==================== design 1
Fig. 1: design 1, metal 1
Drawn at 3 px/micron. Supply wires on this layer in gray.
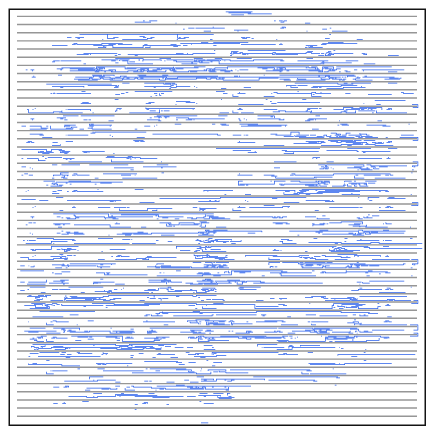
Fig. 2: design 1, the metal 2 layer
Drawn at 2 px/micron.
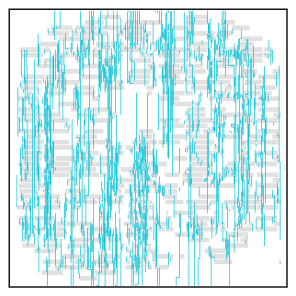
Fig. 3: design 1, signal wires on met3
Drawn at 3 px/micron.
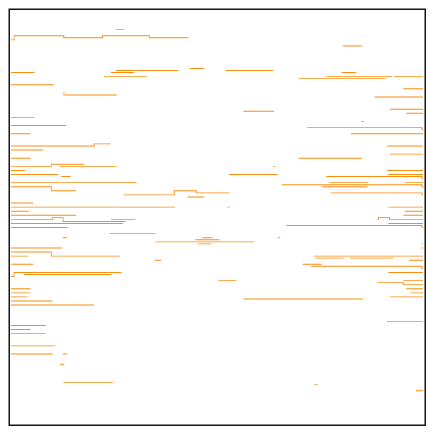
### src/rtl/execute_gr_writeback_scheduler.sv
// GR writeback scheduler: EX and LS queues, load-priority arbiter with EX starvation guard.
// Define EXECUTE_WB_SCHED_HAZARD_CHECK_EN to build the pending-destination comparators.
module execute_gr_writeback_scheduler #(
  parameter int FIFO_DEPTH   = 2,
  parameter int STARVE_LIMIT = 4
) (
  input  logic        iCLOCK,
  input  logic        iRESET_SYNC,
  input  logic        iFLUSH,
  input  logic        iEX_REQ,
  output logic        oEX_BUSY,
  input  logic [31:0] iEX_DATA,
  input  logic [4:0]  iEX_DEST,
  input  logic        iEX_DEST_SYSREG,
  input  logic        iLS_REQ,
  output logic        oLS_BUSY,
  input  logic [31:0] iLS_DATA,
  input  logic [4:0]  iLS_DEST,
  input  logic        iLS_DEST_SYSREG,
  input  logic        iWB_STALL,
  output logic        oWB_GR_VALID,
  output logic [31:0] oWB_GR_DATA,
  output logic [4:0]  oWB_GR_DEST,
  output logic        oWB_GR_DEST_SYSREG,
  input  logic [4:0]  iCHK_DEST,
  input  logic        iCHK_SYSREG,
  output logic        oCHK_HIT
);

  localparam int PTR_W = $clog2(FIFO_DEPTH);
  localparam int CNT_W = PTR_W + 1;
  localparam int ENT_W = 38;

  localparam logic [1:0] ST_IDLE     = 2'd0;
  localparam logic [1:0] ST_LS_PRIO  = 2'd1;
  localparam logic [1:0] ST_EX_FORCE = 2'd2;

  // Index 0 is the EX queue, index 1 the LS queue; entry = {sysreg, dest, data}.
  logic [1:0]       req;
  logic [1:0]       busy;
  logic [1:0]       push;
  logic [1:0]       pop;
  logic [1:0]       nonempty;
  logic [1:0]       empty_next;
  logic [1:0]       grant;
  logic [1:0]       q_hit;
  logic [ENT_W-1:0] wr_entry [2];
  logic [ENT_W-1:0] head     [2];

  logic [1:0]       state_reg, state_next;
  logic [3:0]       starve_reg, starve_next;
  logic             out_valid_reg;
  logic [ENT_W-1:0] out_entry_reg;

  assign req         = {iLS_REQ, iEX_REQ};
  assign wr_entry[0] = {iEX_DEST_SYSREG, iEX_DEST, iEX_DATA};
  assign wr_entry[1] = {iLS_DEST_SYSREG, iLS_DEST, iLS_DATA};

  genvar gi, gj;
  generate
    for (gi = 0; gi < 2; gi++) begin : g_queue
      logic [ENT_W-1:0] mem [FIFO_DEPTH];
      logic [PTR_W-1:0] wr_ptr_reg, rd_ptr_reg;
      logic [CNT_W-1:0] count_reg, count_next;

      assign busy[gi]       = (count_reg == CNT_W'(FIFO_DEPTH));
      assign push[gi]       = req[gi] && !busy[gi] && !iFLUSH && !iRESET_SYNC;
      assign pop[gi]        = grant[gi] && !iWB_STALL;
      assign nonempty[gi]   = (count_reg != '0);
      assign head[gi]       = mem[rd_ptr_reg];
      assign count_next     = count_reg + CNT_W'(push[gi]) - CNT_W'(pop[gi]);
      assign empty_next[gi] = (count_next == '0);

      always_ff @(posedge iCLOCK) begin
        if (push[gi]) mem[wr_ptr_reg] <= wr_entry[gi];
      end

      always_ff @(posedge iCLOCK) begin
        if (iRESET_SYNC || iFLUSH) begin
          wr_ptr_reg <= '0;
          rd_ptr_reg <= '0;
          count_reg  <= '0;
        end else begin
          if (push[gi]) wr_ptr_reg <= wr_ptr_reg + PTR_W'(1);
          if (pop[gi])  rd_ptr_reg <= rd_ptr_reg + PTR_W'(1);
          count_reg <= count_next;
        end
      end

`ifdef EXECUTE_WB_SCHED_HAZARD_CHECK_EN
      logic [FIFO_DEPTH-1:0] slot_hit;
      for (gj = 0; gj < FIFO_DEPTH; gj++) begin : g_slot
        logic [PTR_W-1:0] slot_ofs;
        assign slot_ofs     = PTR_W'(gj) - rd_ptr_reg;
        assign slot_hit[gj] = ({1'b0, slot_ofs} < count_reg) &&
                              (mem[gj][ENT_W-1:32] == {iCHK_SYSREG, iCHK_DEST});
      end
      assign q_hit[gi] = |slot_hit;
`else
      assign q_hit[gi] = 1'b0;
`endif
    end
  endgenerate

  // IDLE arbitrates like LS_PRIO so a freshly queued entry is granted on the next edge.
  always_comb begin
    grant       = 2'b00;
    state_next  = state_reg;
    starve_next = starve_reg;
    if (state_reg == ST_EX_FORCE) begin
      grant[0]    = nonempty[0];
      starve_next = 4'd0;
      state_next  = (&empty_next) ? ST_IDLE : ST_LS_PRIO;
    end else begin
      if (nonempty[1])      grant[1] = 1'b1;
      else if (nonempty[0]) grant[0] = 1'b1;
      if (!nonempty[0] || grant[0])
        starve_next = 4'd0;
      else if (grant[1] && starve_reg < 4'(STARVE_LIMIT))
        starve_next = starve_reg + 4'd1;
      if (&empty_next)
        state_next = ST_IDLE;
      else if (nonempty[0] && starve_next == 4'(STARVE_LIMIT))
        state_next = ST_EX_FORCE;
      else
        state_next = ST_LS_PRIO;
    end
  end

  always_ff @(posedge iCLOCK) begin
    if (iRESET_SYNC || iFLUSH) begin
      state_reg  <= ST_IDLE;
      starve_reg <= 4'd0;
    end else if (!iWB_STALL) begin
      state_reg  <= state_next;
      starve_reg <= starve_next;
    end
  end

  // On flush only the valid bit is cleared; stale data is harmless without it.
  always_ff @(posedge iCLOCK) begin
    if (iRESET_SYNC) begin
      out_valid_reg <= 1'b0;
      out_entry_reg <= '0;
    end else if (iFLUSH) begin
      out_valid_reg <= 1'b0;
    end else if (!iWB_STALL) begin
      out_valid_reg <= |grant;
      if (grant[1])      out_entry_reg <= head[1];
      else if (grant[0]) out_entry_reg <= head[0];
    end
  end

  assign oEX_BUSY           = busy[0];
  assign oLS_BUSY           = busy[1];
  assign oWB_GR_VALID       = out_valid_reg;
  assign oWB_GR_DATA        = out_entry_reg[31:0];
  assign oWB_GR_DEST        = out_entry_reg[36:32];
  assign oWB_GR_DEST_SYSREG = out_entry_reg[37];

`ifdef EXECUTE_WB_SCHED_HAZARD_CHECK_EN
  assign oCHK_HIT = (|q_hit) ||
                    (out_valid_reg && out_entry_reg[ENT_W-1:32] == {iCHK_SYSREG, iCHK_DEST});
`else
  logic unused_chk;
  assign unused_chk = ^{iCHK_DEST, iCHK_SYSREG, q_hit};
  assign oCHK_HIT   = 1'b0;
`endif

endmodule

### config.mk
export PLATFORM = sky130hd
export DESIGN_NAME = execute_gr_writeback_scheduler
export DESIGN_NICKNAME = d
export VERILOG_FILES = /design/src/rtl/execute_gr_writeback_scheduler.sv
export SDC_FILE = /design/constraint.sdc
export NUM_CORES = 1
export LEC_CHECK = 0
export CAP_MARGIN = 20
export CORE_MARGIN = 2
export CORE_UTILIZATION = 45
export CTS_CLUSTER_SIZE = 30
export DETAILED_ROUTE_END_ITERATION = 10
export DONT_BUFFER_PORTS = 1
export PLACE_DENSITY_LB_ADDON = 0.12
export SLEW_MARGIN = 20
export SYNTH_ARGS = -nofsm -noshare
export SYNTH_HDL_FRONTEND = slang
export SYNTH_SLANG_ARGS = --single-unit
### constraint.sdc
create_clock -name iCLOCK -period 3.8 [get_ports iCLOCK]
set_clock_uncertainty 0.05 [all_clocks]
set_input_delay 0.95 -clock iCLOCK [delete_from_list [all_inputs] [get_ports iCLOCK]]
set_output_delay 0.95 -clock iCLOCK [all_outputs]
set_load 0.1 [all_outputs]
==> impl_metrics.json <==
{
  "status": "completed",
  "post-route-cell-area_sq_um": 9110,
  "worst-r2r-cell-count": 9,
  "maximum_buffer_depth_of_the_clock_tree": 3,
  "critical_path.max_stage_delay_ns": 0.55,
  "synth_area_sq_um": 8097,
  "postCtsResizedCells": 0,
  "reg2reg_from": "state_reg[1]",
  "tightest_pin_transition_ns": 1.052,
  "max_slew_margin_pct": 29.68,
  "seq_total_area_pct": 62.24,
  "register_area_sq_um": 5670,
  "seq_power_share_pct": 53.4,
  "stage_log_warnings": 32,
  "n_all_inverters": 9,
  "grt_setup_unrepaired": "no",
  "clk_pwr_mw": 2.05,
  "ys_sh_xor_pct": 0.8654,
  "io_buffer_count": 0,
  "post_synth_most_frequent_cells": "edfxtp_1, dfxtp_1, o21ai_1, a21oi_1, mux2i_1",
  "yosys.stat.chipArea_sq_um": 8097,
  "hold-path-cell-count": 1,
  "worstPathCellList": "nor2b_4, nor3_1, ha_1, inv_1, ha_1, xor2_1, xnor2_1, a311oi_1, a32o_1",
  "critPathArrivalTime_ns": 3.06,
  "setup-violations-final": 0
}
Notes on Fig. 1 above:
share of all routed wire: 39%
wire length on this layer: 6960 microns

Notes on Fig. 2 above:
wire length on this layer: 8700 microns
main direction: vertical
longest straight run: 81.3 microns
nets with wire on the layer: 516
total routed wirelength: 17640 microns
detailed-route via count: 4536

Notes on Fig. 3 above:
share of all routed wire: 9.5%
nets with wire on the layer: 89
longest straight run: 54.5 microns
wire length on this layer: 1670 microns
main direction: horizontal

worst max-delay path by stage:
| stage | from | endpoint | slack [ns] |
|---|---|---|---|
| 6_report | state_reg[1] | state_reg[1] | 1.12 |
| 5_1_grt | state_reg[1] | state_reg[1] | 0.89 |
| 2_1_floorplan | iFLUSH | g_queue[0].mem[0][0] | 0.30 |
| 3_5_place_dp | iFLUSH | state_reg[1] | 0.81 |
| 3_3_place_gp | iFLUSH | state_reg[1] | 0.86 |
| 4_1_cts | state_reg[1] | state_reg[1] | 1.10 |

==================== design 2
Fig. 4: design 2, the metal 2 layer
Drawn at 2 px/micron.
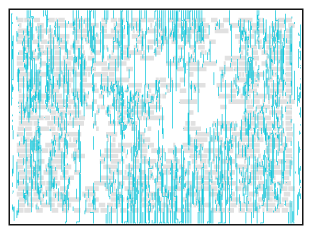
Fig. 5: design 2, metal 1
Drawn at 2 px/micron. Supply wires on this layer in gray.
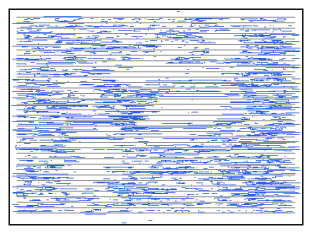
File: config.mk
export PLATFORM = sky130hd
export DESIGN_NAME = stg4ma
export DESIGN_NICKNAME = d
export VERILOG_FILES = /design/src/rtl/stg4ma_pkg.sv /design/src/rtl/stg4ma_timeout_ctr.sv /design/src/rtl/stg4ma.sv
export SDC_FILE = /design/constraint.sdc
export NUM_CORES = 1
export LEC_CHECK = 0
export CAP_MARGIN = 25
export CORE_AREA = 3 3 143 104
export DETAILED_ROUTE_END_ITERATION = 7
export DIE_AREA = 0 0 146 107
export GPL_TIMING_DRIVEN = 0
export PLACE_DENSITY = 0.79
export SETUP_SLACK_MARGIN = 0.05
export SLEW_MARGIN = 40
export SYNTH_ARGS = -nofsm -noshare
export SYNTH_HDL_FRONTEND = slang
export SYNTH_SLANG_ARGS = --single-unit
export TNS_END_PERCENT = 5
File: constraint.sdc
create_clock -name iw_clk -period 2.3 [get_ports iw_clk]
set_clock_uncertainty 0.1 [all_clocks]
set_input_delay 0.46 -clock iw_clk [delete_from_list [all_inputs] [get_ports iw_clk]]
set_output_delay 0.46 -clock iw_clk [all_outputs]
set_load 0.05 [all_outputs]
File: src/rtl/stg4ma_pkg.sv
// Shared widths, opcodes and state encoding for the memory-access stage.
package stg4ma_pkg;

    localparam int unsigned SIZE_DATA   = 24;
    localparam int unsigned SIZE_ADDR   = 24;
    localparam int unsigned SIZE_OPC    = 8;
    localparam int unsigned SIZE_TGT_GP = 4;
    localparam int unsigned SIZE_TGT_SR = 2;

    localparam logic [SIZE_OPC-1:0] OPC_NOP  = 8'h00;
    localparam logic [SIZE_OPC-1:0] OPC_M_LD = 8'h30;
    localparam logic [SIZE_OPC-1:0] OPC_M_ST = 8'h31;

    typedef enum logic [1:0] {
        StIdle  = 2'd0,
        StWait  = 2'd1,
        StFault = 2'd2
    } state_e;

    function automatic logic is_mem_op(input logic [SIZE_OPC-1:0] opc);
        return (opc == OPC_M_LD) || (opc == OPC_M_ST);
    endfunction

endpackage

File: src/rtl/stg4ma_timeout_ctr.sv
// Wait-cycle counter for a memory transaction; expired flags the last allowed cycle.
module ma_timeout_ctr #(
    parameter int unsigned TIMEOUT = 16
) (
    input  logic clk,
    input  logic rst,
    input  logic clr,
    input  logic en,
    output logic expired
);

    localparam int unsigned CntW = (TIMEOUT > 1) ? $clog2(TIMEOUT) : 1;

    logic [CntW-1:0] cnt_q, cnt_d;

    // Next count: clear wins over increment.
    always_comb begin
        cnt_d = cnt_q;
        if (clr) begin
            cnt_d = '0;
        end else if (en) begin
            cnt_d = cnt_q + CntW'(1);
        end
    end

    // Count register with synchronous reset.
    always_ff @(posedge clk) begin
        if (rst) begin
            cnt_q <= '0;
        end else begin
            cnt_q <= cnt_d;
        end
    end

    assign expired = (cnt_q == CntW'(TIMEOUT - 1));

endmodule

File: src/rtl/stg4ma.sv
// Memory-access pipeline stage: passes ALU ops through, runs LD/ST on the data port.
module stg4ma
    import stg4ma_pkg::*;
#(
    parameter int unsigned TIMEOUT = 16
) (
    input  logic                   iw_clk,
    input  logic                   iw_rst,
    input  logic [SIZE_ADDR-1:0]   iw_pc,
    input  logic [SIZE_DATA-1:0]   iw_instr,
    input  logic [SIZE_OPC-1:0]    iw_opc,
    input  logic [SIZE_TGT_GP-1:0] iw_tgt_gp,
    input  logic [SIZE_TGT_SR-1:0] iw_tgt_sr,
    input  logic [SIZE_DATA-1:0]   iw_result,
    input  logic [SIZE_DATA-1:0]   iw_st_data,
    output logic [SIZE_ADDR-1:0]   ow_pc,
    output logic [SIZE_DATA-1:0]   ow_instr,
    output logic [SIZE_OPC-1:0]    ow_opc,
    output logic [SIZE_TGT_GP-1:0] ow_tgt_gp,
    output logic [SIZE_TGT_SR-1:0] ow_tgt_sr,
    output logic [SIZE_DATA-1:0]   ow_result,
    output logic                   ow_stall,
    output logic                   ow_fault,
    output logic                   ow_mem_req,
    output logic                   ow_mem_we,
    output logic [SIZE_ADDR-1:0]   ow_mem_addr,
    output logic [SIZE_DATA-1:0]   ow_mem_wdata,
    input  logic                   iw_mem_ack,
    input  logic [SIZE_DATA-1:0]   iw_mem_rdata
);

    state_e state_q, state_d;

    logic [SIZE_ADDR-1:0]   pc_q, pc_d;
    logic [SIZE_DATA-1:0]   instr_q, instr_d;
    logic [SIZE_OPC-1:0]    opc_q, opc_d;
    logic [SIZE_TGT_GP-1:0] tgt_gp_q, tgt_gp_d;
    logic [SIZE_TGT_SR-1:0] tgt_sr_q, tgt_sr_d;
    logic [SIZE_DATA-1:0]   result_q, result_d;
    logic                   fault_q, fault_d;
    logic                   req_q, req_d;
    logic                   we_q, we_d;
    logic [SIZE_ADDR-1:0]   addr_q, addr_d;
    logic [SIZE_DATA-1:0]   wdata_q, wdata_d;

    logic stall;
    logic ctr_clr, ctr_en, ctr_expired;
    logic ack;

    // Ack is only meaningful while a request is outstanding.
    assign ack = iw_mem_ack && req_q;

    ma_timeout_ctr #(
        .TIMEOUT (TIMEOUT)
    ) u_timeout_ctr (
        .clk     (iw_clk),
        .rst     (iw_rst),
        .clr     (ctr_clr),
        .en      (ctr_en),
        .expired (ctr_expired)
    );

    // Next-state, pipeline latch values, memory port and stall.
    always_comb begin
        state_d  = state_q;
        pc_d     = pc_q;
        instr_d  = instr_q;
        opc_d    = opc_q;
        tgt_gp_d = tgt_gp_q;
        tgt_sr_d = tgt_sr_q;
        result_d = result_q;
        fault_d  = 1'b0;
        req_d    = req_q;
        we_d     = we_q;
        addr_d   = addr_q;
        wdata_d  = wdata_q;
        stall    = 1'b0;
        ctr_clr  = 1'b0;
        ctr_en   = 1'b0;

        case (state_q)
            StIdle: begin
                pc_d    = iw_pc;
                instr_d = iw_instr;
                ctr_clr = 1'b1;
                if (is_mem_op(iw_opc)) begin
                    stall    = 1'b1;
                    opc_d    = OPC_NOP;
                    tgt_gp_d = '0;
                    tgt_sr_d = '0;
                    result_d = '0;
                    req_d    = 1'b1;
                    we_d     = (iw_opc == OPC_M_ST);
                    addr_d   = iw_result[SIZE_ADDR-1:0];
                    wdata_d  = iw_st_data;
                    state_d  = StWait;
                end else begin
                    opc_d    = iw_opc;
                    tgt_gp_d = iw_tgt_gp;
                    tgt_sr_d = iw_tgt_sr;
                    result_d = iw_result;
                end
            end
            StWait: begin
                pc_d    = iw_pc;
                instr_d = iw_instr;
                if (ack) begin
                    // Ack beats a simultaneous timeout.
                    opc_d    = iw_opc;
                    tgt_gp_d = iw_tgt_gp;
                    tgt_sr_d = iw_tgt_sr;
                    result_d = (iw_opc == OPC_M_LD) ? iw_mem_rdata : iw_result;
                    req_d    = 1'b0;
                    we_d     = 1'b0;
                    state_d  = StIdle;
                end else begin
                    stall    = 1'b1;
                    opc_d    = OPC_NOP;
                    tgt_gp_d = '0;
                    tgt_sr_d = '0;
                    result_d = '0;
                    ctr_en   = 1'b1;
                    if (ctr_expired) begin
                        req_d   = 1'b0;
                        we_d    = 1'b0;
                        fault_d = 1'b1;
                        state_d = StFault;
                    end
                end
            end
            StFault: begin
                // Faulting instruction is dropped; pc stays visible for the handler.
                pc_d     = iw_pc;
                instr_d  = iw_instr;
                opc_d    = OPC_NOP;
                tgt_gp_d = '0;
                tgt_sr_d = '0;
                result_d = '0;
                state_d  = StIdle;
            end
            default: begin
                state_d = StIdle;
            end
        endcase

        // Upstream must not see a stall while the stage is held in reset.
        if (iw_rst) begin
            stall = 1'b0;
        end
    end

    // State and output registers with synchronous reset.
    always_ff @(posedge iw_clk) begin
        if (iw_rst) begin
            state_q  <= StIdle;
            pc_q     <= '0;
            instr_q  <= '0;
            opc_q    <= '0;
            tgt_gp_q <= '0;
            tgt_sr_q <= '0;
            result_q <= '0;
            fault_q  <= 1'b0;
            req_q    <= 1'b0;
            we_q     <= 1'b0;
            addr_q   <= '0;
            wdata_q  <= '0;
        end else begin
            state_q  <= state_d;
            pc_q     <= pc_d;
            instr_q  <= instr_d;
            opc_q    <= opc_d;
            tgt_gp_q <= tgt_gp_d;
            tgt_sr_q <= tgt_sr_d;
            result_q <= result_d;
            fault_q  <= fault_d;
            req_q    <= req_d;
            we_q     <= we_d;
            addr_q   <= addr_d;
            wdata_q  <= wdata_d;
        end
    end

    assign ow_pc        = pc_q;
    assign ow_instr     = instr_q;
    assign ow_opc       = opc_q;
    assign ow_tgt_gp    = tgt_gp_q;
    assign ow_tgt_sr    = tgt_sr_q;
    assign ow_result    = result_q;
    assign ow_stall     = stall;
    assign ow_fault     = fault_q;
    assign ow_mem_req   = req_q;
    assign ow_mem_we    = we_q;
    assign ow_mem_addr  = addr_q;
    assign ow_mem_wdata = wdata_q;

endmodule

==> impl_metrics.json <==
{
  "status": "completed",
  "placedInstanceArea_sq_um": 8377,
  "worst_setup_hold_path_clk_slew_ns": 0.06,
  "placement.setup.worst_slack_ns": -1.528,
  "grt_setup_unrepaired": "no",
  "area_dominant_class": "non-clock buffers",
  "worstSetupPathDepth": 1,
  "yosysWarnings": 0,
  "setup-tns-final_ns": 0,
  "synth-cells-yosys": 580,
  "diodes": 0,
  "async_flop_share_pct": 0,
  "p_leak_nw": 3.395,
  "routed-wl-met2_microns": 7882,
  "fillers": 1169,
  "gr-usage-all-layers_pct": 21.63,
  "first_global_vias": 5079,
  "post-synth-top-area-fraction_pct": 53.12,
  "whs_endpoint": "ow_opc[2]",
  "worstPathBufferInverterCount": 1,
  "power.ir.vdd_worst_v": 0.0004922,
  "grt_util_met1_pct": 26.47,
  "synthesis.area_per_instance_sq_um": 9.291,
  "grt_start_max_net_pins": 17,
  "stdcell_count": 1079,
  "n_all_inverters": 3,
  "regToRegSetupSlack_ns": 0.22,
  "gpl.final_weighted_congestion": 0.8072,
  "numSynthFlops": 143,
  "worstSetupStartpoint": "ow_opc[3]",
  "die_w_microns": 146,
  "maximum_buffer_depth_of_the_clock_tree": 2,
  "p_per_area_nw_per_um2": 693.7
}
Notes on Fig. 4 above:
main direction: vertical
nets with wire on the layer: 870
longest straight run: 54.1 microns
total routed wirelength: 16980 microns
GR Layer Usage met2: 35.85%
detailed-route via count: 5079

Notes on Fig. 5 above:
nets with wire on the layer: 923
share of all routed wire: 44%

-- report_power, final --
group / total (mW) / switching [mW] / internal [mW]
Combinational: 0.879 / 0.483 / 0.396
Clock: 2.79 / 1.07 / 1.72
Sequential: 2.61 / 0.0446 / 2.56
Total: 6.27 / 1.60 / 4.68
-- cells by family after synthesis --
logic type                 after synthesis  synth area share [%]
AOI/OAI and AO/OA                       92                 9.450
xor gates and xnor gates                 3                0.4877
adders and majority gates                4                0.9288
buffers and inverters                   44                 4.434
DFF                                    143                 53.12
muxes                                   85                 15.79
and+or+nand+nor                        209                 15.79

==================== design 3
File: config.mk
export PLATFORM = sky130hd
export DESIGN_NAME = issue_starvation_guard
export DESIGN_NICKNAME = d
export VERILOG_FILES = /design/src/rtl/issue_starvation_guard_pkg.sv /design/src/rtl/issue_starvation_guard_age.sv /design/src/rtl/issue_starvation_guard.sv
export SDC_FILE = /design/constraint.sdc
export NUM_CORES = 1
export LEC_CHECK = 0
export CAP_MARGIN = 10
export CORE_ASPECT_RATIO = 0.5
export CORE_MARGIN = 10
export CORE_UTILIZATION = 25
export CTS_BUF_LIST = sky130_fd_sc_hd__clkbuf_8
export DETAILED_ROUTE_END_ITERATION = 16
export PLACE_DENSITY_LB_ADDON = 0.08
export SETUP_SLACK_MARGIN = 0.5
export SYNTH_ARGS = -nofsm -noshare
export SYNTH_HDL_FRONTEND = slang
export SYNTH_HIERARCHICAL = 1
export SYNTH_SLANG_ARGS = --single-unit
File: constraint.sdc
create_clock -name clk -period 4.5 [get_ports clk]
set_input_delay 0.9 -clock clk [delete_from_list [all_inputs] [get_ports clk]]
set_output_delay 0.9 -clock clk [all_outputs]
set_load 0.01 [all_outputs]
File: src/rtl/issue_starvation_guard_pkg.sv
// Shared scheduler types for the issue-select stage starvation guard.
// Queue geometry, starvation thresholds and guard FSM encoding.
package issue_starvation_guard_pkg;

  localparam int ISSUE_QUEUE_ENTRY_NUM = 16;
  localparam int ISSUE_QUEUE_INDEX_WIDTH =
    $clog2(ISSUE_QUEUE_ENTRY_NUM);

  localparam int ISSUE_STARVE_THRESHOLD = 32;
  localparam int ISSUE_STARVE_CNT_WIDTH = 6;
  localparam int ISSUE_STARVE_ABANDON = 4;
  localparam int ISSUE_STARVE_COOLDOWN = 8;

  typedef logic [ISSUE_QUEUE_ENTRY_NUM-1:0]
    IssueQueueOneHotPath;
  typedef logic [ISSUE_QUEUE_INDEX_WIDTH-1:0]
    IssueQueueIndexPath;

  typedef enum logic [1:0] {
    SG_NORMAL,
    SG_FORCE,
    SG_COOLDOWN
  } StarvationGuardState;

endpackage

File: src/rtl/issue_starvation_guard_age.sv
// Per-entry saturating wait counters and the starved vector.
// Ports: clk, rst_n, flush, req, grant in; starved out.
module starvation_age_counter_array
  import issue_starvation_guard_pkg::*;
#(
  parameter int ENTRY_NUM = ISSUE_QUEUE_ENTRY_NUM,
  parameter int AGE_THRESHOLD = ISSUE_STARVE_THRESHOLD,
  parameter int CNT_WIDTH = ISSUE_STARVE_CNT_WIDTH
) (
  input  logic                 clk,
  input  logic                 rst_n,
  input  logic                 flush,
  input  logic [ENTRY_NUM-1:0] req,
  input  logic [ENTRY_NUM-1:0] grant,
  output logic [ENTRY_NUM-1:0] starved
);

  localparam logic [CNT_WIDTH-1:0] THR =
    CNT_WIDTH'(AGE_THRESHOLD);

  logic [CNT_WIDTH-1:0] wc [ENTRY_NUM];

  always_ff @(posedge clk or negedge rst_n) begin
    if (!rst_n) begin
      for (int i = 0; i < ENTRY_NUM; i++)
        wc[i] <= '0;
    end else begin
      for (int i = 0; i < ENTRY_NUM; i++) begin
        if (flush || !req[i] || grant[i])
          wc[i] <= '0;
        else if (wc[i] != THR)
          wc[i] <= wc[i] + 1'b1;
      end
    end
  end

  always_comb begin
    starved = '0;
    for (int i = 0; i < ENTRY_NUM; i++)
      starved[i] = (wc[i] == THR);
  end

endmodule

File: src/rtl/issue_starvation_guard.sv
// Starvation guard in front of one issue picker: forces a starved entry.
// Ports: req/grant in, maskedReq/forceActive/victimPtr/starveEvents out.
module issue_starvation_guard
  import issue_starvation_guard_pkg::*;
#(
  parameter int ENTRY_NUM = ISSUE_QUEUE_ENTRY_NUM,
  parameter int AGE_THRESHOLD = ISSUE_STARVE_THRESHOLD,
  parameter int CNT_WIDTH = ISSUE_STARVE_CNT_WIDTH,
  parameter int ABANDON_CYCLES = ISSUE_STARVE_ABANDON,
  parameter int COOLDOWN_CYCLES = ISSUE_STARVE_COOLDOWN
) (
  input  logic                         clk,
  input  logic                         rst_n,
  input  logic                         flush,
  input  logic [ENTRY_NUM-1:0]         req,
  input  logic [ENTRY_NUM-1:0]         grant,
  output logic [ENTRY_NUM-1:0]         maskedReq,
  output logic                         forceActive,
  output logic [$clog2(ENTRY_NUM)-1:0] victimPtr,
  output logic [15:0]                  starveEvents
);

  localparam int IDX_W = $clog2(ENTRY_NUM);
  localparam int IDLE_W = $clog2(ABANDON_CYCLES + 1);
  localparam int COOL_W = $clog2(COOLDOWN_CYCLES + 1);
  localparam logic [IDLE_W-1:0] IDLE_LAST =
    IDLE_W'(ABANDON_CYCLES - 1);
  localparam logic [COOL_W-1:0] COOL_LOAD =
    COOL_W'(COOLDOWN_CYCLES - 1);
  localparam logic [ENTRY_NUM-1:0] ONE =
    {{(ENTRY_NUM-1){1'b0}}, 1'b1};

  StarvationGuardState state, stateNext;

  logic [IDX_W-1:0]     victim, victimNext, lowIdx;
  logic [IDLE_W-1:0]    idleCnt, idleNext;
  logic [COOL_W-1:0]    coolCnt, coolNext;
  logic [15:0]          eventsNext;
  logic [ENTRY_NUM-1:0] starved, victimOneHot;
  logic                 anyStarved, victimReq, victimGrant;

  starvation_age_counter_array #(
    .ENTRY_NUM     (ENTRY_NUM),
    .AGE_THRESHOLD (AGE_THRESHOLD),
    .CNT_WIDTH     (CNT_WIDTH)
  ) u_age (
    .clk     (clk),
    .rst_n   (rst_n),
    .flush   (flush),
    .req     (req),
    .grant   (grant),
    .starved (starved)
  );

  assign victimOneHot = ONE << victim;
  assign victimReq = |(req & victimOneHot);
  assign victimGrant = |(grant & victimOneHot);
  assign anyStarved = |starved;

  // Scan high to low so the lowest starved index wins.
  always_comb begin
    lowIdx = '0;
    for (int i = ENTRY_NUM - 1; i >= 0; i--)
      if (starved[i]) lowIdx = IDX_W'(i);
  end

  always_ff @(posedge clk or negedge rst_n) begin
    if (!rst_n) state <= SG_NORMAL;
    else        state <= stateNext;
  end

  always_comb begin
    stateNext = state;
    if (flush) begin
      stateNext = SG_NORMAL;
    end else begin
      unique case (state)
        SG_NORMAL:
          if (anyStarved) stateNext = SG_FORCE;
        SG_FORCE:
          if (victimGrant ||
              (!victimReq && idleCnt == IDLE_LAST))
            stateNext = SG_COOLDOWN;
        SG_COOLDOWN:
          if (coolCnt == '0) stateNext = SG_NORMAL;
        default:
          stateNext = SG_NORMAL;
      endcase
    end
  end

  always_comb begin
    maskedReq = req;
    forceActive = 1'b0;
    victimPtr = '0;
    if (state == SG_FORCE) begin
      maskedReq = req & victimOneHot;
      forceActive = 1'b1;
      victimPtr = victim;
    end
  end

  always_comb begin
    victimNext = victim;
    idleNext = idleCnt;
    coolNext = coolCnt;
    eventsNext = starveEvents;
    if (flush) begin
      victimNext = '0;
      idleNext = '0;
      coolNext = '0;
    end else begin
      unique case (state)
        SG_NORMAL: begin
          if (anyStarved) begin
            victimNext = lowIdx;
            idleNext = '0;
            if (starveEvents != 16'hFFFF)
              eventsNext = starveEvents + 16'd1;
          end
        end
        SG_FORCE: begin
          idleNext = victimReq ? '0 : idleCnt + 1'b1;
          if (stateNext == SG_COOLDOWN) begin
            coolNext = COOL_LOAD;
            idleNext = '0;
            victimNext = '0;
          end
        end
        SG_COOLDOWN: begin
          if (coolCnt != '0)
            coolNext = coolCnt - 1'b1;
        end
        default: begin
          victimNext = '0;
        end
      endcase
    end
  end

  always_ff @(posedge clk or negedge rst_n) begin
    if (!rst_n) begin
      victim <= '0;
      idleCnt <= '0;
      coolCnt <= '0;
      starveEvents <= '0;
    end else begin
      victim <= victimNext;
      idleCnt <= idleNext;
      coolCnt <= coolNext;
      starveEvents <= eventsNext;
    end
  end

  // A picker that grants anything but the victim while forced is broken.
  assert property (@(posedge clk) disable iff (!rst_n)
    (state == SG_FORCE) |-> ((grant & ~victimOneHot) == '0));

endmodule

Fig. 6: design 3, metal 1
Drawn at 2 px/micron. Supply wires on this layer in gray.
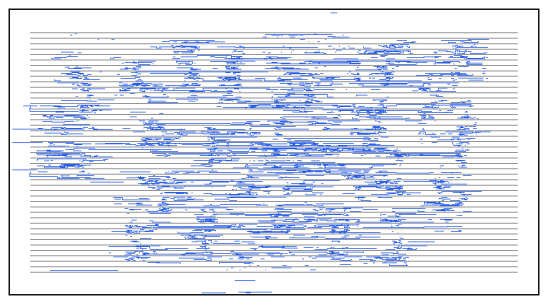
longest straight run: 66.2 microns
nets with wire on the layer: 881
main direction: horizontal
total routed wirelength: 20770 microns
detailed-route via count: 6017
met1 usage: 14.16%

==> impl_metrics.json <==
{
  "core_outline_area_sq_um": 29180,
  "total_switching_power_uw": 576.4,
  "multi_input_comb_cells": 598,
  "fmax_mhz": 272.8,
  "layout_top_cell_excl_fill_tap": "dfrtp_1",
  "whs_endpoint": "idleCnt[2]",
  "max_slew_vio_count": 0,
  "power.ir.vdd_worst_v": 0.0001749,
  "timing.final.crit_period_ns": 3.665,
  "post-cts-setup-buffers": 0,
  "status": "completed",
  "multiInputGateArea_sq_um": 4000,
  "insertion_delay_of_the_later_clocked_pin_in_the_worst_skew_pair_ns": 0.47,
  "worstPathCellList": "inv_1, nand2_1, inv_1, o21ai_0, and2_1, clkdlybuf4s50_1",
  "numPlacedInstances": 1250,
  "netlist_instances": 794,
  "worstSetupPathDepth": 6,
  "hold_start": "idleCnt[2]",
  "first_global_vias": 5947,
  "area_dominant_class": "multi-input combinational cells",
  "die_h_microns": 142.0,
  "tightest_pin_transition_ns": 0.8819,
  "n_all_inverters": 56,
  "yosys_most_used_dff": "dfrtp_1"
}
Fig. 7: design 3, the metal 2 layer
Drawn at 1.5 px/micron.
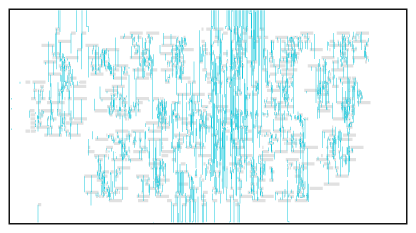
wire length on this layer: 9880 microns
longest straight run: 77.7 microns
nets with wire on the layer: 808
main direction: vertical
share of all routed wire: 48%
GR Layer Usage met2: 18.44%

[flip-flops by register name, summed over array words and instances, names as in the netlist]
signal,cells
coolCnt,4
idleCnt,3
starveEvents,16
state,2
u_age/wc,96
victim,4
[per-layer routing]
layer,wire length (microns),track usage [%],part of all wire (%)
met5,0,0,0
met4,181,2.872,0.87
met3,650,3.183,3.1
met2,9881,18.44,48
met1,10060,14.16,48
[worst min-delay path: stages (launching register included)]
cell and delay [ns]:
dfrtp_1 0.35, nand2_1 0.05, o31ai_1 0.05

==================== design 4
<file path="src/rtl/mem_pkg.sv">
// mem_pkg: shared definitions for the memory-access stage.
//   - funct3 encodings for loads and stores
//   - FSM state and access-size enums
//   - byte-enable width
//   - helpers for access size, lane alignment and the misalignment predicate
package mem_pkg;

    localparam int BE_W = 4;

    localparam logic [2:0] F3_LB  = 3'b000;
    localparam logic [2:0] F3_LH  = 3'b001;
    localparam logic [2:0] F3_LW  = 3'b010;
    localparam logic [2:0] F3_LBU = 3'b100;
    localparam logic [2:0] F3_LHU = 3'b101;
    localparam logic [2:0] F3_SB  = 3'b000;
    localparam logic [2:0] F3_SH  = 3'b001;
    localparam logic [2:0] F3_SW  = 3'b010;

    typedef enum logic [1:0] {
        ST_IDLE = 2'd0,
        ST_REQ  = 2'd1,
        ST_RESP = 2'd2
    } state_e;

    typedef enum logic [1:0] {
        SZ_B = 2'd0,
        SZ_H = 2'd1,
        SZ_W = 2'd2
    } size_e;

    // Any funct3 not naming a byte or half access behaves as a word access.
    function automatic size_e acc_size(input logic [2:0] mode, input logic is_store);
        size_e sz;
        sz = SZ_W;
        if (is_store) begin
            if (mode == F3_SB)      sz = SZ_B;
            else if (mode == F3_SH) sz = SZ_H;
        end else begin
            if (mode == F3_LB || mode == F3_LBU)      sz = SZ_B;
            else if (mode == F3_LH || mode == F3_LHU) sz = SZ_H;
        end
        return sz;
    endfunction

    function automatic logic is_misaligned(input size_e sz, input logic [1:0] off);
        logic mis;
        mis = 1'b0;
        case (sz)
            SZ_H:    mis = off[0];
            SZ_W:    mis = (off != 2'b00);
            default: mis = 1'b0;
        endcase
        return mis;
    endfunction

    // Forces the byte offset to the natural alignment of the access size.
    function automatic logic [1:0] align_off(input size_e sz, input logic [1:0] off);
        logic [1:0] o;
        o = off;
        case (sz)
            SZ_H:    o = {off[1], 1'b0};
            SZ_W:    o = 2'b00;
            default: o = off;
        endcase
        return o;
    endfunction

endpackage

</file>
<file path="src/rtl/load_align.sv">
// load_align: combinational lane extraction and sign/zero extension of load data.
// Ports:
//   mode_i  - funct3 of the load
//   off_i   - byte offset within the word (already aligned to access size)
//   rdata_i - raw word returned by data memory
//   data_o  - extended write-back value
module load_align
    import mem_pkg::*;
#(
    parameter int XLEN = 32
) (
    input  logic [2:0]      mode_i,
    input  logic [1:0]      off_i,
    input  logic [XLEN-1:0] rdata_i,
    output logic [XLEN-1:0] data_o
);

    logic [XLEN-1:0] shifted;

    assign shifted = rdata_i >> {off_i, 3'b000};

    always_comb begin
        data_o = shifted;
        case (mode_i)
            F3_LB:   data_o = {{(XLEN-8){shifted[7]}}, shifted[7:0]};
            F3_LBU:  data_o = {{(XLEN-8){1'b0}}, shifted[7:0]};
            F3_LH:   data_o = {{(XLEN-16){shifted[15]}}, shifted[15:0]};
            F3_LHU:  data_o = {{(XLEN-16){1'b0}}, shifted[15:0]};
            default: data_o = shifted;
        endcase
    end

endmodule

</file>
<file path="src/rtl/mem_stage.sv">
// mem_stage: memory-access stage of the RV32I pipeline.
// Non-memory results are registered through in one cycle. Loads and stores run a
// req/gnt/rvalid handshake on the data port and stall upstream until complete.
// Build option: MEM_MISALIGN_TRAP_EN - misaligned half/word accesses are trapped
// (no bus request, misalign_o pulse) instead of being forced to natural alignment.
// Ports:
//   clk, rst                       - clock, async active-high reset
//   valid_i .. mem_mode_i          - instruction from EXE/MEM register
//   stall_o                        - upstream hold (combinational)
//   dmem_*                         - data memory request/response port
//   valid_o, wb_val_o, rd_*_o      - write-back outputs (one-cycle valid pulse)
//   bus_err_o                      - access timed out
//   misalign_o                     - misaligned access trapped (trap build only)
//
// state   | meaning
// --------+-------------------------------------------------
// IDLE    | no access in flight; pass-through of ALU results
// REQ     | dmem_req_o held high, waiting for grant
// RESP    | load granted, waiting for rvalid
module mem_stage
    import mem_pkg::*;
#(
    parameter int XLEN    = 32,
    parameter int RD_AW   = 5,
    parameter int TIMEOUT = 16
) (
    input  logic             clk,
    input  logic             rst,
    input  logic             valid_i,
    input  logic [XLEN-1:0]  alu_val_i,
    input  logic [XLEN-1:0]  rs2_val_i,
    input  logic [RD_AW-1:0] rd_addr_i,
    input  logic             rd_we_i,
    input  logic             mem_re_i,
    input  logic             mem_we_i,
    input  logic [2:0]       mem_mode_i,
    output logic             stall_o,
    output logic             dmem_req_o,
    output logic             dmem_we_o,
    output logic [XLEN-1:0]  dmem_addr_o,
    output logic [BE_W-1:0]  dmem_be_o,
    output logic [XLEN-1:0]  dmem_wdata_o,
    input  logic             dmem_gnt_i,
    input  logic             dmem_rvalid_i,
    input  logic [XLEN-1:0]  dmem_rdata_i,
    output logic             valid_o,
    output logic [XLEN-1:0]  wb_val_o,
    output logic [RD_AW-1:0] rd_addr_o,
    output logic             rd_we_o,
`ifdef MEM_MISALIGN_TRAP_EN
    output logic             misalign_o,
`endif
    output logic             bus_err_o
);

    localparam int TW = (TIMEOUT > 1) ? $clog2(TIMEOUT) : 1;
    localparam logic [TW-1:0] T_LOAD = TW'((TIMEOUT > 0) ? TIMEOUT - 1 : 0);

    state_e           state_q;
    logic [TW-1:0]    cnt_q;
    logic [2:0]       mode_q;
    logic [1:0]       off_q;
    logic [RD_AW-1:0] rd_q;
    logic             rd_we_q;

    logic             mem_op;
    logic             trap;
    size_e            sz;
    logic [1:0]       off;
    logic [BE_W-1:0]  be_d;
    logic [XLEN-1:0]  wdata_d;
    logic [XLEN-1:0]  load_data;
    logic             tmo_hit;

    assign mem_op = valid_i & (mem_re_i | mem_we_i);
    assign sz     = acc_size(mem_mode_i, mem_we_i);
    assign off    = align_off(sz, alu_val_i[1:0]);

`ifdef MEM_MISALIGN_TRAP_EN
    assign trap = mem_op & is_misaligned(sz, alu_val_i[1:0]);
`else
    assign trap = 1'b0;
`endif

    // Down-counter loaded on entry to REQ/RESP; terminal count at zero.
    assign tmo_hit = (TIMEOUT != 0) && (cnt_q == '0);

    always_comb begin
        be_d    = {BE_W{1'b1}};
        wdata_d = rs2_val_i;
        case (sz)
            SZ_B: begin
                be_d    = 4'b0001 << off;
                wdata_d = {4{rs2_val_i[7:0]}};
            end
            SZ_H: begin
                be_d    = 4'b0011 << {off[1], 1'b0};
                wdata_d = {2{rs2_val_i[15:0]}};
            end
            default: begin
                be_d    = {BE_W{1'b1}};
                wdata_d = rs2_val_i;
            end
        endcase
    end

    load_align #(.XLEN(XLEN)) u_load_align (
        .mode_i  (mode_q),
        .off_i   (off_q),
        .rdata_i (dmem_rdata_i),
        .data_o  (load_data)
    );

    // A timeout also completes the instruction, so stall drops in the expiry
    // cycle; otherwise upstream would re-present the same op into IDLE.
    always_comb begin
        stall_o = 1'b0;
        case (state_q)
            ST_IDLE: stall_o = mem_op & ~trap;
            ST_REQ:  stall_o = dmem_gnt_i ? ~dmem_we_o : ~tmo_hit;
            ST_RESP: stall_o = ~dmem_rvalid_i & ~tmo_hit;
            default: stall_o = 1'b0;
        endcase
        if (rst) stall_o = 1'b0;
    end

    always_ff @(posedge clk or posedge rst) begin
        if (rst) begin
            state_q      <= ST_IDLE;
            cnt_q        <= '0;
            mode_q       <= '0;
            off_q        <= '0;
            rd_q         <= '0;
            rd_we_q      <= 1'b0;
            dmem_req_o   <= 1'b0;
            dmem_we_o    <= 1'b0;
            dmem_addr_o  <= '0;
            dmem_be_o    <= '0;
            dmem_wdata_o <= '0;
            valid_o      <= 1'b0;
            wb_val_o     <= '0;
            rd_addr_o    <= '0;
            rd_we_o      <= 1'b0;
            bus_err_o    <= 1'b0;
`ifdef MEM_MISALIGN_TRAP_EN
            misalign_o   <= 1'b0;
`endif
        end else begin
            valid_o   <= 1'b0;
            bus_err_o <= 1'b0;
`ifdef MEM_MISALIGN_TRAP_EN
            misalign_o <= 1'b0;
`endif
            case (state_q)
                ST_IDLE: begin
                    if (trap) begin
                        valid_o   <= 1'b1;
                        wb_val_o  <= alu_val_i;
                        rd_addr_o <= rd_addr_i;
                        rd_we_o   <= 1'b0;
`ifdef MEM_MISALIGN_TRAP_EN
                        misalign_o <= 1'b1;
`endif
                    end else if (mem_op) begin
                        state_q      <= ST_REQ;
                        cnt_q        <= T_LOAD;
                        dmem_req_o   <= 1'b1;
                        dmem_we_o    <= mem_we_i;
                        dmem_addr_o  <= {alu_val_i[XLEN-1:2], 2'b00};
                        dmem_be_o    <= be_d;
                        dmem_wdata_o <= wdata_d;
                        mode_q       <= mem_mode_i;
                        off_q        <= off;
                        rd_q         <= rd_addr_i;
                        rd_we_q      <= rd_we_i;
                    end else if (valid_i) begin
                        valid_o   <= 1'b1;
                        wb_val_o  <= alu_val_i;
                        rd_addr_o <= rd_addr_i;
                        rd_we_o   <= rd_we_i & (rd_addr_i != '0);
                    end
                end
                ST_REQ: begin
                    if (dmem_gnt_i) begin
                        dmem_req_o <= 1'b0;
                        if (dmem_we_o) begin
                            state_q   <= ST_IDLE;
                            valid_o   <= 1'b1;
                            wb_val_o  <= '0;
                            rd_addr_o <= rd_q;
                            rd_we_o   <= 1'b0;
                        end else begin
                            state_q <= ST_RESP;
                            cnt_q   <= T_LOAD;
                        end
                    end else if (tmo_hit) begin
                        dmem_req_o <= 1'b0;
                        state_q    <= ST_IDLE;
                        valid_o    <= 1'b1;
                        bus_err_o  <= 1'b1;
                        wb_val_o   <= '0;
                        rd_addr_o  <= rd_q;
                        rd_we_o    <= 1'b0;
                    end else begin
                        cnt_q <= cnt_q - 1'b1;
                    end
                end
                ST_RESP: begin
                    if (dmem_rvalid_i) begin
                        state_q   <= ST_IDLE;
                        valid_o   <= 1'b1;
                        wb_val_o  <= load_data;
                        rd_addr_o <= rd_q;
                        rd_we_o   <= rd_we_q & (rd_q != '0);
                    end else if (tmo_hit) begin
                        state_q   <= ST_IDLE;
                        valid_o   <= 1'b1;
                        bus_err_o <= 1'b1;
                        wb_val_o  <= '0;
                        rd_addr_o <= rd_q;
                        rd_we_o   <= 1'b0;
                    end else begin
                        cnt_q <= cnt_q - 1'b1;
                    end
                end
                default: state_q <= ST_IDLE;
            endcase
        end
    end

endmodule
</file>
<file path="config.mk">
export PLATFORM = sky130hd
export DESIGN_NAME = mem_stage
export DESIGN_NICKNAME = d
export VERILOG_FILES = /design/src/rtl/mem_pkg.sv /design/src/rtl/load_align.sv /design/src/rtl/mem_stage.sv
export SDC_FILE = /design/constraint.sdc
export NUM_CORES = 1
export LEC_CHECK = 0
export CAP_MARGIN = 5
export CORE_UTILIZATION = 41
export DETAILED_ROUTE_END_ITERATION = 6
export PLACE_DENSITY = 0.85
export SETUP_SLACK_MARGIN = 0.15
export SYNTH_ARGS = -nofsm -noshare
export SYNTH_HDL_FRONTEND = slang
export SYNTH_HIERARCHICAL = 1
export SYNTH_SLANG_ARGS = --single-unit
</file>
<file path="constraint.sdc">
create_clock -name clk -period 4 [get_ports clk]
set_input_delay 0.8 -clock clk [delete_from_list [all_inputs] [get_ports clk]]
set_output_delay 0.8 -clock clk [all_outputs]
set_load 0.03 [all_outputs]
</file>
Fig. 8: design 4, signal wires on met3
Drawn at 3 px/micron.
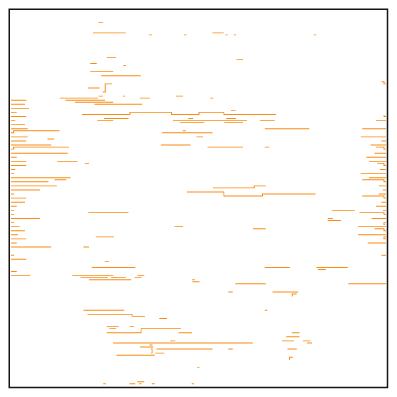
share of all routed wire: 5.5%
main direction: horizontal

Fig. 9: design 4, placed standard cells
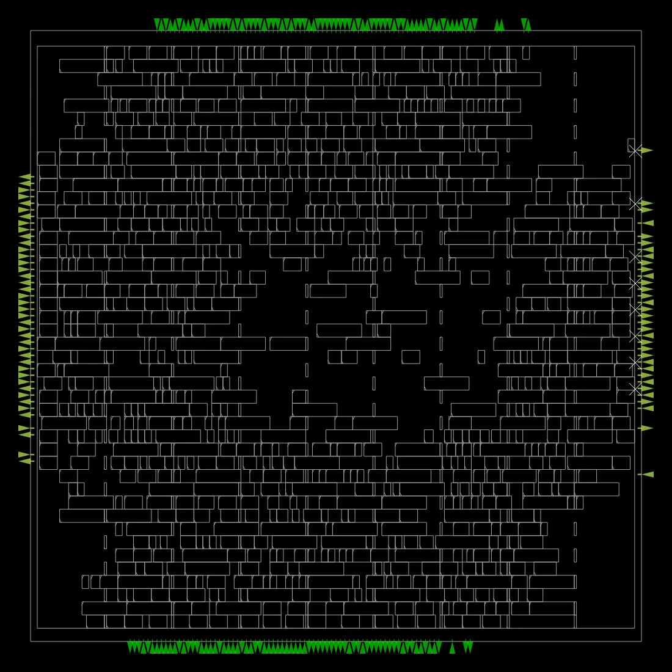
flip-flops: 125
core utilization of the finished layout: 62.32%
Placement Rows: 44

==> impl_metrics.json <==
{
  "status": "complete, but fails checks",
  "failed_checks": "design-rule violations",
  "p_per_area_nw_per_um2": 884.1,
  "start_kind": "input pin",
  "detail_route.drc_violations": 8,
  "yosysWarnings": 6,
  "gr-total-overflow": 0,
  "wire_length_of_the_first_global_routing_pass_microns": 31800,
  "nonClkBufAreaFrac_pct": 25.30,
  "most-common-layout-cells": "clkdlybuf4s50_1, nand2_1, dfrtp_1",
  "cts_hold_repair.buffers": 0,
  "post-synth-top-area-fraction_pct": 49.94,
  "p_sw_share_pct": 44.34,
  "gr-usage-all-layers_pct": 26.09,
  "seq_total_area_pct": 34.15,
  "layout_top_cell_excl_fill_tap": "clkdlybuf4s50_1"
}
Fig. 10: design 4, the metal 2 layer
Drawn at 2 px/micron.
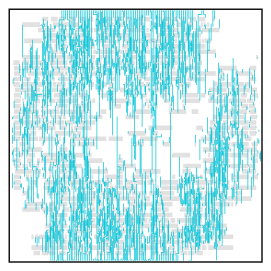
main direction: vertical
longest straight run: 48.1 microns
detailed-route via count: 6036
GR Layer Usage met2: 42.58%

## worst max-delay path, cell delays in order
cell,delay [ns]
clkdlybuf4s50_1,0.68
o211a_2,0.28
nor2_1,0.06
a211oi_1,0.23
clkdlybuf4s50_1,0.73
## metal layers
metal  global-route usage (%)  vias to the layer above  share of wire, %
li1                         -                     2808                 -
met1                    33.45                     2930                42
met2                    42.58                      249                49
met3                    5.434                       49               5.5
met4                    11.55                        0               3.2
met5                        0                        -                 0
## kinds of logic after synthesis
logic type | Yosys count
other | 1
and+or+nand+nor | 270
buffers and inverters | 63
adders and majority gates | 7
muxes | 28
DFF | 125
AOI/OAI and AO/OA | 186

==================== design 5
Fig. 11: design 5, the metal 2 layer
Drawn at 4 px/micron.
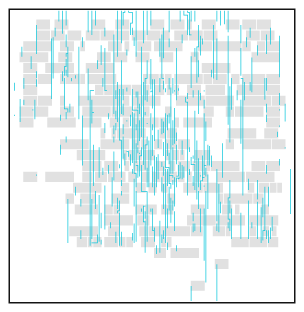
`config.mk`:
```
export PLATFORM = sky130hd
export DESIGN_NAME = sort_job_sched
export DESIGN_NICKNAME = d
export VERILOG_FILES = /design/src/rtl/sort_job_sched.sv
export SDC_FILE = /design/constraint.sdc
export NUM_CORES = 1
export LEC_CHECK = 0
export CAP_MARGIN = 30
export CORE_AREA = 2 2 69 71
export CTS_BUF_LIST = sky130_fd_sc_hd__clkbuf_2 sky130_fd_sc_hd__clkbuf_4 sky130_fd_sc_hd__clkbuf_8
export DETAILED_ROUTE_END_ITERATION = 8
export DIE_AREA = 0 0 71 73
export PLACE_DENSITY_LB_ADDON = 0.3
export SYNTH_ARGS = -nofsm -noshare
export SYNTH_HDL_FRONTEND = slang
export SYNTH_SLANG_ARGS = --single-unit
export TNS_END_PERCENT = 5
```
`constraint.sdc`:
```
create_clock -name clk -period 4.4 [get_ports clk]
set_clock_uncertainty 0.2 [all_clocks]
set_input_delay 0.88 -clock clk [delete_from_list [all_inputs] [get_ports clk]]
set_output_delay 0.88 -clock clk [all_outputs]
set_load 0.01 [all_outputs]
```
`src/rtl/sort_job_sched.sv`:
```
// sort_job_sched: round-robin scheduler sharing one NUM-slot sort engine between two requesters
module sort_job_sched #(
  parameter int DW  = 5,
  parameter int NUM = 10,
  parameter int TMO = 64
) (
  input  logic          clk,
  input  logic          rst_n,
  input  logic          req0_valid,
  input  logic          req0_last,
  input  logic [DW-1:0] req0_data,
  output logic          req0_ready,
  input  logic          req1_valid,
  input  logic          req1_last,
  input  logic [DW-1:0] req1_data,
  output logic          req1_ready,
  output logic          eng_in_valid1,
  output logic          eng_in_valid2,
  output logic [DW-1:0] eng_in,
  output logic          eng_mode,
  output logic [1:0]    eng_op,
  input  logic          eng_out_valid,
  input  logic [DW-1:0] eng_out,
  output logic          rsp_valid,
  output logic [DW-1:0] rsp_data,
  output logic          rsp_id,
  output logic          rsp_last,
  output logic          busy,
  output logic          err_tmo
);
  localparam int CW = $clog2(NUM + 1);
  localparam int TW = $clog2(TMO);
  typedef enum logic [2:0] {SETTLE, ARB, MODE, LOAD, START, WAIT, DRAIN} state_t;
  state_t state, state_n;
  logic owner, owner_n, rr, rr_n, acc, lst, g;
  logic [CW-1:0] cnt, cnt_n;
  logic [TW-1:0] tcnt, tcnt_n;
  logic iv1_n, iv2_n, rv_n, rl_n, err_n;
  logic [1:0] op_n;
  logic [DW-1:0] in_n, rd_n;
  assign eng_mode = 1'b0;
  // next state plus the engine/response strobes to register for the coming cycle
  always_comb begin
    acc = owner ? (req1_valid & req1_ready) : (req0_valid & req0_ready);
    lst = owner ? req1_last : req0_last;
    g = (req0_valid & req1_valid) ? rr : req1_valid;
    state_n = state;
    owner_n = owner;
    rr_n = rr;
    cnt_n = cnt;
    tcnt_n = tcnt;
    iv1_n = 1'b0;
    iv2_n = 1'b0;
    op_n = 2'd0;
    in_n = eng_in;
    rv_n = 1'b0;
    rd_n = rsp_data;
    rl_n = 1'b0;
    err_n = 1'b0;
    case (state)
      SETTLE: begin
        tcnt_n = (tcnt == TW'(1)) ? '0 : tcnt + 1'b1;
        state_n = (tcnt == TW'(1)) ? ARB : SETTLE;
      end
      ARB: if (req0_valid | req1_valid) begin
        owner_n = g;
        rr_n = ~g;
        state_n = MODE;
      end
      MODE: begin
        iv2_n = 1'b1;
        cnt_n = '0;
        state_n = LOAD;
      end
      LOAD: if (acc) begin
        iv1_n = 1'b1;
        op_n = 2'd1;
        in_n = owner ? req1_data : req0_data;
        cnt_n = cnt + 1'b1;
        state_n = (lst || cnt == CW'(NUM - 1)) ? START : LOAD;
      end
      START: begin
        iv1_n = 1'b1;
        op_n = 2'd2;
        cnt_n = '0;
        tcnt_n = '0;
        state_n = WAIT;
      end
      WAIT, DRAIN: if (eng_out_valid) begin
        rv_n = 1'b1;
        rd_n = eng_out;
        rl_n = cnt == CW'(NUM - 1);
        cnt_n = cnt + 1'b1;
        tcnt_n = '0;
        state_n = rl_n ? SETTLE : DRAIN;
      end else if (tcnt == TW'(TMO - 1)) begin
        err_n = 1'b1;
        tcnt_n = '0;
        state_n = SETTLE;
      end else begin
        tcnt_n = tcnt + 1'b1;
      end
      default: state_n = SETTLE;
    endcase
  end
  // state and registered outputs; ready and busy track the state being entered
  always_ff @(posedge clk) begin
    if (!rst_n) begin
      state <= SETTLE;
      owner <= 1'b0;
      rr <= 1'b0;
      cnt <= '0;
      tcnt <= '0;
      req0_ready <= 1'b0;
      req1_ready <= 1'b0;
      eng_in_valid1 <= 1'b0;
      eng_in_valid2 <= 1'b0;
      eng_in <= '0;
      eng_op <= 2'd0;
      rsp_valid <= 1'b0;
      rsp_data <= '0;
      rsp_id <= 1'b0;
      rsp_last <= 1'b0;
      busy <= 1'b0;
      err_tmo <= 1'b0;
    end else begin
      state <= state_n;
      owner <= owner_n;
      rr <= rr_n;
      cnt <= cnt_n;
      tcnt <= tcnt_n;
      req0_ready <= state_n == LOAD && !owner_n;
      req1_ready <= state_n == LOAD && owner_n;
      eng_in_valid1 <= iv1_n;
      eng_in_valid2 <= iv2_n;
      eng_in <= in_n;
      eng_op <= op_n;
      rsp_valid <= rv_n;
      rsp_data <= rd_n;
      rsp_id <= owner;
      rsp_last <= rl_n;
      busy <= state_n != ARB;
      err_tmo <= err_n;
    end
  end
endmodule

```
==> impl_metrics.json <==
{
  "yosys_most_used_dff": "dfxtp_1",
  "via_per_inst": 5.115,
  "final_core_utilization_pct": 51.34,
  "met3_length_microns": 172,
  "routedWlPerCell_microns": 13.05,
  "number_of_cts_inserted_buffers": 5,
  "hold_start": "eng_in[4]",
  "synth_top_cell_by_area": "dfxtp_1",
  "initial_core_util_pct": 39.31,
  "worstSetupStartpoint": "req1_valid",
  "hold-path-cell-count": 1,
  "fin_total_pwr_uw": 955.1,
  "tightest_pin_transition_ns": 0.9036,
  "status": "completed",
  "comb_power_share_pct": 26.8,
  "final_antenna_net_count": 0,
  "area.growth.synth_to_final_pct": 30.60,
  "insertion_delay_of_the_later_clocked_pin_in_the_worst_skew_pair_ns": 0.28,
  "seq-power_uw": 416,
  "timing.final.crit_share_pct": 62.27,
  "critical_path.max_stage_delay_ns": 0.60,
  "stage_log_warnings": 28,
  "clock_power_share_pct": 29.6
}
Notes on Fig. 11 above:
share of all routed wire: 46%
main direction: vertical
wire length on this layer: 1710 microns
nets with wire on the layer: 207
longest straight run: 38.8 microns
GR Layer Usage met2: 22.01%
total routed wirelength: 3744 microns
detailed-route via count: 1468

-- final cells by class --
cell class	count	share of cell area (%)
inverter	8	1.290
clock inverter	3	1.827
timing repair buffer	42	18.05
tap	54	2.902
sequential	36	30.95
clock buffer	5	2.955
multi-input combinational	139	42.02
-- cells by family after synthesis --
family                     count (synthesis)
AOI/OAI and AO/OA                         45
other                                      1
and+or+nand+nor                           71
muxes                                     12
xor gates and xnor gates                   5
buffers and inverters                     19
DFF                                       36
adders and majority gates                  5
-- registers in the layout (all words and copies together), names as in the netlist, 2 cells and up --
register	count
tcnt	6
eng_in	5
rsp_data	5
cnt	4
state	3
eng_op	2

==================== design 6
[config.mk]
export PLATFORM = sky130hd
export DESIGN_NAME = mac_pe
export DESIGN_NICKNAME = d
export VERILOG_FILES = /design/src/rtl/mac_pkg.sv /design/src/rtl/mac_arith.sv /design/src/rtl/mac_pe.sv
export SDC_FILE = /design/constraint.sdc
export NUM_CORES = 1
export LEC_CHECK = 0
export ABC_CLOCK_PERIOD_IN_PS = 4140
export CORE_MARGIN = 3
export CORE_UTILIZATION = 48
export DETAILED_ROUTE_END_ITERATION = 10
export PLACE_DENSITY_LB_ADDON = 0.05
export SETUP_SLACK_MARGIN = 0.4
export SYNTH_ARGS = -nofsm -noshare
export SYNTH_HDL_FRONTEND = slang
export SYNTH_SLANG_ARGS = --single-unit
[constraint.sdc]
create_clock -name clk_in -period 4.14 [get_ports clk_in]
set_input_delay 0.414 -clock clk_in [delete_from_list [all_inputs] [get_ports clk_in]]
set_output_delay 0.414 -clock clk_in [all_outputs]
set_load 0.1 [all_outputs]
[src/rtl/mac_pkg.sv]
// mac_pkg: shared width default, mode encoding and saturating width reduction for the MAC element
package mac_pkg;
  localparam int MAC_WIDTH = 8;
  typedef enum logic {MODE_COMPUTE, MODE_LOAD} mode_e;
  function automatic logic [63:0] sat_reduce(input logic signed [64:0] value, input int width, input logic sgn);
    logic signed [64:0] hi, lo;
    hi = sgn ? (65'sd1 <<< (width - 1)) - 65'sd1 : (65'sd1 <<< width) - 65'sd1;
    lo = sgn ? -(65'sd1 <<< (width - 1)) : 65'sd0;
    return value > hi ? 64'(hi) : value < lo ? 64'(lo) : 64'(value);
  endfunction
endpackage

[src/rtl/mac_arith.sv]
// mac_arith: combinational psum + weight*feature with wrap or clamp down to WIDTH bits
module mac_arith
  import mac_pkg::*;
#(
  parameter int WIDTH    = MAC_WIDTH,
  parameter int SIGNED   = 0,
  parameter int SATURATE = 0
) (
  input  logic [WIDTH-1:0] weight,
  input  logic [WIDTH-1:0] feature,
  input  logic [WIDTH-1:0] psum,
  output logic [WIDTH-1:0] sum
);
  localparam int SW = 2 * WIDTH + 1;
  logic signed [SW-1:0] w_x, f_x, p_x, acc;
  assign w_x = {{(SW - WIDTH){SIGNED != 0 && weight[WIDTH-1]}}, weight};
  assign f_x = {{(SW - WIDTH){SIGNED != 0 && feature[WIDTH-1]}}, feature};
  assign p_x = {{(SW - WIDTH){SIGNED != 0 && psum[WIDTH-1]}}, psum};
  assign acc = p_x + w_x * f_x;
  assign sum = SATURATE != 0 ? WIDTH'(sat_reduce(65'(acc), WIDTH, SIGNED != 0)) : WIDTH'(acc);
endmodule

[src/rtl/mac_pe.sv]
// mac_pe: weight-stationary MAC element with weight shift chain through psum_out
module mac_pe
  import mac_pkg::*;
#(
  parameter int WIDTH    = MAC_WIDTH,
  parameter int SIGNED   = 0,
  parameter int SATURATE = 0
) (
  input  logic             clk_in,
  input  logic             rst_in,
  input  logic             ctrl_in,
  input  logic             valid_in,
  input  logic [WIDTH-1:0] weight_in,
  input  logic [WIDTH-1:0] feature_in,
  input  logic [WIDTH-1:0] psum_in,
  output logic [WIDTH-1:0] psum_out,
  output logic [WIDTH-1:0] feature_out,
  output logic             valid_out
);
  logic [WIDTH-1:0] weight_reg, sum;
  mode_e mode;
  assign mode = ctrl_in ? MODE_LOAD : MODE_COMPUTE;
  mac_arith #(.WIDTH(WIDTH), .SIGNED(SIGNED), .SATURATE(SATURATE)) u_arith (
    .weight (weight_reg),
    .feature(feature_in),
    .psum   (psum_in),
    .sum    (sum)
  );
  always_ff @(posedge clk_in) begin
    if (rst_in) begin
      weight_reg  <= '0;
      psum_out    <= '0;
      feature_out <= '0;
      valid_out   <= 1'b0;
    end else begin
      valid_out   <= mode == MODE_COMPUTE && valid_in;
      feature_out <= (mode == MODE_LOAD || valid_in) ? feature_in : feature_out;
      if (mode == MODE_LOAD) begin
        weight_reg <= weight_in;
        psum_out   <= weight_reg;
      end else if (valid_in) begin
        psum_out <= sum;
      end
    end
  end
endmodule

Fig. 12: design 6, metal 1
Drawn at 6 px/micron. Supply wires on this layer in gray.
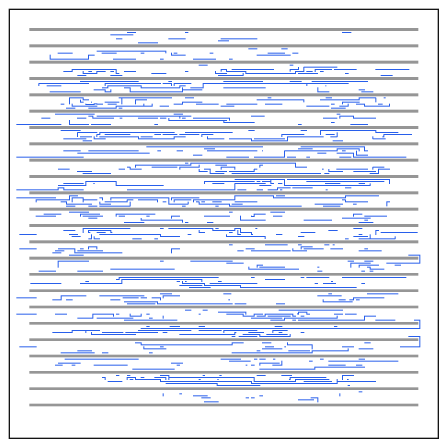
main direction: horizontal
share of all routed wire: 45%
met1 usage: 25.45%
detailed-route via count: 1695
total routed wirelength: 4648 microns

==> impl_metrics.json <==
{
  "status": "completed",
  "first_global_vias": 1682,
  "syn_nets": 306,
  "clock_area_share_pct": 1.649,
  "worst_setup_hold_path_clk_slew_ns": 0.09,
  "worstPathMaxFanout": 2,
  "synthesis.area_per_instance_sq_um": 8.413,
  "multi_input_comb_cells": 165,
  "synth-compound-area-share_pct": 8.323,
  "n_all_inverters": 40,
  "yosysWarnings": 0,
  "post_synth_most_frequent_cells": "inv_1, nand2_1, dfxtp_1, nor2_1",
  "seq_total_area_pct": 18.92,
  "yosys_most_used_dff": "dfxtp_1",
  "max_slew_margin_pct": 34.93,
  "tightest_pin_transition_ns": 0.9730,
  "cts_tree": "yes",
  "post_route_cells_drive_above_1_share_pct": 16.72,
  "synth.cellmix.simpleShare_pct": 14.32,
  "p_leak_nw": 1.241,
  "layout_top_cell_excl_fill_tap": "clkdlybuf4s50_1",
  "nonClkBufAreaFrac_pct": 20.20,
  "area_fraction_in_full_adders_half_adders_and_majority_gates_pct": 28.03,
  "endpoint_kind": "flop",
  "worstPathRequired_ns": 4.32,
  "wire_length_of_the_first_global_routing_pass_microns": 7686,
  "area_leaders": "dfxtp_1, fa_1, ha_1",
  "post-synth-top-area-fraction_pct": 24.48,
  "finalHoldViolations": 0,
  "routed-wl-met2_microns": 2299,
  "top_power_group": "combinational logic",
  "use_met3_pct": 3.226,
  "dp_hpwl_microns": 3658,
  "hold_path.class": "reg2reg"
}
[path summary, 6_finish.rpt]
| path | startpoint | to | slack [ns] | depth (start not counted) |
|---|---|---|---|---|
| setup reg to reg | weight_reg[4] | psum_out[6] | 0.60 | 14 |
| hold / removal | feature_out[7] | feature_out[7] | 0.45 | 2 |
| hold reg to reg | feature_out[7] | feature_out[7] | 0.45 | 2 |
| setup / recovery | psum_in[3] | psum_out[6] | 0.58 | 15 |
[what timing repair did]
item | in CTS | in global routing
pin swaps | 15 | 20
buffers inserted | 0 | 3
gates resized | 16 | 27
endpoints found under the setup margin | 4 | 4

==================== design 7
<file path="config.mk">
export PLATFORM = sky130hd
export DESIGN_NAME = mem_arbiter
export DESIGN_NICKNAME = d
export VERILOG_FILES = /design/src/rtl/mem_arbiter.sv
export SDC_FILE = /design/constraint.sdc
export NUM_CORES = 1
export LEC_CHECK = 0
export ABC_CLOCK_PERIOD_IN_PS = 2650
export CAP_MARGIN = 0
export CORE_ASPECT_RATIO = 2
export CORE_MARGIN = 4
export CORE_UTILIZATION = 41
export DETAILED_ROUTE_END_ITERATION = 7
export GPL_TIMING_DRIVEN = 0
export MAX_ROUTING_LAYER = met4
export PLACE_DENSITY = 0.8
export SYNTH_ARGS = -nofsm -noshare
export SYNTH_HDL_FRONTEND = slang
export SYNTH_SLANG_ARGS = --single-unit
</file>
<file path="constraint.sdc">
create_clock -name clk -period 2.65 [get_ports clk]
set_input_delay 0.6625 -clock clk [delete_from_list [all_inputs] [get_ports clk]]
set_output_delay 0.6625 -clock clk [all_outputs]
set_load 0.01 [all_outputs]
</file>
<file path="src/rtl/mem_arbiter.sv">
// mem_arbiter: shares one single-port synchronous RAM between the instruction
// fetch port (if_*) and the load/store port (d_*). One access at a time, each
// taking exactly three cycles: IDLE (arbitrate + latch), ISSUE (drive RAM),
// RESP (ack with fault/rdata). Handles byte enables, store data replication,
// load sign/zero extension, and misaligned / invalid / out-of-range faults.
//
// Ports:
//   clk, resetn                    clock, async active-low reset
//   if_req/if_addr                 fetch request (held until if_ack)
//   if_ack/if_rdata/if_fault       fetch completion, valid for one cycle
//   d_req/d_we/d_addr/d_funct3/d_wdata   load/store request (held until d_ack)
//   d_ack/d_rdata/d_fault          data completion, valid for one cycle
//   ram_en/ram_we/ram_addr/ram_wdata/ram_rdata   RAM port (read data 1 cycle later)
//
// Optional build macro MEM_ARB_STATS_EN adds stat_if_grants, stat_d_grants and
// stat_conflicts (32-bit wrapping counters).
module mem_arbiter #(
  parameter int          ADDR_W   = 12,
  parameter logic [31:0] BASE     = 32'h80000000,
  parameter int          MAX_WAIT = 4
) (
  input  logic              clk,
  input  logic              resetn,
  input  logic              if_req,
  input  logic [31:0]       if_addr,
  output logic              if_ack,
  output logic [31:0]       if_rdata,
  output logic              if_fault,
  input  logic              d_req,
  input  logic              d_we,
  input  logic [31:0]       d_addr,
  input  logic [2:0]        d_funct3,
  input  logic [31:0]       d_wdata,
  output logic              d_ack,
  output logic [31:0]       d_rdata,
  output logic              d_fault,
  output logic              ram_en,
  output logic [3:0]        ram_we,
  output logic [ADDR_W-1:0] ram_addr,
  output logic [31:0]       ram_wdata,
  input  logic [31:0]       ram_rdata
`ifdef MEM_ARB_STATS_EN
  ,
  output logic [31:0]       stat_if_grants,
  output logic [31:0]       stat_d_grants,
  output logic [31:0]       stat_conflicts
`endif
);

  localparam int WW = $clog2(MAX_WAIT + 1);
  localparam logic [WW-1:0] WAIT_MAX = WW'(MAX_WAIT);

  typedef enum logic [1:0] {IDLE, ISSUE, RESP} state_t;

  typedef struct packed {
    logic        is_fetch;
    logic        we;
    logic [2:0]  funct3;
    logic [31:0] addr;
    logic [31:0] wdata;
  } acc_t;

  state_t        state, state_nxt;
  acc_t          cur;
  logic [WW-1:0] wait_cnt;
  logic          grant_if, grant_d;

  // Arbitration, only meaningful in IDLE.
  always_comb begin
    grant_if = 1'b0;
    grant_d  = 1'b0;
    if (if_req && d_req) begin
      if (wait_cnt >= WAIT_MAX) grant_if = 1'b1;
      else                      grant_d  = 1'b1;
    end else if (if_req) begin
      grant_if = 1'b1;
    end else if (d_req) begin
      grant_d = 1'b1;
    end
  end

  // State register
  always_ff @(posedge clk or negedge resetn) begin
    if (!resetn) state <= IDLE;
    else         state <= state_nxt;
  end

  // Next state
  always_comb begin
    state_nxt = state;
    case (state)
      IDLE:    if (if_req || d_req) state_nxt = ISSUE;
      ISSUE:   state_nxt = RESP;
      RESP:    state_nxt = IDLE;
      default: state_nxt = IDLE;
    endcase
  end

  // Request latch and starvation counter
  always_ff @(posedge clk or negedge resetn) begin
    if (!resetn) begin
      cur      <= '0;
      wait_cnt <= '0;
    end else if (state == IDLE) begin
      if (grant_if) begin
        cur      <= '{is_fetch: 1'b1, we: 1'b0, funct3: 3'b010, addr: if_addr, wdata: 32'h0};
        wait_cnt <= '0;
      end else if (grant_d) begin
        cur <= '{is_fetch: 1'b0, we: d_we, funct3: d_funct3, addr: d_addr, wdata: d_wdata};
        // Data only beats a pending fetch while wait_cnt < MAX_WAIT, so this
        // increment saturates on its own.
        if (if_req) wait_cnt <= wait_cnt + 1'b1;
      end
    end
  end

  // Fault check on the latched access
  logic [31:0] off;
  logic        is_byte, is_half, bad_f3, misalign, oor, fault;
  logic        unused_off;

  always_comb begin
    off      = cur.addr - BASE;
    is_byte  = (cur.funct3[1:0] == 2'b00);
    is_half  = (cur.funct3[1:0] == 2'b01);
    bad_f3   = !cur.is_fetch &&
               ((cur.funct3 == 3'b011) || (cur.we && cur.funct3[2:1] == 2'b11));
    misalign = is_half ? cur.addr[0] : (!is_byte && cur.addr[1:0] != 2'b00);
    // Unsigned wrap makes addresses below BASE land far out of range.
    oor      = |off[31:ADDR_W+2];
    fault    = bad_f3 | misalign | oor;
  end

  assign unused_off = ^off[1:0];

  // Store lanes and load extension
  logic [3:0]  we_mask;
  logic [31:0] wdata_rep, shifted, load_val;

  always_comb begin
    case (cur.funct3[1:0])
      2'b00: begin
        we_mask   = 4'b0001 << cur.addr[1:0];
        wdata_rep = {4{cur.wdata[7:0]}};
      end
      2'b01: begin
        we_mask   = 4'b0011 << cur.addr[1:0];
        wdata_rep = {2{cur.wdata[15:0]}};
      end
      default: begin
        we_mask   = 4'b1111;
        wdata_rep = cur.wdata;
      end
    endcase
    shifted = ram_rdata >> {cur.addr[1:0], 3'b000};
    case (cur.funct3[1:0])
      2'b00:   load_val = {{24{~cur.funct3[2] & shifted[7]}},  shifted[7:0]};
      2'b01:   load_val = {{16{~cur.funct3[2] & shifted[15]}}, shifted[15:0]};
      default: load_val = ram_rdata;
    endcase
  end

  // Outputs decoded from state so reset clears them immediately.
  always_comb begin
    if_ack    = 1'b0;
    if_rdata  = '0;
    if_fault  = 1'b0;
    d_ack     = 1'b0;
    d_rdata   = '0;
    d_fault   = 1'b0;
    ram_en    = 1'b0;
    ram_we    = '0;
    ram_addr  = '0;
    ram_wdata = '0;
    case (state)
      ISSUE: if (!fault) begin
        ram_en   = 1'b1;
        ram_addr = off[ADDR_W+1:2];
        if (cur.we) begin
          ram_we    = we_mask;
          ram_wdata = wdata_rep;
        end
      end
      RESP: begin
        if (cur.is_fetch) begin
          if_ack   = 1'b1;
          if_fault = fault;
          if_rdata = fault ? 32'h0 : ram_rdata;
        end else begin
          d_ack   = 1'b1;
          d_fault = fault;
          d_rdata = (fault || cur.we) ? 32'h0 : load_val;
        end
      end
      default: ;
    endcase
  end

`ifdef MEM_ARB_STATS_EN
  always_ff @(posedge clk or negedge resetn) begin
    if (!resetn) begin
      stat_if_grants <= '0;
      stat_d_grants  <= '0;
      stat_conflicts <= '0;
    end else if (state == IDLE) begin
      if (grant_if)         stat_if_grants <= stat_if_grants + 32'd1;
      if (grant_d)          stat_d_grants  <= stat_d_grants + 32'd1;
      if (if_req && d_req)  stat_conflicts <= stat_conflicts + 32'd1;
    end
  end
`endif

endmodule

</file>
Fig. 13: design 7, metal 1
Drawn at 3 px/micron. Supply wires on this layer in gray.
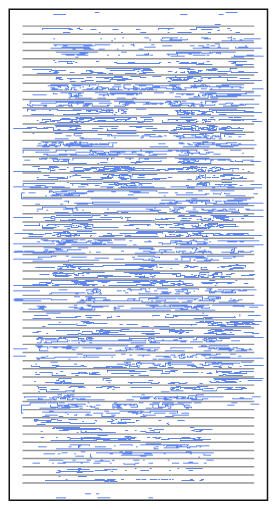
nets with wire on the layer: 895
wire length on this layer: 7410 microns
main direction: horizontal
detailed-route via count: 5913
met1 usage: 30.09%
total routed wirelength: 23020 microns

Fig. 14: design 7, the metal 2 layer
Drawn at 2 px/micron.
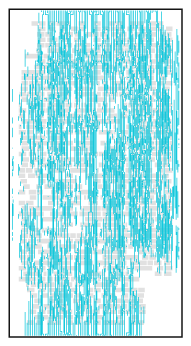
share of all routed wire: 54%
wire length on this layer: 12500 microns
main direction: vertical
longest straight run: 62.9 microns
nets with wire on the layer: 908

Fig. 15: design 7, signal wires on met3
Drawn at 3 px/micron.
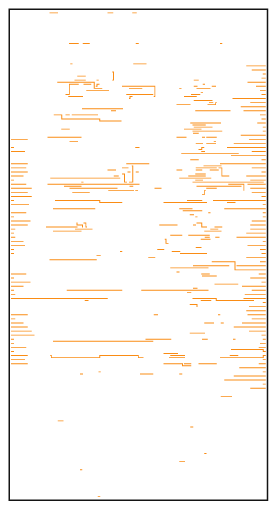
main direction: horizontal
longest straight run: 33.1 microns
share of all routed wire: 6.6%
wire length on this layer: 1520 microns
nets with wire on the layer: 223

==> impl_metrics.json <==
{
  "number_of_clock_buffer_instances_in_the_layout": 9,
  "p_leak_nw": 4.253,
  "multiInputGateArea_sq_um": 3428,
  "synthesis.area_per_instance_sq_um": 8.905,
  "layout_top_cell_excl_fill_tap": "clkdlybuf4s50_1",
  "numSynthFlops": 74,
  "failed_checks": "negative setup slack",
  "r2r-end": "cur[17]",
  "critical-path-slowest-cell": "dfrtp_1",
  "insertion_delay_of_the_later_clocked_pin_in_the_worst_skew_pair_ns": 0.34,
  "area_leaders": "dfrtp_1, mux2i_1, and2_1",
  "ys_sh_mux_pct": 12.22,
  "synth_top_cell_by_area": "dfrtp_1",
  "setup-violations-final": 115,
  "tightest_pin_transition_ns": 0.9541,
  "synth_area_sq_um": 4933,
  "critical_path_class": "reg2out",
  "sequential_cell_total": 74,
  "critPathArrivalTime_ns": 2.47,
  "status": "complete, but fails checks",
  "worst_path_most_repeated_cell": "buf_6",
  "clock_power_share_pct": 18.4,
  "n_all_buffers": 352,
  "comb_area_share_pct": 37.50,
  "n_all_inverters": 7,
  "timing.final.ws_setup_ns": -0.4863,
  "detail_route.drc_violations": 0,
  "power.ir.vdd_worst_v": 0.0006943
}
-- repair_timing --
action                                  in CTS  in global routing
buffers inserted                            40                 10
gates resized                              633                126
cloned                                       6                  3
hold buffers                                 0                  0
pin swaps                                   30                 39
endpoints found under the setup margin     115                115
-- through the flow --
step / cells / utilization (%) / hold WS, ns / power (mW)
after floorplan: 554 / - / 0.3669 / 3.870
after CTS: 1009 / 72.58 / 0.4830 / 6.482
after global routing: 1019 / 77.66 / 0.5186 / 7.072
final: 1019 / 77.66 / 0.4562 / 6.711
after global placement: 951 / 64.88 / 0.4589 / 4.692
after detailed placement: 951 / 64.86 / 0.4678 / 4.832

==================== design 8
**src/rtl/fifo_chain_if.sv**
```systemverilog
// fifo_chain_if: handshake and status bundle for the fifo_chain buffer.
//
// Signals:
//   d_in        write data from the producer
//   d_in_strobe write request from the producer
//   wr_ready    write will be accepted this cycle (combinational)
//   q           head element data
//   q_valid     head element occupied
//   rd_strobe   pop request from the consumer
//   count       number of occupied elements
//   almost_full count has reached the almost-full threshold
//   overflow    sticky: write attempted while not ready
//   underflow   sticky: read attempted while head empty
//
// The master modport is the side that writes and reads the FIFO;
// the slave modport is the FIFO itself.
interface fifo_chain_if #(
    parameter int WIDTH = 8,
    parameter int CW    = 4
);
    logic [WIDTH-1:0] d_in;
    logic             d_in_strobe;
    logic             wr_ready;
    logic [WIDTH-1:0] q;
    logic             q_valid;
    logic             rd_strobe;
    logic [CW-1:0]    count;
    logic             almost_full;
    logic             overflow;
    logic             underflow;

    modport master (
        output d_in, d_in_strobe, rd_strobe,
        input  wr_ready, q, q_valid, count, almost_full, overflow, underflow
    );

    modport slave (
        input  d_in, d_in_strobe, rd_strobe,
        output wr_ready, q, q_valid, count, almost_full, overflow, underflow
    );
endinterface

```
**src/rtl/fifo_chain.sv**
```systemverilog
// fifo_chain: chained-element FIFO built from DEPTH storage elements.
// Element 0 is the entry, element DEPTH-1 is the head that drives q.
// Words ripple one element per cycle toward the head and stop once the
// element ahead of them is occupied, so order is strictly preserved.
//
// Ports:
//   clk    rising-edge clock
//   reset  synchronous active-high reset, overrides everything
//   flush  synchronous clear of contents and sticky error flags
//   bus    fifo_chain_if.slave: write side (d_in, d_in_strobe, wr_ready),
//          read side (q, q_valid, rd_strobe) and status (count,
//          almost_full, overflow, underflow)
module fifo_chain #(
    parameter int WIDTH = 8,
    parameter int DEPTH = 8,
    parameter int CW    = 4,
    parameter int AFULL = 6
) (
    input logic          clk,
    input logic          reset,
    input logic          flush,
    fifo_chain_if.slave  bus
);

    logic [DEPTH-1:0] used;
    logic [DEPTH-1:0] mv;
    logic [DEPTH-1:0] fill;
    logic [WIDTH-1:0] data [DEPTH];
    logic             pop;
    logic             accept;
    logic             wr_ready;
    logic [CW-1:0]    count_r;
    logic [CW-1:0]    count_next;
    logic             almost_full_r;
    logic             overflow_r;
    logic             underflow_r;

    // The move chain is resolved from the head backward: an element may
    // advance when the one ahead is empty or is itself leaving this cycle.
    // Kept in a function so the bit-to-bit dependency stays local and does
    // not look like a combinational loop on a signal.
    function automatic logic [DEPTH-1:0] move_chain(input logic [DEPTH-1:0] u,
                                                    input logic             rd);
        logic [DEPTH-1:0] m;
        m            = '0;
        m[DEPTH-1]   = rd & u[DEPTH-1];
        for (int i = DEPTH - 2; i >= 0; i--) begin
            m[i] = u[i] & (~u[i+1] | m[i+1]);
        end
        return m;
    endfunction

    // Decode this cycle's moves, the write acceptance and the element
    // fills; fill[i] marks an element that receives a word at the edge.
    always_comb begin
        mv         = move_chain(used, bus.rd_strobe);
        pop        = mv[DEPTH-1];
        wr_ready   = ~used[0] | mv[0];
        accept     = bus.d_in_strobe & wr_ready;
        fill       = '0;
        fill[0]    = accept;
        for (int i = 1; i < DEPTH; i++) begin
            fill[i] = mv[i-1];
        end
        count_next = count_r + CW'(accept) - CW'(pop);
    end

    // Flush behaves exactly like reset, so requests arriving in the same
    // cycle are dropped and do not raise the sticky flags.
    always_ff @(posedge clk) begin
        if (reset || flush) begin
            used <= '0;
            for (int i = 0; i < DEPTH; i++) begin
                data[i] <= '0;
            end
            count_r       <= '0;
            almost_full_r <= 1'b0;
            overflow_r    <= 1'b0;
            underflow_r   <= 1'b0;
        end else begin
            if (accept) begin
                data[0] <= bus.d_in;
            end
            for (int i = 1; i < DEPTH; i++) begin
                if (mv[i-1]) begin
                    data[i] <= data[i-1];
                end
            end
            used          <= fill | (used & ~mv);
            count_r       <= count_next;
            almost_full_r <= (count_next >= CW'(AFULL));
            overflow_r    <= overflow_r | (bus.d_in_strobe & ~wr_ready);
            underflow_r   <= underflow_r | (bus.rd_strobe & ~used[DEPTH-1]);
        end
    end

    assign bus.wr_ready    = wr_ready;
    assign bus.q           = data[DEPTH-1];
    assign bus.q_valid     = used[DEPTH-1];
    assign bus.count       = count_r;
    assign bus.almost_full = almost_full_r;
    assign bus.overflow    = overflow_r;
    assign bus.underflow   = underflow_r;

endmodule

```
**src/flat_wrapper.sv**
```systemverilog
// flat-port wrapper written by rule: the top's interface ports become plain ports
module fifo_chain_flat 
#(
    parameter int WIDTH = 8,
    parameter int DEPTH = 8,
    parameter int CW    = 4,
    parameter int AFULL = 6
)
  (clk, reset, flush, bus_d_in, bus_d_in_strobe, bus_rd_strobe, bus_wr_ready, bus_q, bus_q_valid, bus_count, bus_almost_full, bus_overflow, bus_underflow);
  fifo_chain_if #(.WIDTH(WIDTH), .CW(CW)) bus_i ();
  input logic clk;
  input logic reset;
  input logic flush;
  input wire logic [$bits(bus_i.d_in)-1:0] bus_d_in;
  input wire logic [$bits(bus_i.d_in_strobe)-1:0] bus_d_in_strobe;
  input wire logic [$bits(bus_i.rd_strobe)-1:0] bus_rd_strobe;
  output wire logic [$bits(bus_i.wr_ready)-1:0] bus_wr_ready;
  output wire logic [$bits(bus_i.q)-1:0] bus_q;
  output wire logic [$bits(bus_i.q_valid)-1:0] bus_q_valid;
  output wire logic [$bits(bus_i.count)-1:0] bus_count;
  output wire logic [$bits(bus_i.almost_full)-1:0] bus_almost_full;
  output wire logic [$bits(bus_i.overflow)-1:0] bus_overflow;
  output wire logic [$bits(bus_i.underflow)-1:0] bus_underflow;
  assign bus_i.d_in = bus_d_in;
  assign bus_i.d_in_strobe = bus_d_in_strobe;
  assign bus_i.rd_strobe = bus_rd_strobe;
  assign bus_wr_ready = bus_i.wr_ready;
  assign bus_q = bus_i.q;
  assign bus_q_valid = bus_i.q_valid;
  assign bus_count = bus_i.count;
  assign bus_almost_full = bus_i.almost_full;
  assign bus_overflow = bus_i.overflow;
  assign bus_underflow = bus_i.underflow;
  fifo_chain #(.WIDTH(WIDTH), .DEPTH(DEPTH), .CW(CW), .AFULL(AFULL)) u_core (.clk(clk), .reset(reset), .flush(flush), .bus(bus_i));
endmodule
```
**config.mk**
```make
export PLATFORM = sky130hd
export DESIGN_NAME = fifo_chain_flat
export DESIGN_NICKNAME = d
export VERILOG_FILES = /design/src/rtl/fifo_chain_if.sv /design/src/rtl/fifo_chain.sv /design/src/flat_wrapper.sv
export SDC_FILE = /design/constraint.sdc
export NUM_CORES = 1
export LEC_CHECK = 0
export CAP_MARGIN = 20
export CORE_MARGIN = 8
export CORE_UTILIZATION = 53
export CTS_BUF_LIST = sky130_fd_sc_hd__clkbuf_8
export DETAILED_ROUTE_END_ITERATION = 16
export PLACE_DENSITY = 0.84
export SLEW_MARGIN = 40
export SYNTH_ARGS = -nofsm -noshare
export SYNTH_HDL_FRONTEND = slang
export SYNTH_SLANG_ARGS = --single-unit
```
**constraint.sdc**
```tcl
create_clock -name clk -period 2.1 [get_ports clk]
set_input_delay 0.42 -clock clk [delete_from_list [all_inputs] [get_ports clk]]
set_output_delay 0.42 -clock clk [all_outputs]
set_load 0.01 [all_outputs]
```
Fig. 16: design 8, metal 1
Drawn at 4 px/micron. Supply wires on this layer in gray.
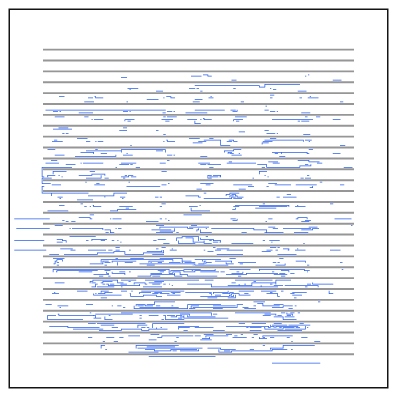
longest straight run: 29.9 microns
share of all routed wire: 39%

==> impl_metrics.json <==
{
  "clockRootBuffer": "clkbuf_8",
  "gr-usage-all-layers_pct": 12.40,
  "combinationalPower_uw": 150,
  "hold_start": "bus_rd_strobe",
  "postCtsResizedCells": 3,
  "number_of_cts_inserted_buffers": 9,
  "worst_setup_hold_path_clk_slew_ns": 0.07,
  "nonClkBufAreaFrac_pct": 11.60,
  "async_flop_share_pct": 0,
  "stdcell_count": 358,
  "status": "completed",
  "core_outline_area_sq_um": 5921,
  "cts_tree": "yes",
  "area_dominant_class": "registers",
  "regToRegSetupSlack_ns": 0.03,
  "critical_path.max_stage_delay_ns": 0.49,
  "worstPathRequired_ns": 2.37,
  "gpl.final_weighted_congestion": 0.7898,
  "regMostFlops": "u_core.data",
  "fillers": 432,
  "antenna_found_initial": 0,
  "post_route_cells_drive_above_1_share_pct": 17.67,
  "synth_top_cell_by_area": "edfxtp_1",
  "worstSetupStartpoint": "u_core.used[6]",
  "comb_area_share_pct": 23.36,
  "die_w_microns": 94.23,
  "r2r-end": "u_core.bus.almost_full",
  "sequential_cell_total": 79,
  "n_all_buffers": 49,
  "clock_area_share_pct": 3.963
}
Fig. 17: design 8, the metal 2 layer
Drawn at 3 px/micron.
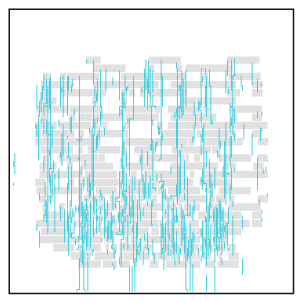
wire length on this layer: 2670 microns
nets with wire on the layer: 262
share of all routed wire: 52%
longest straight run: 53.7 microns
total routed wirelength: 5093 microns
detailed-route via count: 1860
GR Layer Usage met2: 22.13%

metal layers:
metal | global-route usage [%] | part of all wire [%] | vias to the layer above
met5 | 0 | 0 | -
met4 | 8.719 | 2.7 | 0
met3 | 3.437 | 5.6 | 14
met2 | 22.13 | 52 | 47
met1 | 12.03 | 39 | 898
li1 | - | - | 901
cells by family after synthesis:
| kind of cell | share of synthesized area [%] |
|---|---|
| xor gates and xnor gates | 0.5402 |
| DFF | 68.52 |
| adders and majority gates | 2.161 |
| and+or+nand+nor | 17.13 |
| AOI/OAI and AO/OA | 7.214 |
| buffers and inverters | 4.436 |

==================== design 9
Fig. 18: design 9, signal wires on met3
Drawn at 6 px/micron.
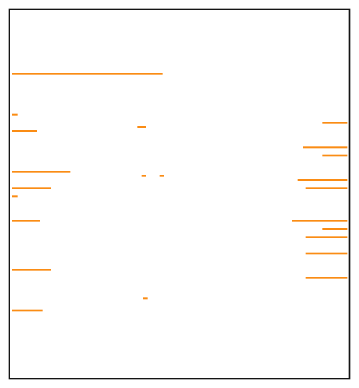
Fig. 19: design 9, I/O pins on the die edge
Drawn at 6 px/micron. Pins as bars across the die edge, other pins in gray.
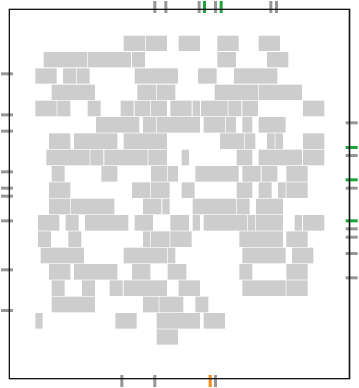
Fig. 20: design 9, metal 1
Drawn at 6 px/micron. Supply wires on this layer in gray.
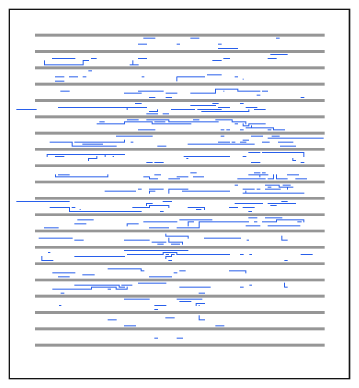
==> src/rtl/gray_ptr_sync_cmp_if.sv <==
// Signal bundle between an async-FIFO pointer synchroniser/comparator and its user.
// The user side drives the pointers and error clear; the comparator returns sync results and flags.
interface gray_ptr_sync_cmp_if #(
    parameter int ADDR_WIDTH = 4
);
    localparam int W = ADDR_WIDTH + 1;

    logic [W-1:0] i_remote_gray;
    logic [W-1:0] i_local_bin;
    logic         i_err_clr;
    logic [W-1:0] o_sync_gray;
    logic [W-1:0] o_sync_bin;
    logic [W-1:0] o_level;
    logic         o_full;
    logic         o_empty;
    logic         o_gray_err;

    modport master (
        output i_remote_gray, i_local_bin, i_err_clr,
        input  o_sync_gray, o_sync_bin, o_level, o_full, o_empty, o_gray_err
    );

    modport slave (
        input  i_remote_gray, i_local_bin, i_err_clr,
        output o_sync_gray, o_sync_bin, o_level, o_full, o_empty, o_gray_err
    );
endinterface

==> src/rtl/gray_ptr_sync_cmp.sv <==
// Synchronises a remote Gray pointer into clk, converts it to binary and derives level/full/empty.
// Also watches the synchronised pointer for multi-bit steps and latches a sticky error.
module gray_ptr_sync_cmp #(
    parameter int ADDR_WIDTH  = 4,
    parameter int SYNC_STAGES = 2,
    parameter int MODE        = 0
) (
    input  logic                  clk,
    input  logic                  reset_n,
    gray_ptr_sync_cmp_if.slave    bus
);
    localparam int           W    = ADDR_WIDTH + 1;
    localparam logic [W-1:0] HALF = W'(1) << ADDR_WIDTH;

    generate
        if (SYNC_STAGES < 2 || SYNC_STAGES > 4) begin : g_bad_stages
            $error("gray_ptr_sync_cmp: SYNC_STAGES must be in 2..4");
        end
        if (MODE != 0 && MODE != 1) begin : g_bad_mode
            $error("gray_ptr_sync_cmp: MODE must be 0 or 1");
        end
    endgenerate

    (* async_reg = "true", keep = "true" *) logic [W-1:0] sync_q [SYNC_STAGES];
    logic [W-1:0] sync_d [SYNC_STAGES];

    logic [W-1:0] sync_gray;
    logic [W-1:0] sync_bin_q, sync_bin_d;
    logic [W-1:0] level_q, level_d;
    logic         full_q, full_d;
    logic         empty_q, empty_d;
    logic [W-1:0] hist_q, hist_d;
    logic         hist_vld_q, hist_vld_d;
    logic         gray_err_q, gray_err_d;
    logic [W-1:0] gray_diff;
    logic         gray_viol;

    // Pure shift chain: nothing may sit between stages.
    always_comb begin
        sync_d[0] = bus.i_remote_gray;
        for (int i = 1; i < SYNC_STAGES; i++) begin
            sync_d[i] = sync_q[i-1];
        end
    end

    assign sync_gray = sync_q[SYNC_STAGES-1];

    always_comb begin
        sync_bin_d = '0;
        for (int i = 0; i < W; i++) begin
            sync_bin_d[i] = ^(sync_gray >> i);
        end
    end

    always_comb begin
        level_d = '0;
        if (MODE == 0) begin
            level_d = bus.i_local_bin - sync_bin_q;
        end else begin
            level_d = sync_bin_q - bus.i_local_bin;
        end
        full_d  = (MODE == 0) && (level_d == HALF);
        empty_d = (MODE == 1) && (level_d == '0);
    end

    // A legal Gray step changes at most one bit; clearing x & (x-1) leaves bits only if two or more were set.
    always_comb begin
        hist_d     = sync_gray;
        hist_vld_d = 1'b1;
        gray_diff  = sync_gray ^ hist_q;
        gray_viol  = hist_vld_q && ((gray_diff & (gray_diff - W'(1))) != '0);
        gray_err_d = gray_viol | (gray_err_q & ~bus.i_err_clr);
    end

    always_ff @(posedge clk) begin
        if (!reset_n) begin
            for (int i = 0; i < SYNC_STAGES; i++) begin
                sync_q[i] <= '0;
            end
            sync_bin_q <= '0;
            level_q    <= '0;
            full_q     <= 1'b0;
            empty_q    <= (MODE == 1);
            hist_q     <= '0;
            hist_vld_q <= 1'b0;
            gray_err_q <= 1'b0;
        end else begin
            for (int i = 0; i < SYNC_STAGES; i++) begin
                sync_q[i] <= sync_d[i];
            end
            sync_bin_q <= sync_bin_d;
            level_q    <= level_d;
            full_q     <= full_d;
            empty_q    <= empty_d;
            hist_q     <= hist_d;
            hist_vld_q <= hist_vld_d;
            gray_err_q <= gray_err_d;
        end
    end

    assign bus.o_sync_gray = sync_gray;
    assign bus.o_sync_bin  = sync_bin_q;
    assign bus.o_level     = level_q;
    assign bus.o_full      = full_q;
    assign bus.o_empty     = empty_q;
    assign bus.o_gray_err  = gray_err_q;
endmodule
==> src/flat_wrapper.sv <==
// flat-port wrapper written by rule: the top's interface ports become plain ports
module gray_ptr_sync_cmp_flat 
#(
    parameter int ADDR_WIDTH  = 4,
    parameter int SYNC_STAGES = 2,
    parameter int MODE        = 0
)
  (clk, reset_n, bus_i_remote_gray, bus_i_local_bin, bus_i_err_clr, bus_o_sync_gray, bus_o_sync_bin, bus_o_level, bus_o_full, bus_o_empty, bus_o_gray_err);
  gray_ptr_sync_cmp_if #(.ADDR_WIDTH(ADDR_WIDTH)) bus_i ();
  input  logic clk;
  input  logic reset_n;
  input wire logic [$bits(bus_i.i_remote_gray)-1:0] bus_i_remote_gray;
  input wire logic [$bits(bus_i.i_local_bin)-1:0] bus_i_local_bin;
  input wire logic [$bits(bus_i.i_err_clr)-1:0] bus_i_err_clr;
  output wire logic [$bits(bus_i.o_sync_gray)-1:0] bus_o_sync_gray;
  output wire logic [$bits(bus_i.o_sync_bin)-1:0] bus_o_sync_bin;
  output wire logic [$bits(bus_i.o_level)-1:0] bus_o_level;
  output wire logic [$bits(bus_i.o_full)-1:0] bus_o_full;
  output wire logic [$bits(bus_i.o_empty)-1:0] bus_o_empty;
  output wire logic [$bits(bus_i.o_gray_err)-1:0] bus_o_gray_err;
  assign bus_i.i_remote_gray = bus_i_remote_gray;
  assign bus_i.i_local_bin = bus_i_local_bin;
  assign bus_i.i_err_clr = bus_i_err_clr;
  assign bus_o_sync_gray = bus_i.o_sync_gray;
  assign bus_o_sync_bin = bus_i.o_sync_bin;
  assign bus_o_level = bus_i.o_level;
  assign bus_o_full = bus_i.o_full;
  assign bus_o_empty = bus_i.o_empty;
  assign bus_o_gray_err = bus_i.o_gray_err;
  gray_ptr_sync_cmp #(.ADDR_WIDTH(ADDR_WIDTH), .SYNC_STAGES(SYNC_STAGES), .MODE(MODE)) u_core (.clk(clk), .reset_n(reset_n), .bus(bus_i));
endmodule
==> config.mk <==
export PLATFORM = sky130hd
export DESIGN_NAME = gray_ptr_sync_cmp_flat
export DESIGN_NICKNAME = d
export VERILOG_FILES = /design/src/rtl/gray_ptr_sync_cmp_if.sv /design/src/rtl/gray_ptr_sync_cmp.sv /design/src/flat_wrapper.sv
export SDC_FILE = /design/constraint.sdc
export NUM_CORES = 1
export LEC_CHECK = 0
export CAP_MARGIN = 20
export CORE_ASPECT_RATIO = 1.1
export CORE_MARGIN = 4
export CORE_UTILIZATION = 40
export DETAILED_ROUTE_END_ITERATION = 8
export PLACE_DENSITY_LB_ADDON = 0.25
export SYNTH_ARGS = -nofsm -noshare
export SYNTH_HDL_FRONTEND = slang
export SYNTH_SLANG_ARGS = --single-unit
==> constraint.sdc <==
create_clock -name clk -period 3.5 [get_ports clk]
set_input_delay 0.525 -clock clk [delete_from_list [all_inputs] [get_ports clk]]
set_output_delay 0.525 -clock clk [all_outputs]
set_load 0.02 [all_outputs]
==> impl_metrics.json <==
{
  "total_switching_power_uw": 149.3,
  "drt_pass1_iterations": 2,
  "route.layer.met1.wl_microns": 634,
  "detail_route.drc_violations": 0,
  "met3_length_microns": 125,
  "post-route-cell-area_sq_um": 1359,
  "hold_path.class": "reg2reg",
  "reg2reg_from": "u_core.bus.o_sync_bin[0]",
  "timing.final.crit_share_pct": 58.25,
  "post-synth-top-area-fraction_pct": 52.30,
  "setup-violations-final": 0,
  "syn_nets": 114,
  "hold_ws_ns": 0.4484,
  "area.growth.synth_to_final_pct": 31.48,
  "post_route_cells_drive_above_1_share_pct": 5.645,
  "max_slew_vio_count": 0,
  "internal_power_uw": 437.8,
  "vias": 715,
  "area_leaders": "dfxtp_1, and2_1, xnor2_1",
  "r2r-end": "u_core.bus.o_full",
  "p_per_area_nw_per_um2": 432.0,
  "synth.cellmix.simpleShare_pct": 17.80,
  "synthesis.area_per_instance_sq_um": 10.77,
  "seq_power_share_pct": 57.1,
  "finalHoldViolations": 0,
  "max_slew_margin_pct": 61.10,
  "antenna_found_initial": 0,
  "grt_busiest_layer": "met2",
  "async_flop_share_pct": 0,
  "max_capacitance_violation_count": 0,
  "numSynthFlops": 27,
  "regMostFlops": "u_core.sync_q",
  "worstPathMaxFanout": 2,
  "synth-cells-yosys": 96,
  "design.portCount": 31,
  "fin_nets": 143,
  "grt_util_met2_pct": 20.13,
  "status": "completed",
  "routedWlPerCell_microns": 10.72,
  "die_w_microns": 56.47,
  "placement.setup.worst_slack_ns": 1.106,
  "stage_log_warnings": 26,
  "clockRootBuffer": "clkbuf_4",
  "synthTopLogicFamily": "simple AND/OR/NAND/NOR gates"
}
Notes on Fig. 18 above:
nets with wire on the layer: 20
share of all routed wire: 7.5%
wire length on this layer: 125 microns
longest straight run: 24.8 microns

Notes on Fig. 19 above:
[bus_i_err_clr] orange | pins: 1 | direction: input | edge: bottom
[bus_i_local_bin] green | pins: 5 | direction: input | edge: 3 right, 2 top
all pins by edge: 10 right, 9 left, 8 top, 4 bottom

Notes on Fig. 20 above:
nets with wire on the layer: 121
main direction: horizontal
share of all routed wire: 38%

-- power groups by stage --
stage          clock network (mW)  registers (mW)  logic, mW
3_5_place_dp                    0           0.343      0.124
5_1_grt                     0.148           0.338      0.134
4_1_cts                     0.136           0.336      0.125
6_report                    0.129           0.335      0.122
2_1_floorplan                   0           0.359     0.0561
3_3_place_gp                    0           0.342      0.123
-- layout make-up --
type                            instances  area (sq um)
Multi-Input combinational cell         58         440.4
Fill cell                             227          1137
Sequential cell                        27         540.5
Clock buffer                            4         26.28
Tap cell                               31         38.79
Inverter                                6         22.52
Timing Repair Buffer                   29         290.3

==================== design 10
Fig. 21: design 10, metal 1
Drawn at 3 px/micron. Supply wires on this layer in gray.
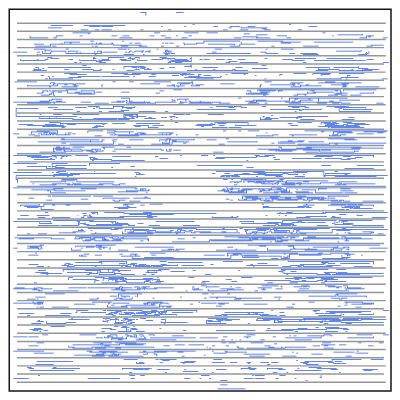
Fig. 22: design 10, the metal 2 layer
Drawn at 2 px/micron.
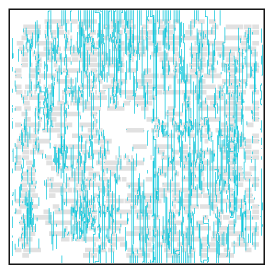
`config.mk`:
```
export PLATFORM = sky130hd
export DESIGN_NAME = ysyx_25020047_lsu_flat
export DESIGN_NICKNAME = d
export VERILOG_FILES = /design/src/rtl/ysyx_25020047_lsu_if.sv /design/src/rtl/ysyx_25020047_lsu.sv /design/src/flat_wrapper.sv
export SDC_FILE = /design/constraint.sdc
export NUM_CORES = 1
export LEC_CHECK = 0
export CORE_MARGIN = 2
export CORE_UTILIZATION = 38
export DETAILED_ROUTE_END_ITERATION = 7
export PLACE_DENSITY_LB_ADDON = 0.08
export SLEW_MARGIN = 20
export SYNTH_ARGS = -nofsm -noshare
export SYNTH_HDL_FRONTEND = slang
export SYNTH_SLANG_ARGS = --single-unit
export TNS_END_PERCENT = 20
```
`constraint.sdc`:
```
create_clock -name clk -period 4.4 [get_ports clk]
set_clock_uncertainty 0.1 [all_clocks]
set_input_delay 0.66 -clock clk [delete_from_list [all_inputs] [get_ports clk]]
set_output_delay 0.66 -clock clk [all_outputs]
set_load 0.05 [all_outputs]
```
`src/rtl/ysyx_25020047_lsu_if.sv`:
```
// Bundle of the LSU's three channels: execute input, data-memory
// request/ack, and register-file write-back. The LSU takes the master
// view; the execute stage, memory and write-back consumer together take
// the slave view.
interface ysyx_25020047_lsu_if #(
  parameter int ADDR_W = 32
);
  // execute -> LSU
  logic              in_valid;
  logic              in_ready;
  logic [31:0]       in_inst_type;
  logic [ADDR_W-1:0] in_result;
  logic [ADDR_W-1:0] in_rdata2;
  logic              in_reg_wen;
  logic              in_read;
  logic              in_write;
  logic [4:0]        in_rd;

  // LSU <-> data memory
  logic              mem_req;
  logic              mem_we;
  logic [ADDR_W-1:0] mem_addr;
  logic [ADDR_W-1:0] mem_wdata;
  logic [3:0]        mem_wmask;
  logic              mem_ack;
  logic [ADDR_W-1:0] mem_rdata;

  // LSU -> write-back
  logic              wb_valid;
  logic              wb_ready;
  logic [ADDR_W-1:0] wb_data;
  logic [4:0]        wb_rd;
  logic              wb_wen;

  modport master (
    input  in_valid, in_inst_type, in_result, in_rdata2,
    input  in_reg_wen, in_read, in_write, in_rd,
    output in_ready,
    output mem_req, mem_we, mem_addr, mem_wdata, mem_wmask,
    input  mem_ack, mem_rdata,
    output wb_valid, wb_data, wb_rd, wb_wen,
    input  wb_ready
  );

  modport slave (
    output in_valid, in_inst_type, in_result, in_rdata2,
    output in_reg_wen, in_read, in_write, in_rd,
    input  in_ready,
    input  mem_req, mem_we, mem_addr, mem_wdata, mem_wmask,
    output mem_ack, mem_rdata,
    input  wb_valid, wb_data, wb_rd, wb_wen,
    output wb_ready
  );
endinterface

```
`src/rtl/ysyx_25020047_lsu.sv`:
```
// Load/store stage: accepts one instruction from execute, issues at most
// one data-memory access over req/ack, then holds a single write-back beat
// until the register-file stage takes it. Errors (illegal access, memory
// timeout) are reported through a sticky flag and a write-back with wen=0.
module ysyx_25020047_lsu #(
  parameter int TIMEOUT_CYC = 255,
  parameter int ADDR_W      = 32
) (
  input  logic                        clk,
  input  logic                        rst,
  ysyx_25020047_lsu_if.master         bus,
  output logic                        lsu_err
);

  localparam logic [31:0] OP_LW  = 32'h0000_0020;
  localparam logic [31:0] OP_LBU = 32'h0000_0040;
  localparam logic [31:0] OP_SW  = 32'h0000_0080;
  localparam logic [31:0] OP_SB  = 32'h0000_0100;
  localparam logic [7:0]  TIMEOUT_LIM = 8'(TIMEOUT_CYC);

  typedef enum logic [1:0] {S_IDLE, S_WAIT, S_WB} state_t;

  state_t            state_q, state_d;
  logic              mem_req_q, mem_req_d;
  logic              mem_we_q, mem_we_d;
  logic [ADDR_W-1:0] mem_addr_q, mem_addr_d;
  logic [ADDR_W-1:0] mem_wdata_q, mem_wdata_d;
  logic [3:0]        mem_wmask_q, mem_wmask_d;
  logic [ADDR_W-1:0] wb_data_q, wb_data_d;
  logic [4:0]        wb_rd_q, wb_rd_d;
  logic              wb_wen_q, wb_wen_d;
  logic              err_q, err_d;
  logic [7:0]        cnt_q, cnt_d;
  logic              op_lbu_q, op_lbu_d;
  logic              reg_wen_q, reg_wen_d;
  logic [1:0]        byte_sel_q, byte_sel_d;

  // Decode of the incoming instruction (only meaningful in IDLE)
  logic       is_lw, is_lbu, is_sw, is_sb, is_mem, is_store, illegal;
  logic [7:0] cnt_inc;
  logic [7:0] load_byte;

  assign is_lw    = (bus.in_inst_type == OP_LW);
  assign is_lbu   = (bus.in_inst_type == OP_LBU);
  assign is_sw    = (bus.in_inst_type == OP_SW);
  assign is_sb    = (bus.in_inst_type == OP_SB);
  assign is_mem   = is_lw | is_lbu | is_sw | is_sb;
  assign is_store = is_sw | is_sb;
  // Conflicting flags or a misaligned word access never reaches memory.
  assign illegal  = (bus.in_read & bus.in_write) |
                    ((is_lw | is_sw) & (bus.in_result[1:0] != 2'b00));
  assign cnt_inc  = cnt_q + 8'd1;

  // Pick the addressed byte of the returned word for lbu.
  always_comb begin
    load_byte = bus.mem_rdata[7:0];
    case (byte_sel_q)
      2'd0:    load_byte = bus.mem_rdata[7:0];
      2'd1:    load_byte = bus.mem_rdata[15:8];
      2'd2:    load_byte = bus.mem_rdata[23:16];
      default: load_byte = bus.mem_rdata[31:24];
    endcase
  end

  // Next-state and next-output logic of the IDLE/WAIT/WB controller.
  always_comb begin
    state_d     = state_q;
    mem_req_d   = mem_req_q;
    mem_we_d    = mem_we_q;
    mem_addr_d  = mem_addr_q;
    mem_wdata_d = mem_wdata_q;
    mem_wmask_d = mem_wmask_q;
    wb_data_d   = wb_data_q;
    wb_rd_d     = wb_rd_q;
    wb_wen_d    = wb_wen_q;
    err_d       = err_q;
    cnt_d       = cnt_q;
    op_lbu_d    = op_lbu_q;
    reg_wen_d   = reg_wen_q;
    byte_sel_d  = byte_sel_q;

    unique case (state_q)
      S_IDLE: begin
        if (bus.in_valid) begin
          op_lbu_d   = is_lbu;
          reg_wen_d  = bus.in_reg_wen;
          byte_sel_d = bus.in_result[1:0];
          wb_rd_d    = bus.in_rd;
          cnt_d      = 8'd0;
          if (illegal) begin
            err_d     = 1'b1;
            wb_wen_d  = 1'b0;
            wb_data_d = '0;
            state_d   = S_WB;
          end else if (is_mem) begin
            mem_req_d  = 1'b1;
            mem_we_d   = is_store;
            mem_addr_d = {bus.in_result[ADDR_W-1:2], 2'b00};
            if (is_sw) begin
              mem_wdata_d = bus.in_rdata2;
              mem_wmask_d = 4'hF;
            end else if (is_sb) begin
              mem_wdata_d = {(ADDR_W/8){bus.in_rdata2[7:0]}};
              mem_wmask_d = 4'b0001 << bus.in_result[1:0];
            end else begin
              mem_wdata_d = '0;
              mem_wmask_d = 4'h0;
            end
            state_d = S_WAIT;
          end else begin
            wb_data_d = bus.in_result;
            wb_wen_d  = bus.in_reg_wen;
            state_d   = S_WB;
          end
        end
      end

      S_WAIT: begin
        if (bus.mem_ack) begin
          mem_req_d = 1'b0;
          state_d   = S_WB;
          if (mem_we_q) begin
            wb_wen_d  = 1'b0;
            wb_data_d = '0;
          end else begin
            wb_wen_d  = reg_wen_q;
            wb_data_d = op_lbu_q ? {{(ADDR_W-8){1'b0}}, load_byte} : bus.mem_rdata;
          end
        end else begin
          cnt_d = cnt_inc;
          // Memory never answered: abandon the access and flag it.
          if (cnt_inc == TIMEOUT_LIM) begin
            mem_req_d = 1'b0;
            err_d     = 1'b1;
            wb_wen_d  = 1'b0;
            wb_data_d = '0;
            state_d   = S_WB;
          end
        end
      end

      S_WB: begin
        if (bus.wb_ready) begin
          state_d = S_IDLE;
        end
      end

      default: state_d = S_IDLE;
    endcase
  end

  // State and output registers; reset drops any in-flight request.
  always_ff @(posedge clk or posedge rst) begin
    if (rst) begin
      state_q     <= S_IDLE;
      mem_req_q   <= 1'b0;
      mem_we_q    <= 1'b0;
      mem_addr_q  <= '0;
      mem_wdata_q <= '0;
      mem_wmask_q <= 4'h0;
      wb_data_q   <= '0;
      wb_rd_q     <= 5'd0;
      wb_wen_q    <= 1'b0;
      err_q       <= 1'b0;
      cnt_q       <= 8'd0;
      op_lbu_q    <= 1'b0;
      reg_wen_q   <= 1'b0;
      byte_sel_q  <= 2'd0;
    end else begin
      state_q     <= state_d;
      mem_req_q   <= mem_req_d;
      mem_we_q    <= mem_we_d;
      mem_addr_q  <= mem_addr_d;
      mem_wdata_q <= mem_wdata_d;
      mem_wmask_q <= mem_wmask_d;
      wb_data_q   <= wb_data_d;
      wb_rd_q     <= wb_rd_d;
      wb_wen_q    <= wb_wen_d;
      err_q       <= err_d;
      cnt_q       <= cnt_d;
      op_lbu_q    <= op_lbu_d;
      reg_wen_q   <= reg_wen_d;
      byte_sel_q  <= byte_sel_d;
    end
  end

  assign bus.in_ready  = (state_q == S_IDLE);
  assign bus.mem_req   = mem_req_q;
  assign bus.mem_we    = mem_we_q;
  assign bus.mem_addr  = mem_addr_q;
  assign bus.mem_wdata = mem_wdata_q;
  assign bus.mem_wmask = mem_wmask_q;
  assign bus.wb_valid  = (state_q == S_WB);
  assign bus.wb_data   = wb_data_q;
  assign bus.wb_rd     = wb_rd_q;
  assign bus.wb_wen    = wb_wen_q;
  assign lsu_err       = err_q;

endmodule
```
`src/flat_wrapper.sv`:
```
// flat-port wrapper written by rule: the top's interface ports become plain ports
module ysyx_25020047_lsu_flat 
#(
  parameter int TIMEOUT_CYC = 255,
  parameter int ADDR_W      = 32
)
  (clk, rst, lsu_err, bus_in_valid, bus_in_inst_type, bus_in_result, bus_in_rdata2, bus_in_reg_wen, bus_in_read, bus_in_write, bus_in_rd, bus_in_ready, bus_mem_req, bus_mem_we, bus_mem_addr, bus_mem_wdata, bus_mem_wmask, bus_mem_ack, bus_mem_rdata, bus_wb_valid, bus_wb_data, bus_wb_rd, bus_wb_wen, bus_wb_ready);
  ysyx_25020047_lsu_if #(.ADDR_W(ADDR_W)) bus_i ();
  input  logic clk;
  input  logic rst;
  output logic lsu_err;
  input wire logic [$bits(bus_i.in_valid)-1:0] bus_in_valid;
  input wire logic [$bits(bus_i.in_inst_type)-1:0] bus_in_inst_type;
  input wire logic [$bits(bus_i.in_result)-1:0] bus_in_result;
  input wire logic [$bits(bus_i.in_rdata2)-1:0] bus_in_rdata2;
  input wire logic [$bits(bus_i.in_reg_wen)-1:0] bus_in_reg_wen;
  input wire logic [$bits(bus_i.in_read)-1:0] bus_in_read;
  input wire logic [$bits(bus_i.in_write)-1:0] bus_in_write;
  input wire logic [$bits(bus_i.in_rd)-1:0] bus_in_rd;
  output wire logic [$bits(bus_i.in_ready)-1:0] bus_in_ready;
  output wire logic [$bits(bus_i.mem_req)-1:0] bus_mem_req;
  output wire logic [$bits(bus_i.mem_we)-1:0] bus_mem_we;
  output wire logic [$bits(bus_i.mem_addr)-1:0] bus_mem_addr;
  output wire logic [$bits(bus_i.mem_wdata)-1:0] bus_mem_wdata;
  output wire logic [$bits(bus_i.mem_wmask)-1:0] bus_mem_wmask;
  input wire logic [$bits(bus_i.mem_ack)-1:0] bus_mem_ack;
  input wire logic [$bits(bus_i.mem_rdata)-1:0] bus_mem_rdata;
  output wire logic [$bits(bus_i.wb_valid)-1:0] bus_wb_valid;
  output wire logic [$bits(bus_i.wb_data)-1:0] bus_wb_data;
  output wire logic [$bits(bus_i.wb_rd)-1:0] bus_wb_rd;
  output wire logic [$bits(bus_i.wb_wen)-1:0] bus_wb_wen;
  input wire logic [$bits(bus_i.wb_ready)-1:0] bus_wb_ready;
  assign bus_i.in_valid = bus_in_valid;
  assign bus_i.in_inst_type = bus_in_inst_type;
  assign bus_i.in_result = bus_in_result;
  assign bus_i.in_rdata2 = bus_in_rdata2;
  assign bus_i.in_reg_wen = bus_in_reg_wen;
  assign bus_i.in_read = bus_in_read;
  assign bus_i.in_write = bus_in_write;
  assign bus_i.in_rd = bus_in_rd;
  assign bus_in_ready = bus_i.in_ready;
  assign bus_mem_req = bus_i.mem_req;
  assign bus_mem_we = bus_i.mem_we;
  assign bus_mem_addr = bus_i.mem_addr;
  assign bus_mem_wdata = bus_i.mem_wdata;
  assign bus_mem_wmask = bus_i.mem_wmask;
  assign bus_i.mem_ack = bus_mem_ack;
  assign bus_i.mem_rdata = bus_mem_rdata;
  assign bus_wb_valid = bus_i.wb_valid;
  assign bus_wb_data = bus_i.wb_data;
  assign bus_wb_rd = bus_i.wb_rd;
  assign bus_wb_wen = bus_i.wb_wen;
  assign bus_i.wb_ready = bus_wb_ready;
  ysyx_25020047_lsu #(.TIMEOUT_CYC(TIMEOUT_CYC), .ADDR_W(ADDR_W)) u_core (.clk(clk), .rst(rst), .bus(bus_i), .lsu_err(lsu_err));
endmodule
```
==> impl_metrics.json <==
{
  "gr-total-overflow": 0,
  "highest_layer": "met4",
  "async_flop_share_pct": 100.0,
  "seq_power_share_pct": 37.8,
  "chipArea_sq_um": 16080,
  "comb_area_share_pct": 27.91,
  "yosys.stat.chipArea_sq_um": 5729,
  "worstPathRequired_ns": 4.58,
  "comb_power_share_pct": 24.9,
  "worstSetupPathDepth": 7,
  "status": "completed",
  "placement.setup.worst_slack_ns": 0.9047,
  "critical-path-slowest-cell": "nand3_2",
  "setup-tns-final_ns": 0,
  "vias": 5042,
  "hold_ws_ns": 0.3618,
  "p_sw_share_pct": 30.09,
  "grt_start_max_net_pins": 104
}
About Fig. 21:
main direction: horizontal
share of all routed wire: 42%
wire length on this layer: 7340 microns

About Fig. 22:
longest straight run: 53.4 microns
nets with wire on the layer: 807

cells by family after synthesis:
group	after synthesis	synth area share, %
flip-flops	121	52.85
adder cells (fa/ha/maj)	2	0.4367
other	1	0.06545
XOR/XNOR	3	0.4587
buffers and inverters	53	4.040
multiplexers	79	15.72
AND/OR/NAND/NOR	148	12.10
AND-OR/OR-AND	118	14.33
power groups by stage:
stage	Sequential, mW	Clock (mW)	Combinational, mW
after floorplan	1.54	0	0.211
after global placement	1.28	0	0.831
after detailed placement	1.28	0	0.838
after CTS	1.26	1.28	0.841
after global routing	1.28	1.34	0.873
final	1.26	1.25	0.833

==================== design 11
Fig. 23: design 11, metal 1
Drawn at 6 px/micron. Supply wires on this layer in gray.
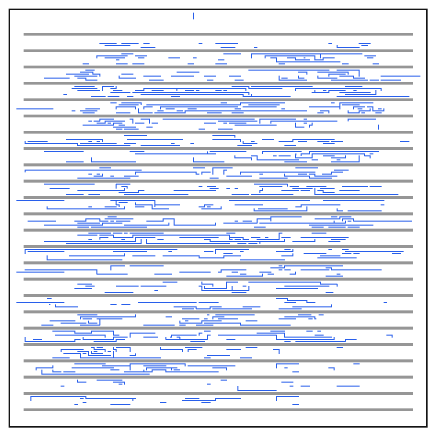
Fig. 24: design 11, the metal 2 layer
Drawn at 4 px/micron.
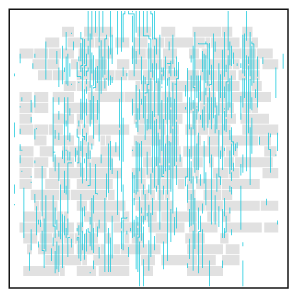
## src/rtl/uart_tx_arbiter.sv

```systemverilog
// Round-robin arbiter sharing one uart_send transmitter between N_REQ byte producers.
// Latches the winner's byte, issues uart_enable (with retry on timeout), and acks on frame end.
module uart_tx_arbiter #(
  parameter int N_REQ        = 4,
  parameter int BUSY_TIMEOUT = 15
) (
  input  logic               clock,
  input  logic               reset,
  input  logic [N_REQ-1:0]   req,
  input  logic [8*N_REQ-1:0] req_data,
  output logic [N_REQ-1:0]   grant,
  output logic [N_REQ-1:0]   ack,
  output logic               arb_busy,
  output logic               uart_enable,
  output logic [7:0]         uart_data,
  input  logic               uart_busy
);

  localparam int IW = (N_REQ > 1) ? $clog2(N_REQ) : 1;
  localparam int CW = $clog2(BUSY_TIMEOUT + 1);

  typedef enum logic [2:0] {
    IDLE,
    LOAD,
    WAIT_BUSY,
    WAIT_DONE,
    ACK
  } state_e;

  state_e           state_q, state_d;
  logic [IW-1:0]    ptr_q, ptr_d;
  logic [IW-1:0]    idx_q, idx_d;
  logic [CW-1:0]    cnt_q, cnt_d;
  logic [N_REQ-1:0] grant_q, grant_d;
  logic [N_REQ-1:0] ack_q, ack_d;
  logic             arb_busy_q, arb_busy_d;
  logic             uart_enable_q, uart_enable_d;
  logic [7:0]       data_q, data_d;

  logic [7:0]       lane_data [N_REQ];
  logic             found;
  logic [IW-1:0]    pick;

  for (genvar g = 0; g < N_REQ; g++) begin : g_lane
    assign lane_data[g] = req_data[8*g +: 8];
  end

  // First requester at or after ptr, wrapping past N_REQ-1.
  always_comb begin
    int j;
    j     = 0;
    found = 1'b0;
    pick  = ptr_q;
    for (int k = 0; k < N_REQ; k++) begin
      j = (int'(ptr_q) + k) % N_REQ;
      if (!found && req[IW'(j)]) begin
        found = 1'b1;
        pick  = IW'(j);
      end
    end
  end

  always_comb begin
    // NOTE: every output of this block is defaulted first so no path leaves one unassigned (no latch).
    state_d       = state_q;
    ptr_d         = ptr_q;
    idx_d         = idx_q;
    cnt_d         = cnt_q;
    grant_d       = grant_q;
    data_d        = data_q;
    ack_d         = '0;
    uart_enable_d = 1'b0;

    case (state_q)
      IDLE: begin
        if (found && !uart_busy) begin
          idx_d       = pick;
          data_d      = lane_data[pick];
          grant_d     = '0;
          grant_d[pick] = 1'b1;
          state_d     = LOAD;
        end
      end
      LOAD: begin
        uart_enable_d = 1'b1;
        cnt_d         = '0;
        state_d       = WAIT_BUSY;
      end
      WAIT_BUSY: begin
        if (uart_busy) begin
          state_d = WAIT_DONE;
        end else if (cnt_q == CW'(BUSY_TIMEOUT - 1)) begin
          state_d = LOAD;
        end else begin
          cnt_d = cnt_q + 1'b1;
        end
      end
      WAIT_DONE: begin
        // Ack is registered, so it shows in the ACK cycle right after busy was first seen low.
        if (!uart_busy) begin
          ack_d[idx_q] = 1'b1;
          state_d      = ACK;
        end
      end
      ACK: begin
        grant_d = '0;
        ptr_d   = (idx_q == IW'(N_REQ - 1)) ? '0 : idx_q + 1'b1;
        state_d = IDLE;
      end
      default: state_d = IDLE;
    endcase

    arb_busy_d = (state_d != IDLE);
  end

  always_ff @(posedge clock or posedge reset) begin
    if (reset) begin
      state_q       <= IDLE;
      ptr_q         <= '0;
      idx_q         <= '0;
      cnt_q         <= '0;
      grant_q       <= '0;
      ack_q         <= '0;
      arb_busy_q    <= 1'b0;
      uart_enable_q <= 1'b0;
      data_q        <= 8'h00;
    end else begin
      // NOTE: non-blocking so every flop samples the pre-edge value of its neighbours.
      state_q       <= state_d;
      ptr_q         <= ptr_d;
      idx_q         <= idx_d;
      cnt_q         <= cnt_d;
      grant_q       <= grant_d;
      ack_q         <= ack_d;
      arb_busy_q    <= arb_busy_d;
      uart_enable_q <= uart_enable_d;
      data_q        <= data_d;
    end
  end

  assign grant       = grant_q;
  assign ack         = ack_q;
  assign arb_busy    = arb_busy_q;
  assign uart_enable = uart_enable_q;
  assign uart_data   = data_q;

endmodule
```

## config.mk

```make
export PLATFORM = sky130hd
export DESIGN_NAME = uart_tx_arbiter
export DESIGN_NICKNAME = d
export VERILOG_FILES = /design/src/rtl/uart_tx_arbiter.sv
export SDC_FILE = /design/constraint.sdc
export NUM_CORES = 1
export LEC_CHECK = 0
export CORE_MARGIN = 2
export CORE_UTILIZATION = 41
export DETAILED_ROUTE_END_ITERATION = 10
export PLACE_DENSITY_LB_ADDON = 0.08
export SYNTH_ARGS = -nofsm -noshare
export SYNTH_HDL_FRONTEND = slang
export SYNTH_SLANG_ARGS = --single-unit
```

## constraint.sdc

```tcl
create_clock -name clock -period 1.5 [get_ports clock]
set_clock_uncertainty 0.05 [all_clocks]
set_input_delay 0.3 -clock clock [delete_from_list [all_inputs] [get_ports clock]]
set_output_delay 0.3 -clock clock [all_outputs]
set_load 0.01 [all_outputs]
```

==> impl_metrics.json <==
{
  "status": "complete, but fails checks",
  "failed_checks": "negative setup slack",
  "routedWlPerCell_microns": 16.32,
  "r2r-end": "uart_data[4]",
  "grt_setup_unrepaired": "yes",
  "layout_top_cell_excl_fill_tap": "clkdlybuf4s50_1",
  "die_w_microns": 69.34,
  "diodes": 0,
  "fillers": 289,
  "start_kind": "flop",
  "post-synth-top-area-fraction_pct": 41.46,
  "yosys_most_used_dff": "dfrtp_1",
  "comb_area_share_pct": 40.13,
  "clock_area_share_pct": 2.759,
  "critical_path.max_stage_delay_ns": 0.46,
  "gr-total-overflow": 0,
  "post-route-cell-area_sq_um": 2903,
  "number_of_cts_inserted_buffers": 5,
  "worstPathMaxFanout": 9,
  "clockRootBuffer": "clkbuf_8",
  "p_leak_nw": 1.292,
  "placement_rows": 23,
  "area_fraction_in_full_adders_half_adders_and_majority_gates_pct": 4.289,
  "n_all_buffers": 87,
  "timing.final.ws_setup_ns": -0.07542,
  "clock_power_share_pct": 13.7,
  "area_dominant_class": "multi-input combinational cells",
  "synthTopLogicFamily": "AND-OR/OR-AND gates",
  "dp_hpwl_microns": 3663,
  "cpLargestDelayFamily": "flip-flops",
  "max_slew_vio_count": 0,
  "timing.final.crit_share_pct": 105.0,
  "die_h_microns": 69.34,
  "setup-violations-final": 11,
  "p_sw_share_pct": 40.13,
  "cts_hold_repair.buffers": 0,
  "seq_area_frac_synth_pct": 41.46
}
Notes on Fig. 23 above:
nets with wire on the layer: 265
wire length on this layer: 2250 microns
longest straight run: 25.3 microns
share of all routed wire: 43%
total routed wirelength: 5221 microns
detailed-route via count: 1810

Notes on Fig. 24 above:
wire length on this layer: 2620 microns
main direction: vertical
share of all routed wire: 50%
nets with wire on the layer: 276
longest straight run: 29.9 microns

-- per-layer routing --
metal | share of wire (%) | vias to the layer above | routed length (microns)
li1 | - | 854 | -
met1 | 43 | 885 | 2247
met2 | 50 | 65 | 2620
met3 | 5.7 | 6 | 298
met4 | 1.1 | 0 | 55
met5 | 0 | - | 0
-- how the worst max path moves through the flow --
stage | end | slack (ns) | cells past startpoint
after global placement | uart_data[2] | -0.66 | 8
final | uart_data[4] | -0.08 | 7
after global routing | uart_data[0] | -0.17 | 6
after CTS | uart_data[2] | -0.05 | 6
after floorplan | uart_data[0] | -0.02 | 6
after detailed placement | uart_data[2] | -0.74 | 7


## Gallery

Placed standard cells.
image #1
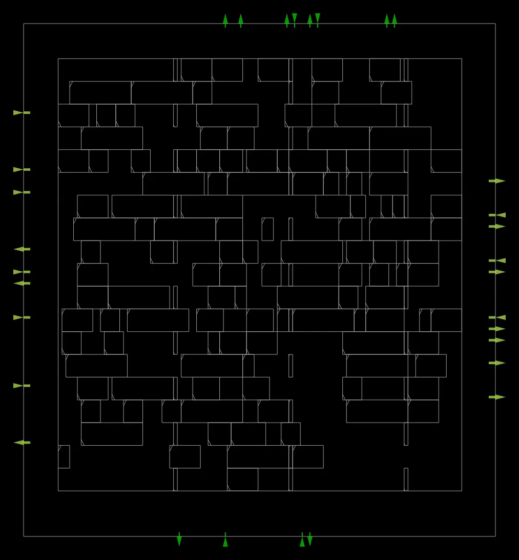
image #2
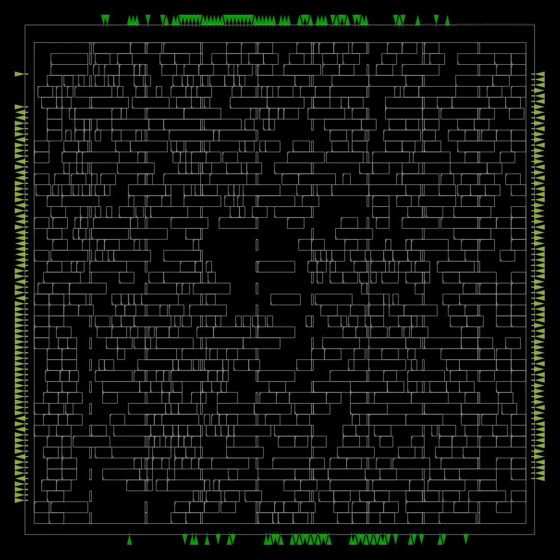
image #3
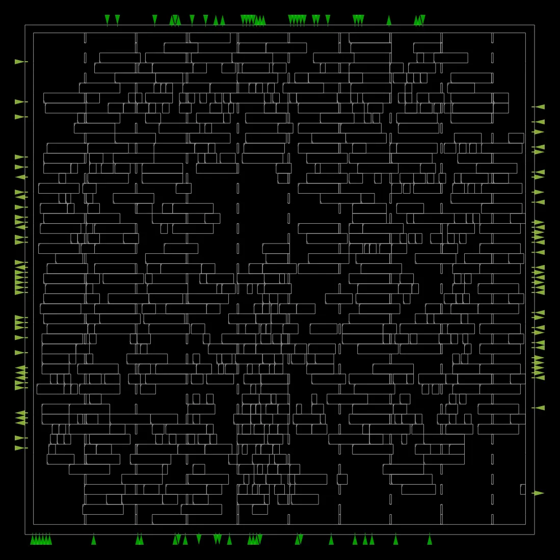
image #4
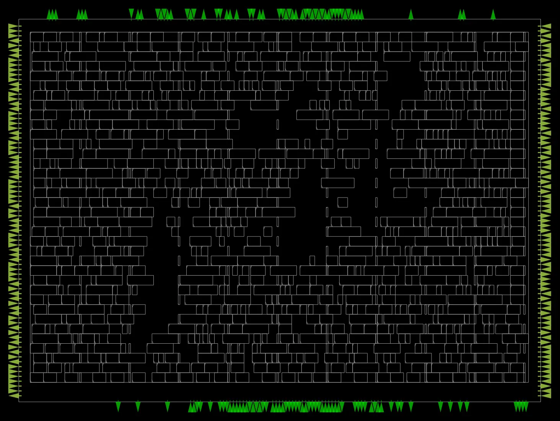
image #5
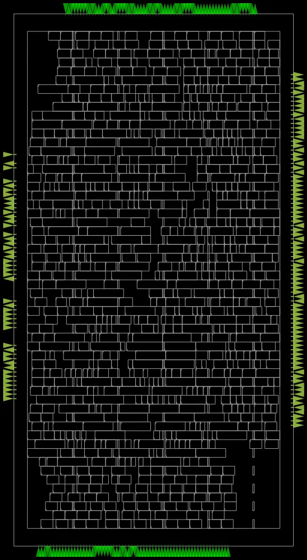
image #6
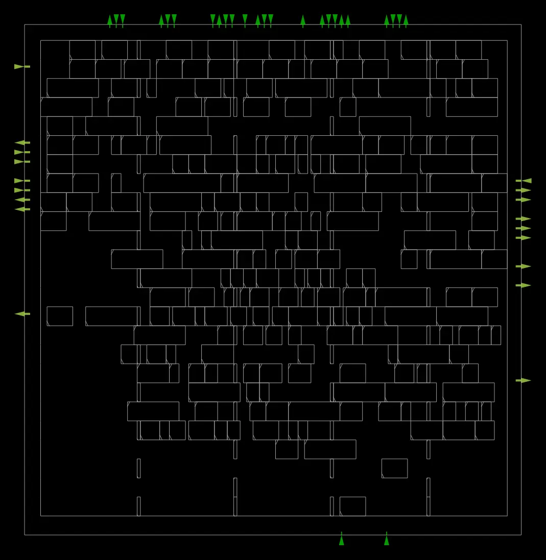
The one with the fewest cells is image #1.
The one with the fewest sequential cells is image #1.
image #5 -> design 7
image #4 -> design 2
image #3 -> design 1
image #2 -> design 10
image #6 -> design 5
image #1 -> design 9


==> layout pictures side by side <==
Signal wires on met3.
picture 1
Drawn at 4 px/micron.
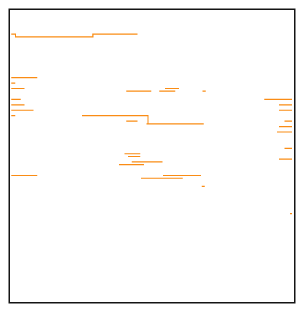
picture 2
Drawn at 2 px/micron.
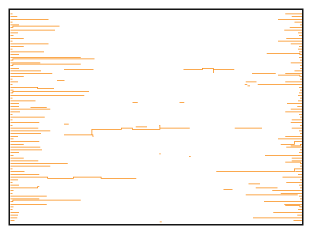
picture 3
Drawn at 6 px/micron.
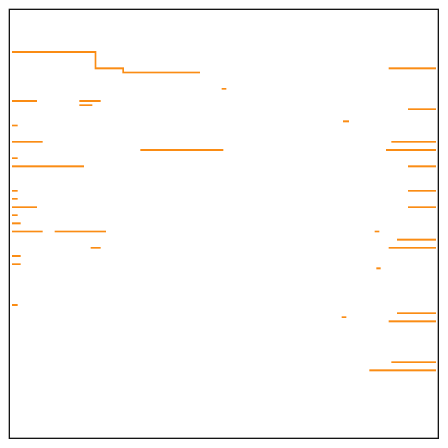
picture 4
Drawn at 2 px/micron.
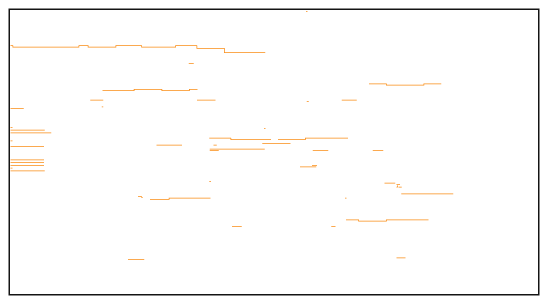
picture 5
Drawn at 6 px/micron.
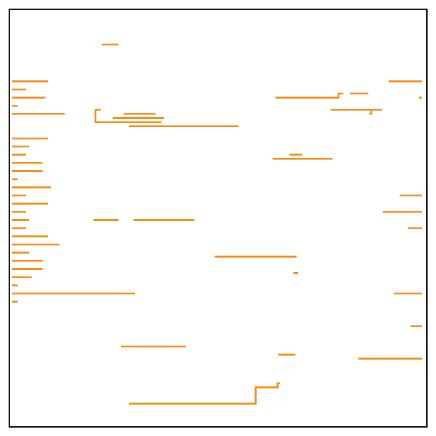
picture 6
Drawn at 3 px/micron.
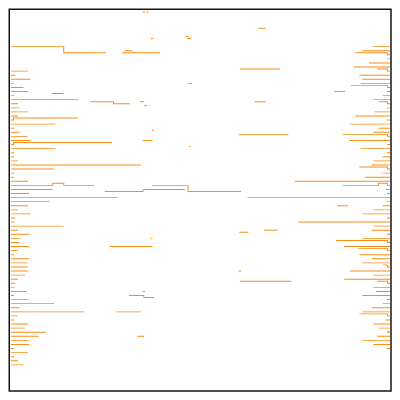
design 6: picture 3
design 11: picture 5
design 10: picture 6
design 2: picture 2
design 3: picture 4
design 5: picture 1
The one with the largest die is picture 4.

Key to picture 2:
longest straight run: 40.7 microns
share of all routed wire: 9.1%
main direction: horizontal
nets with wire on the layer: 166
wire length on this layer: 1550 microns

No activity file was given, so power comes from the tool's default toggle rates.
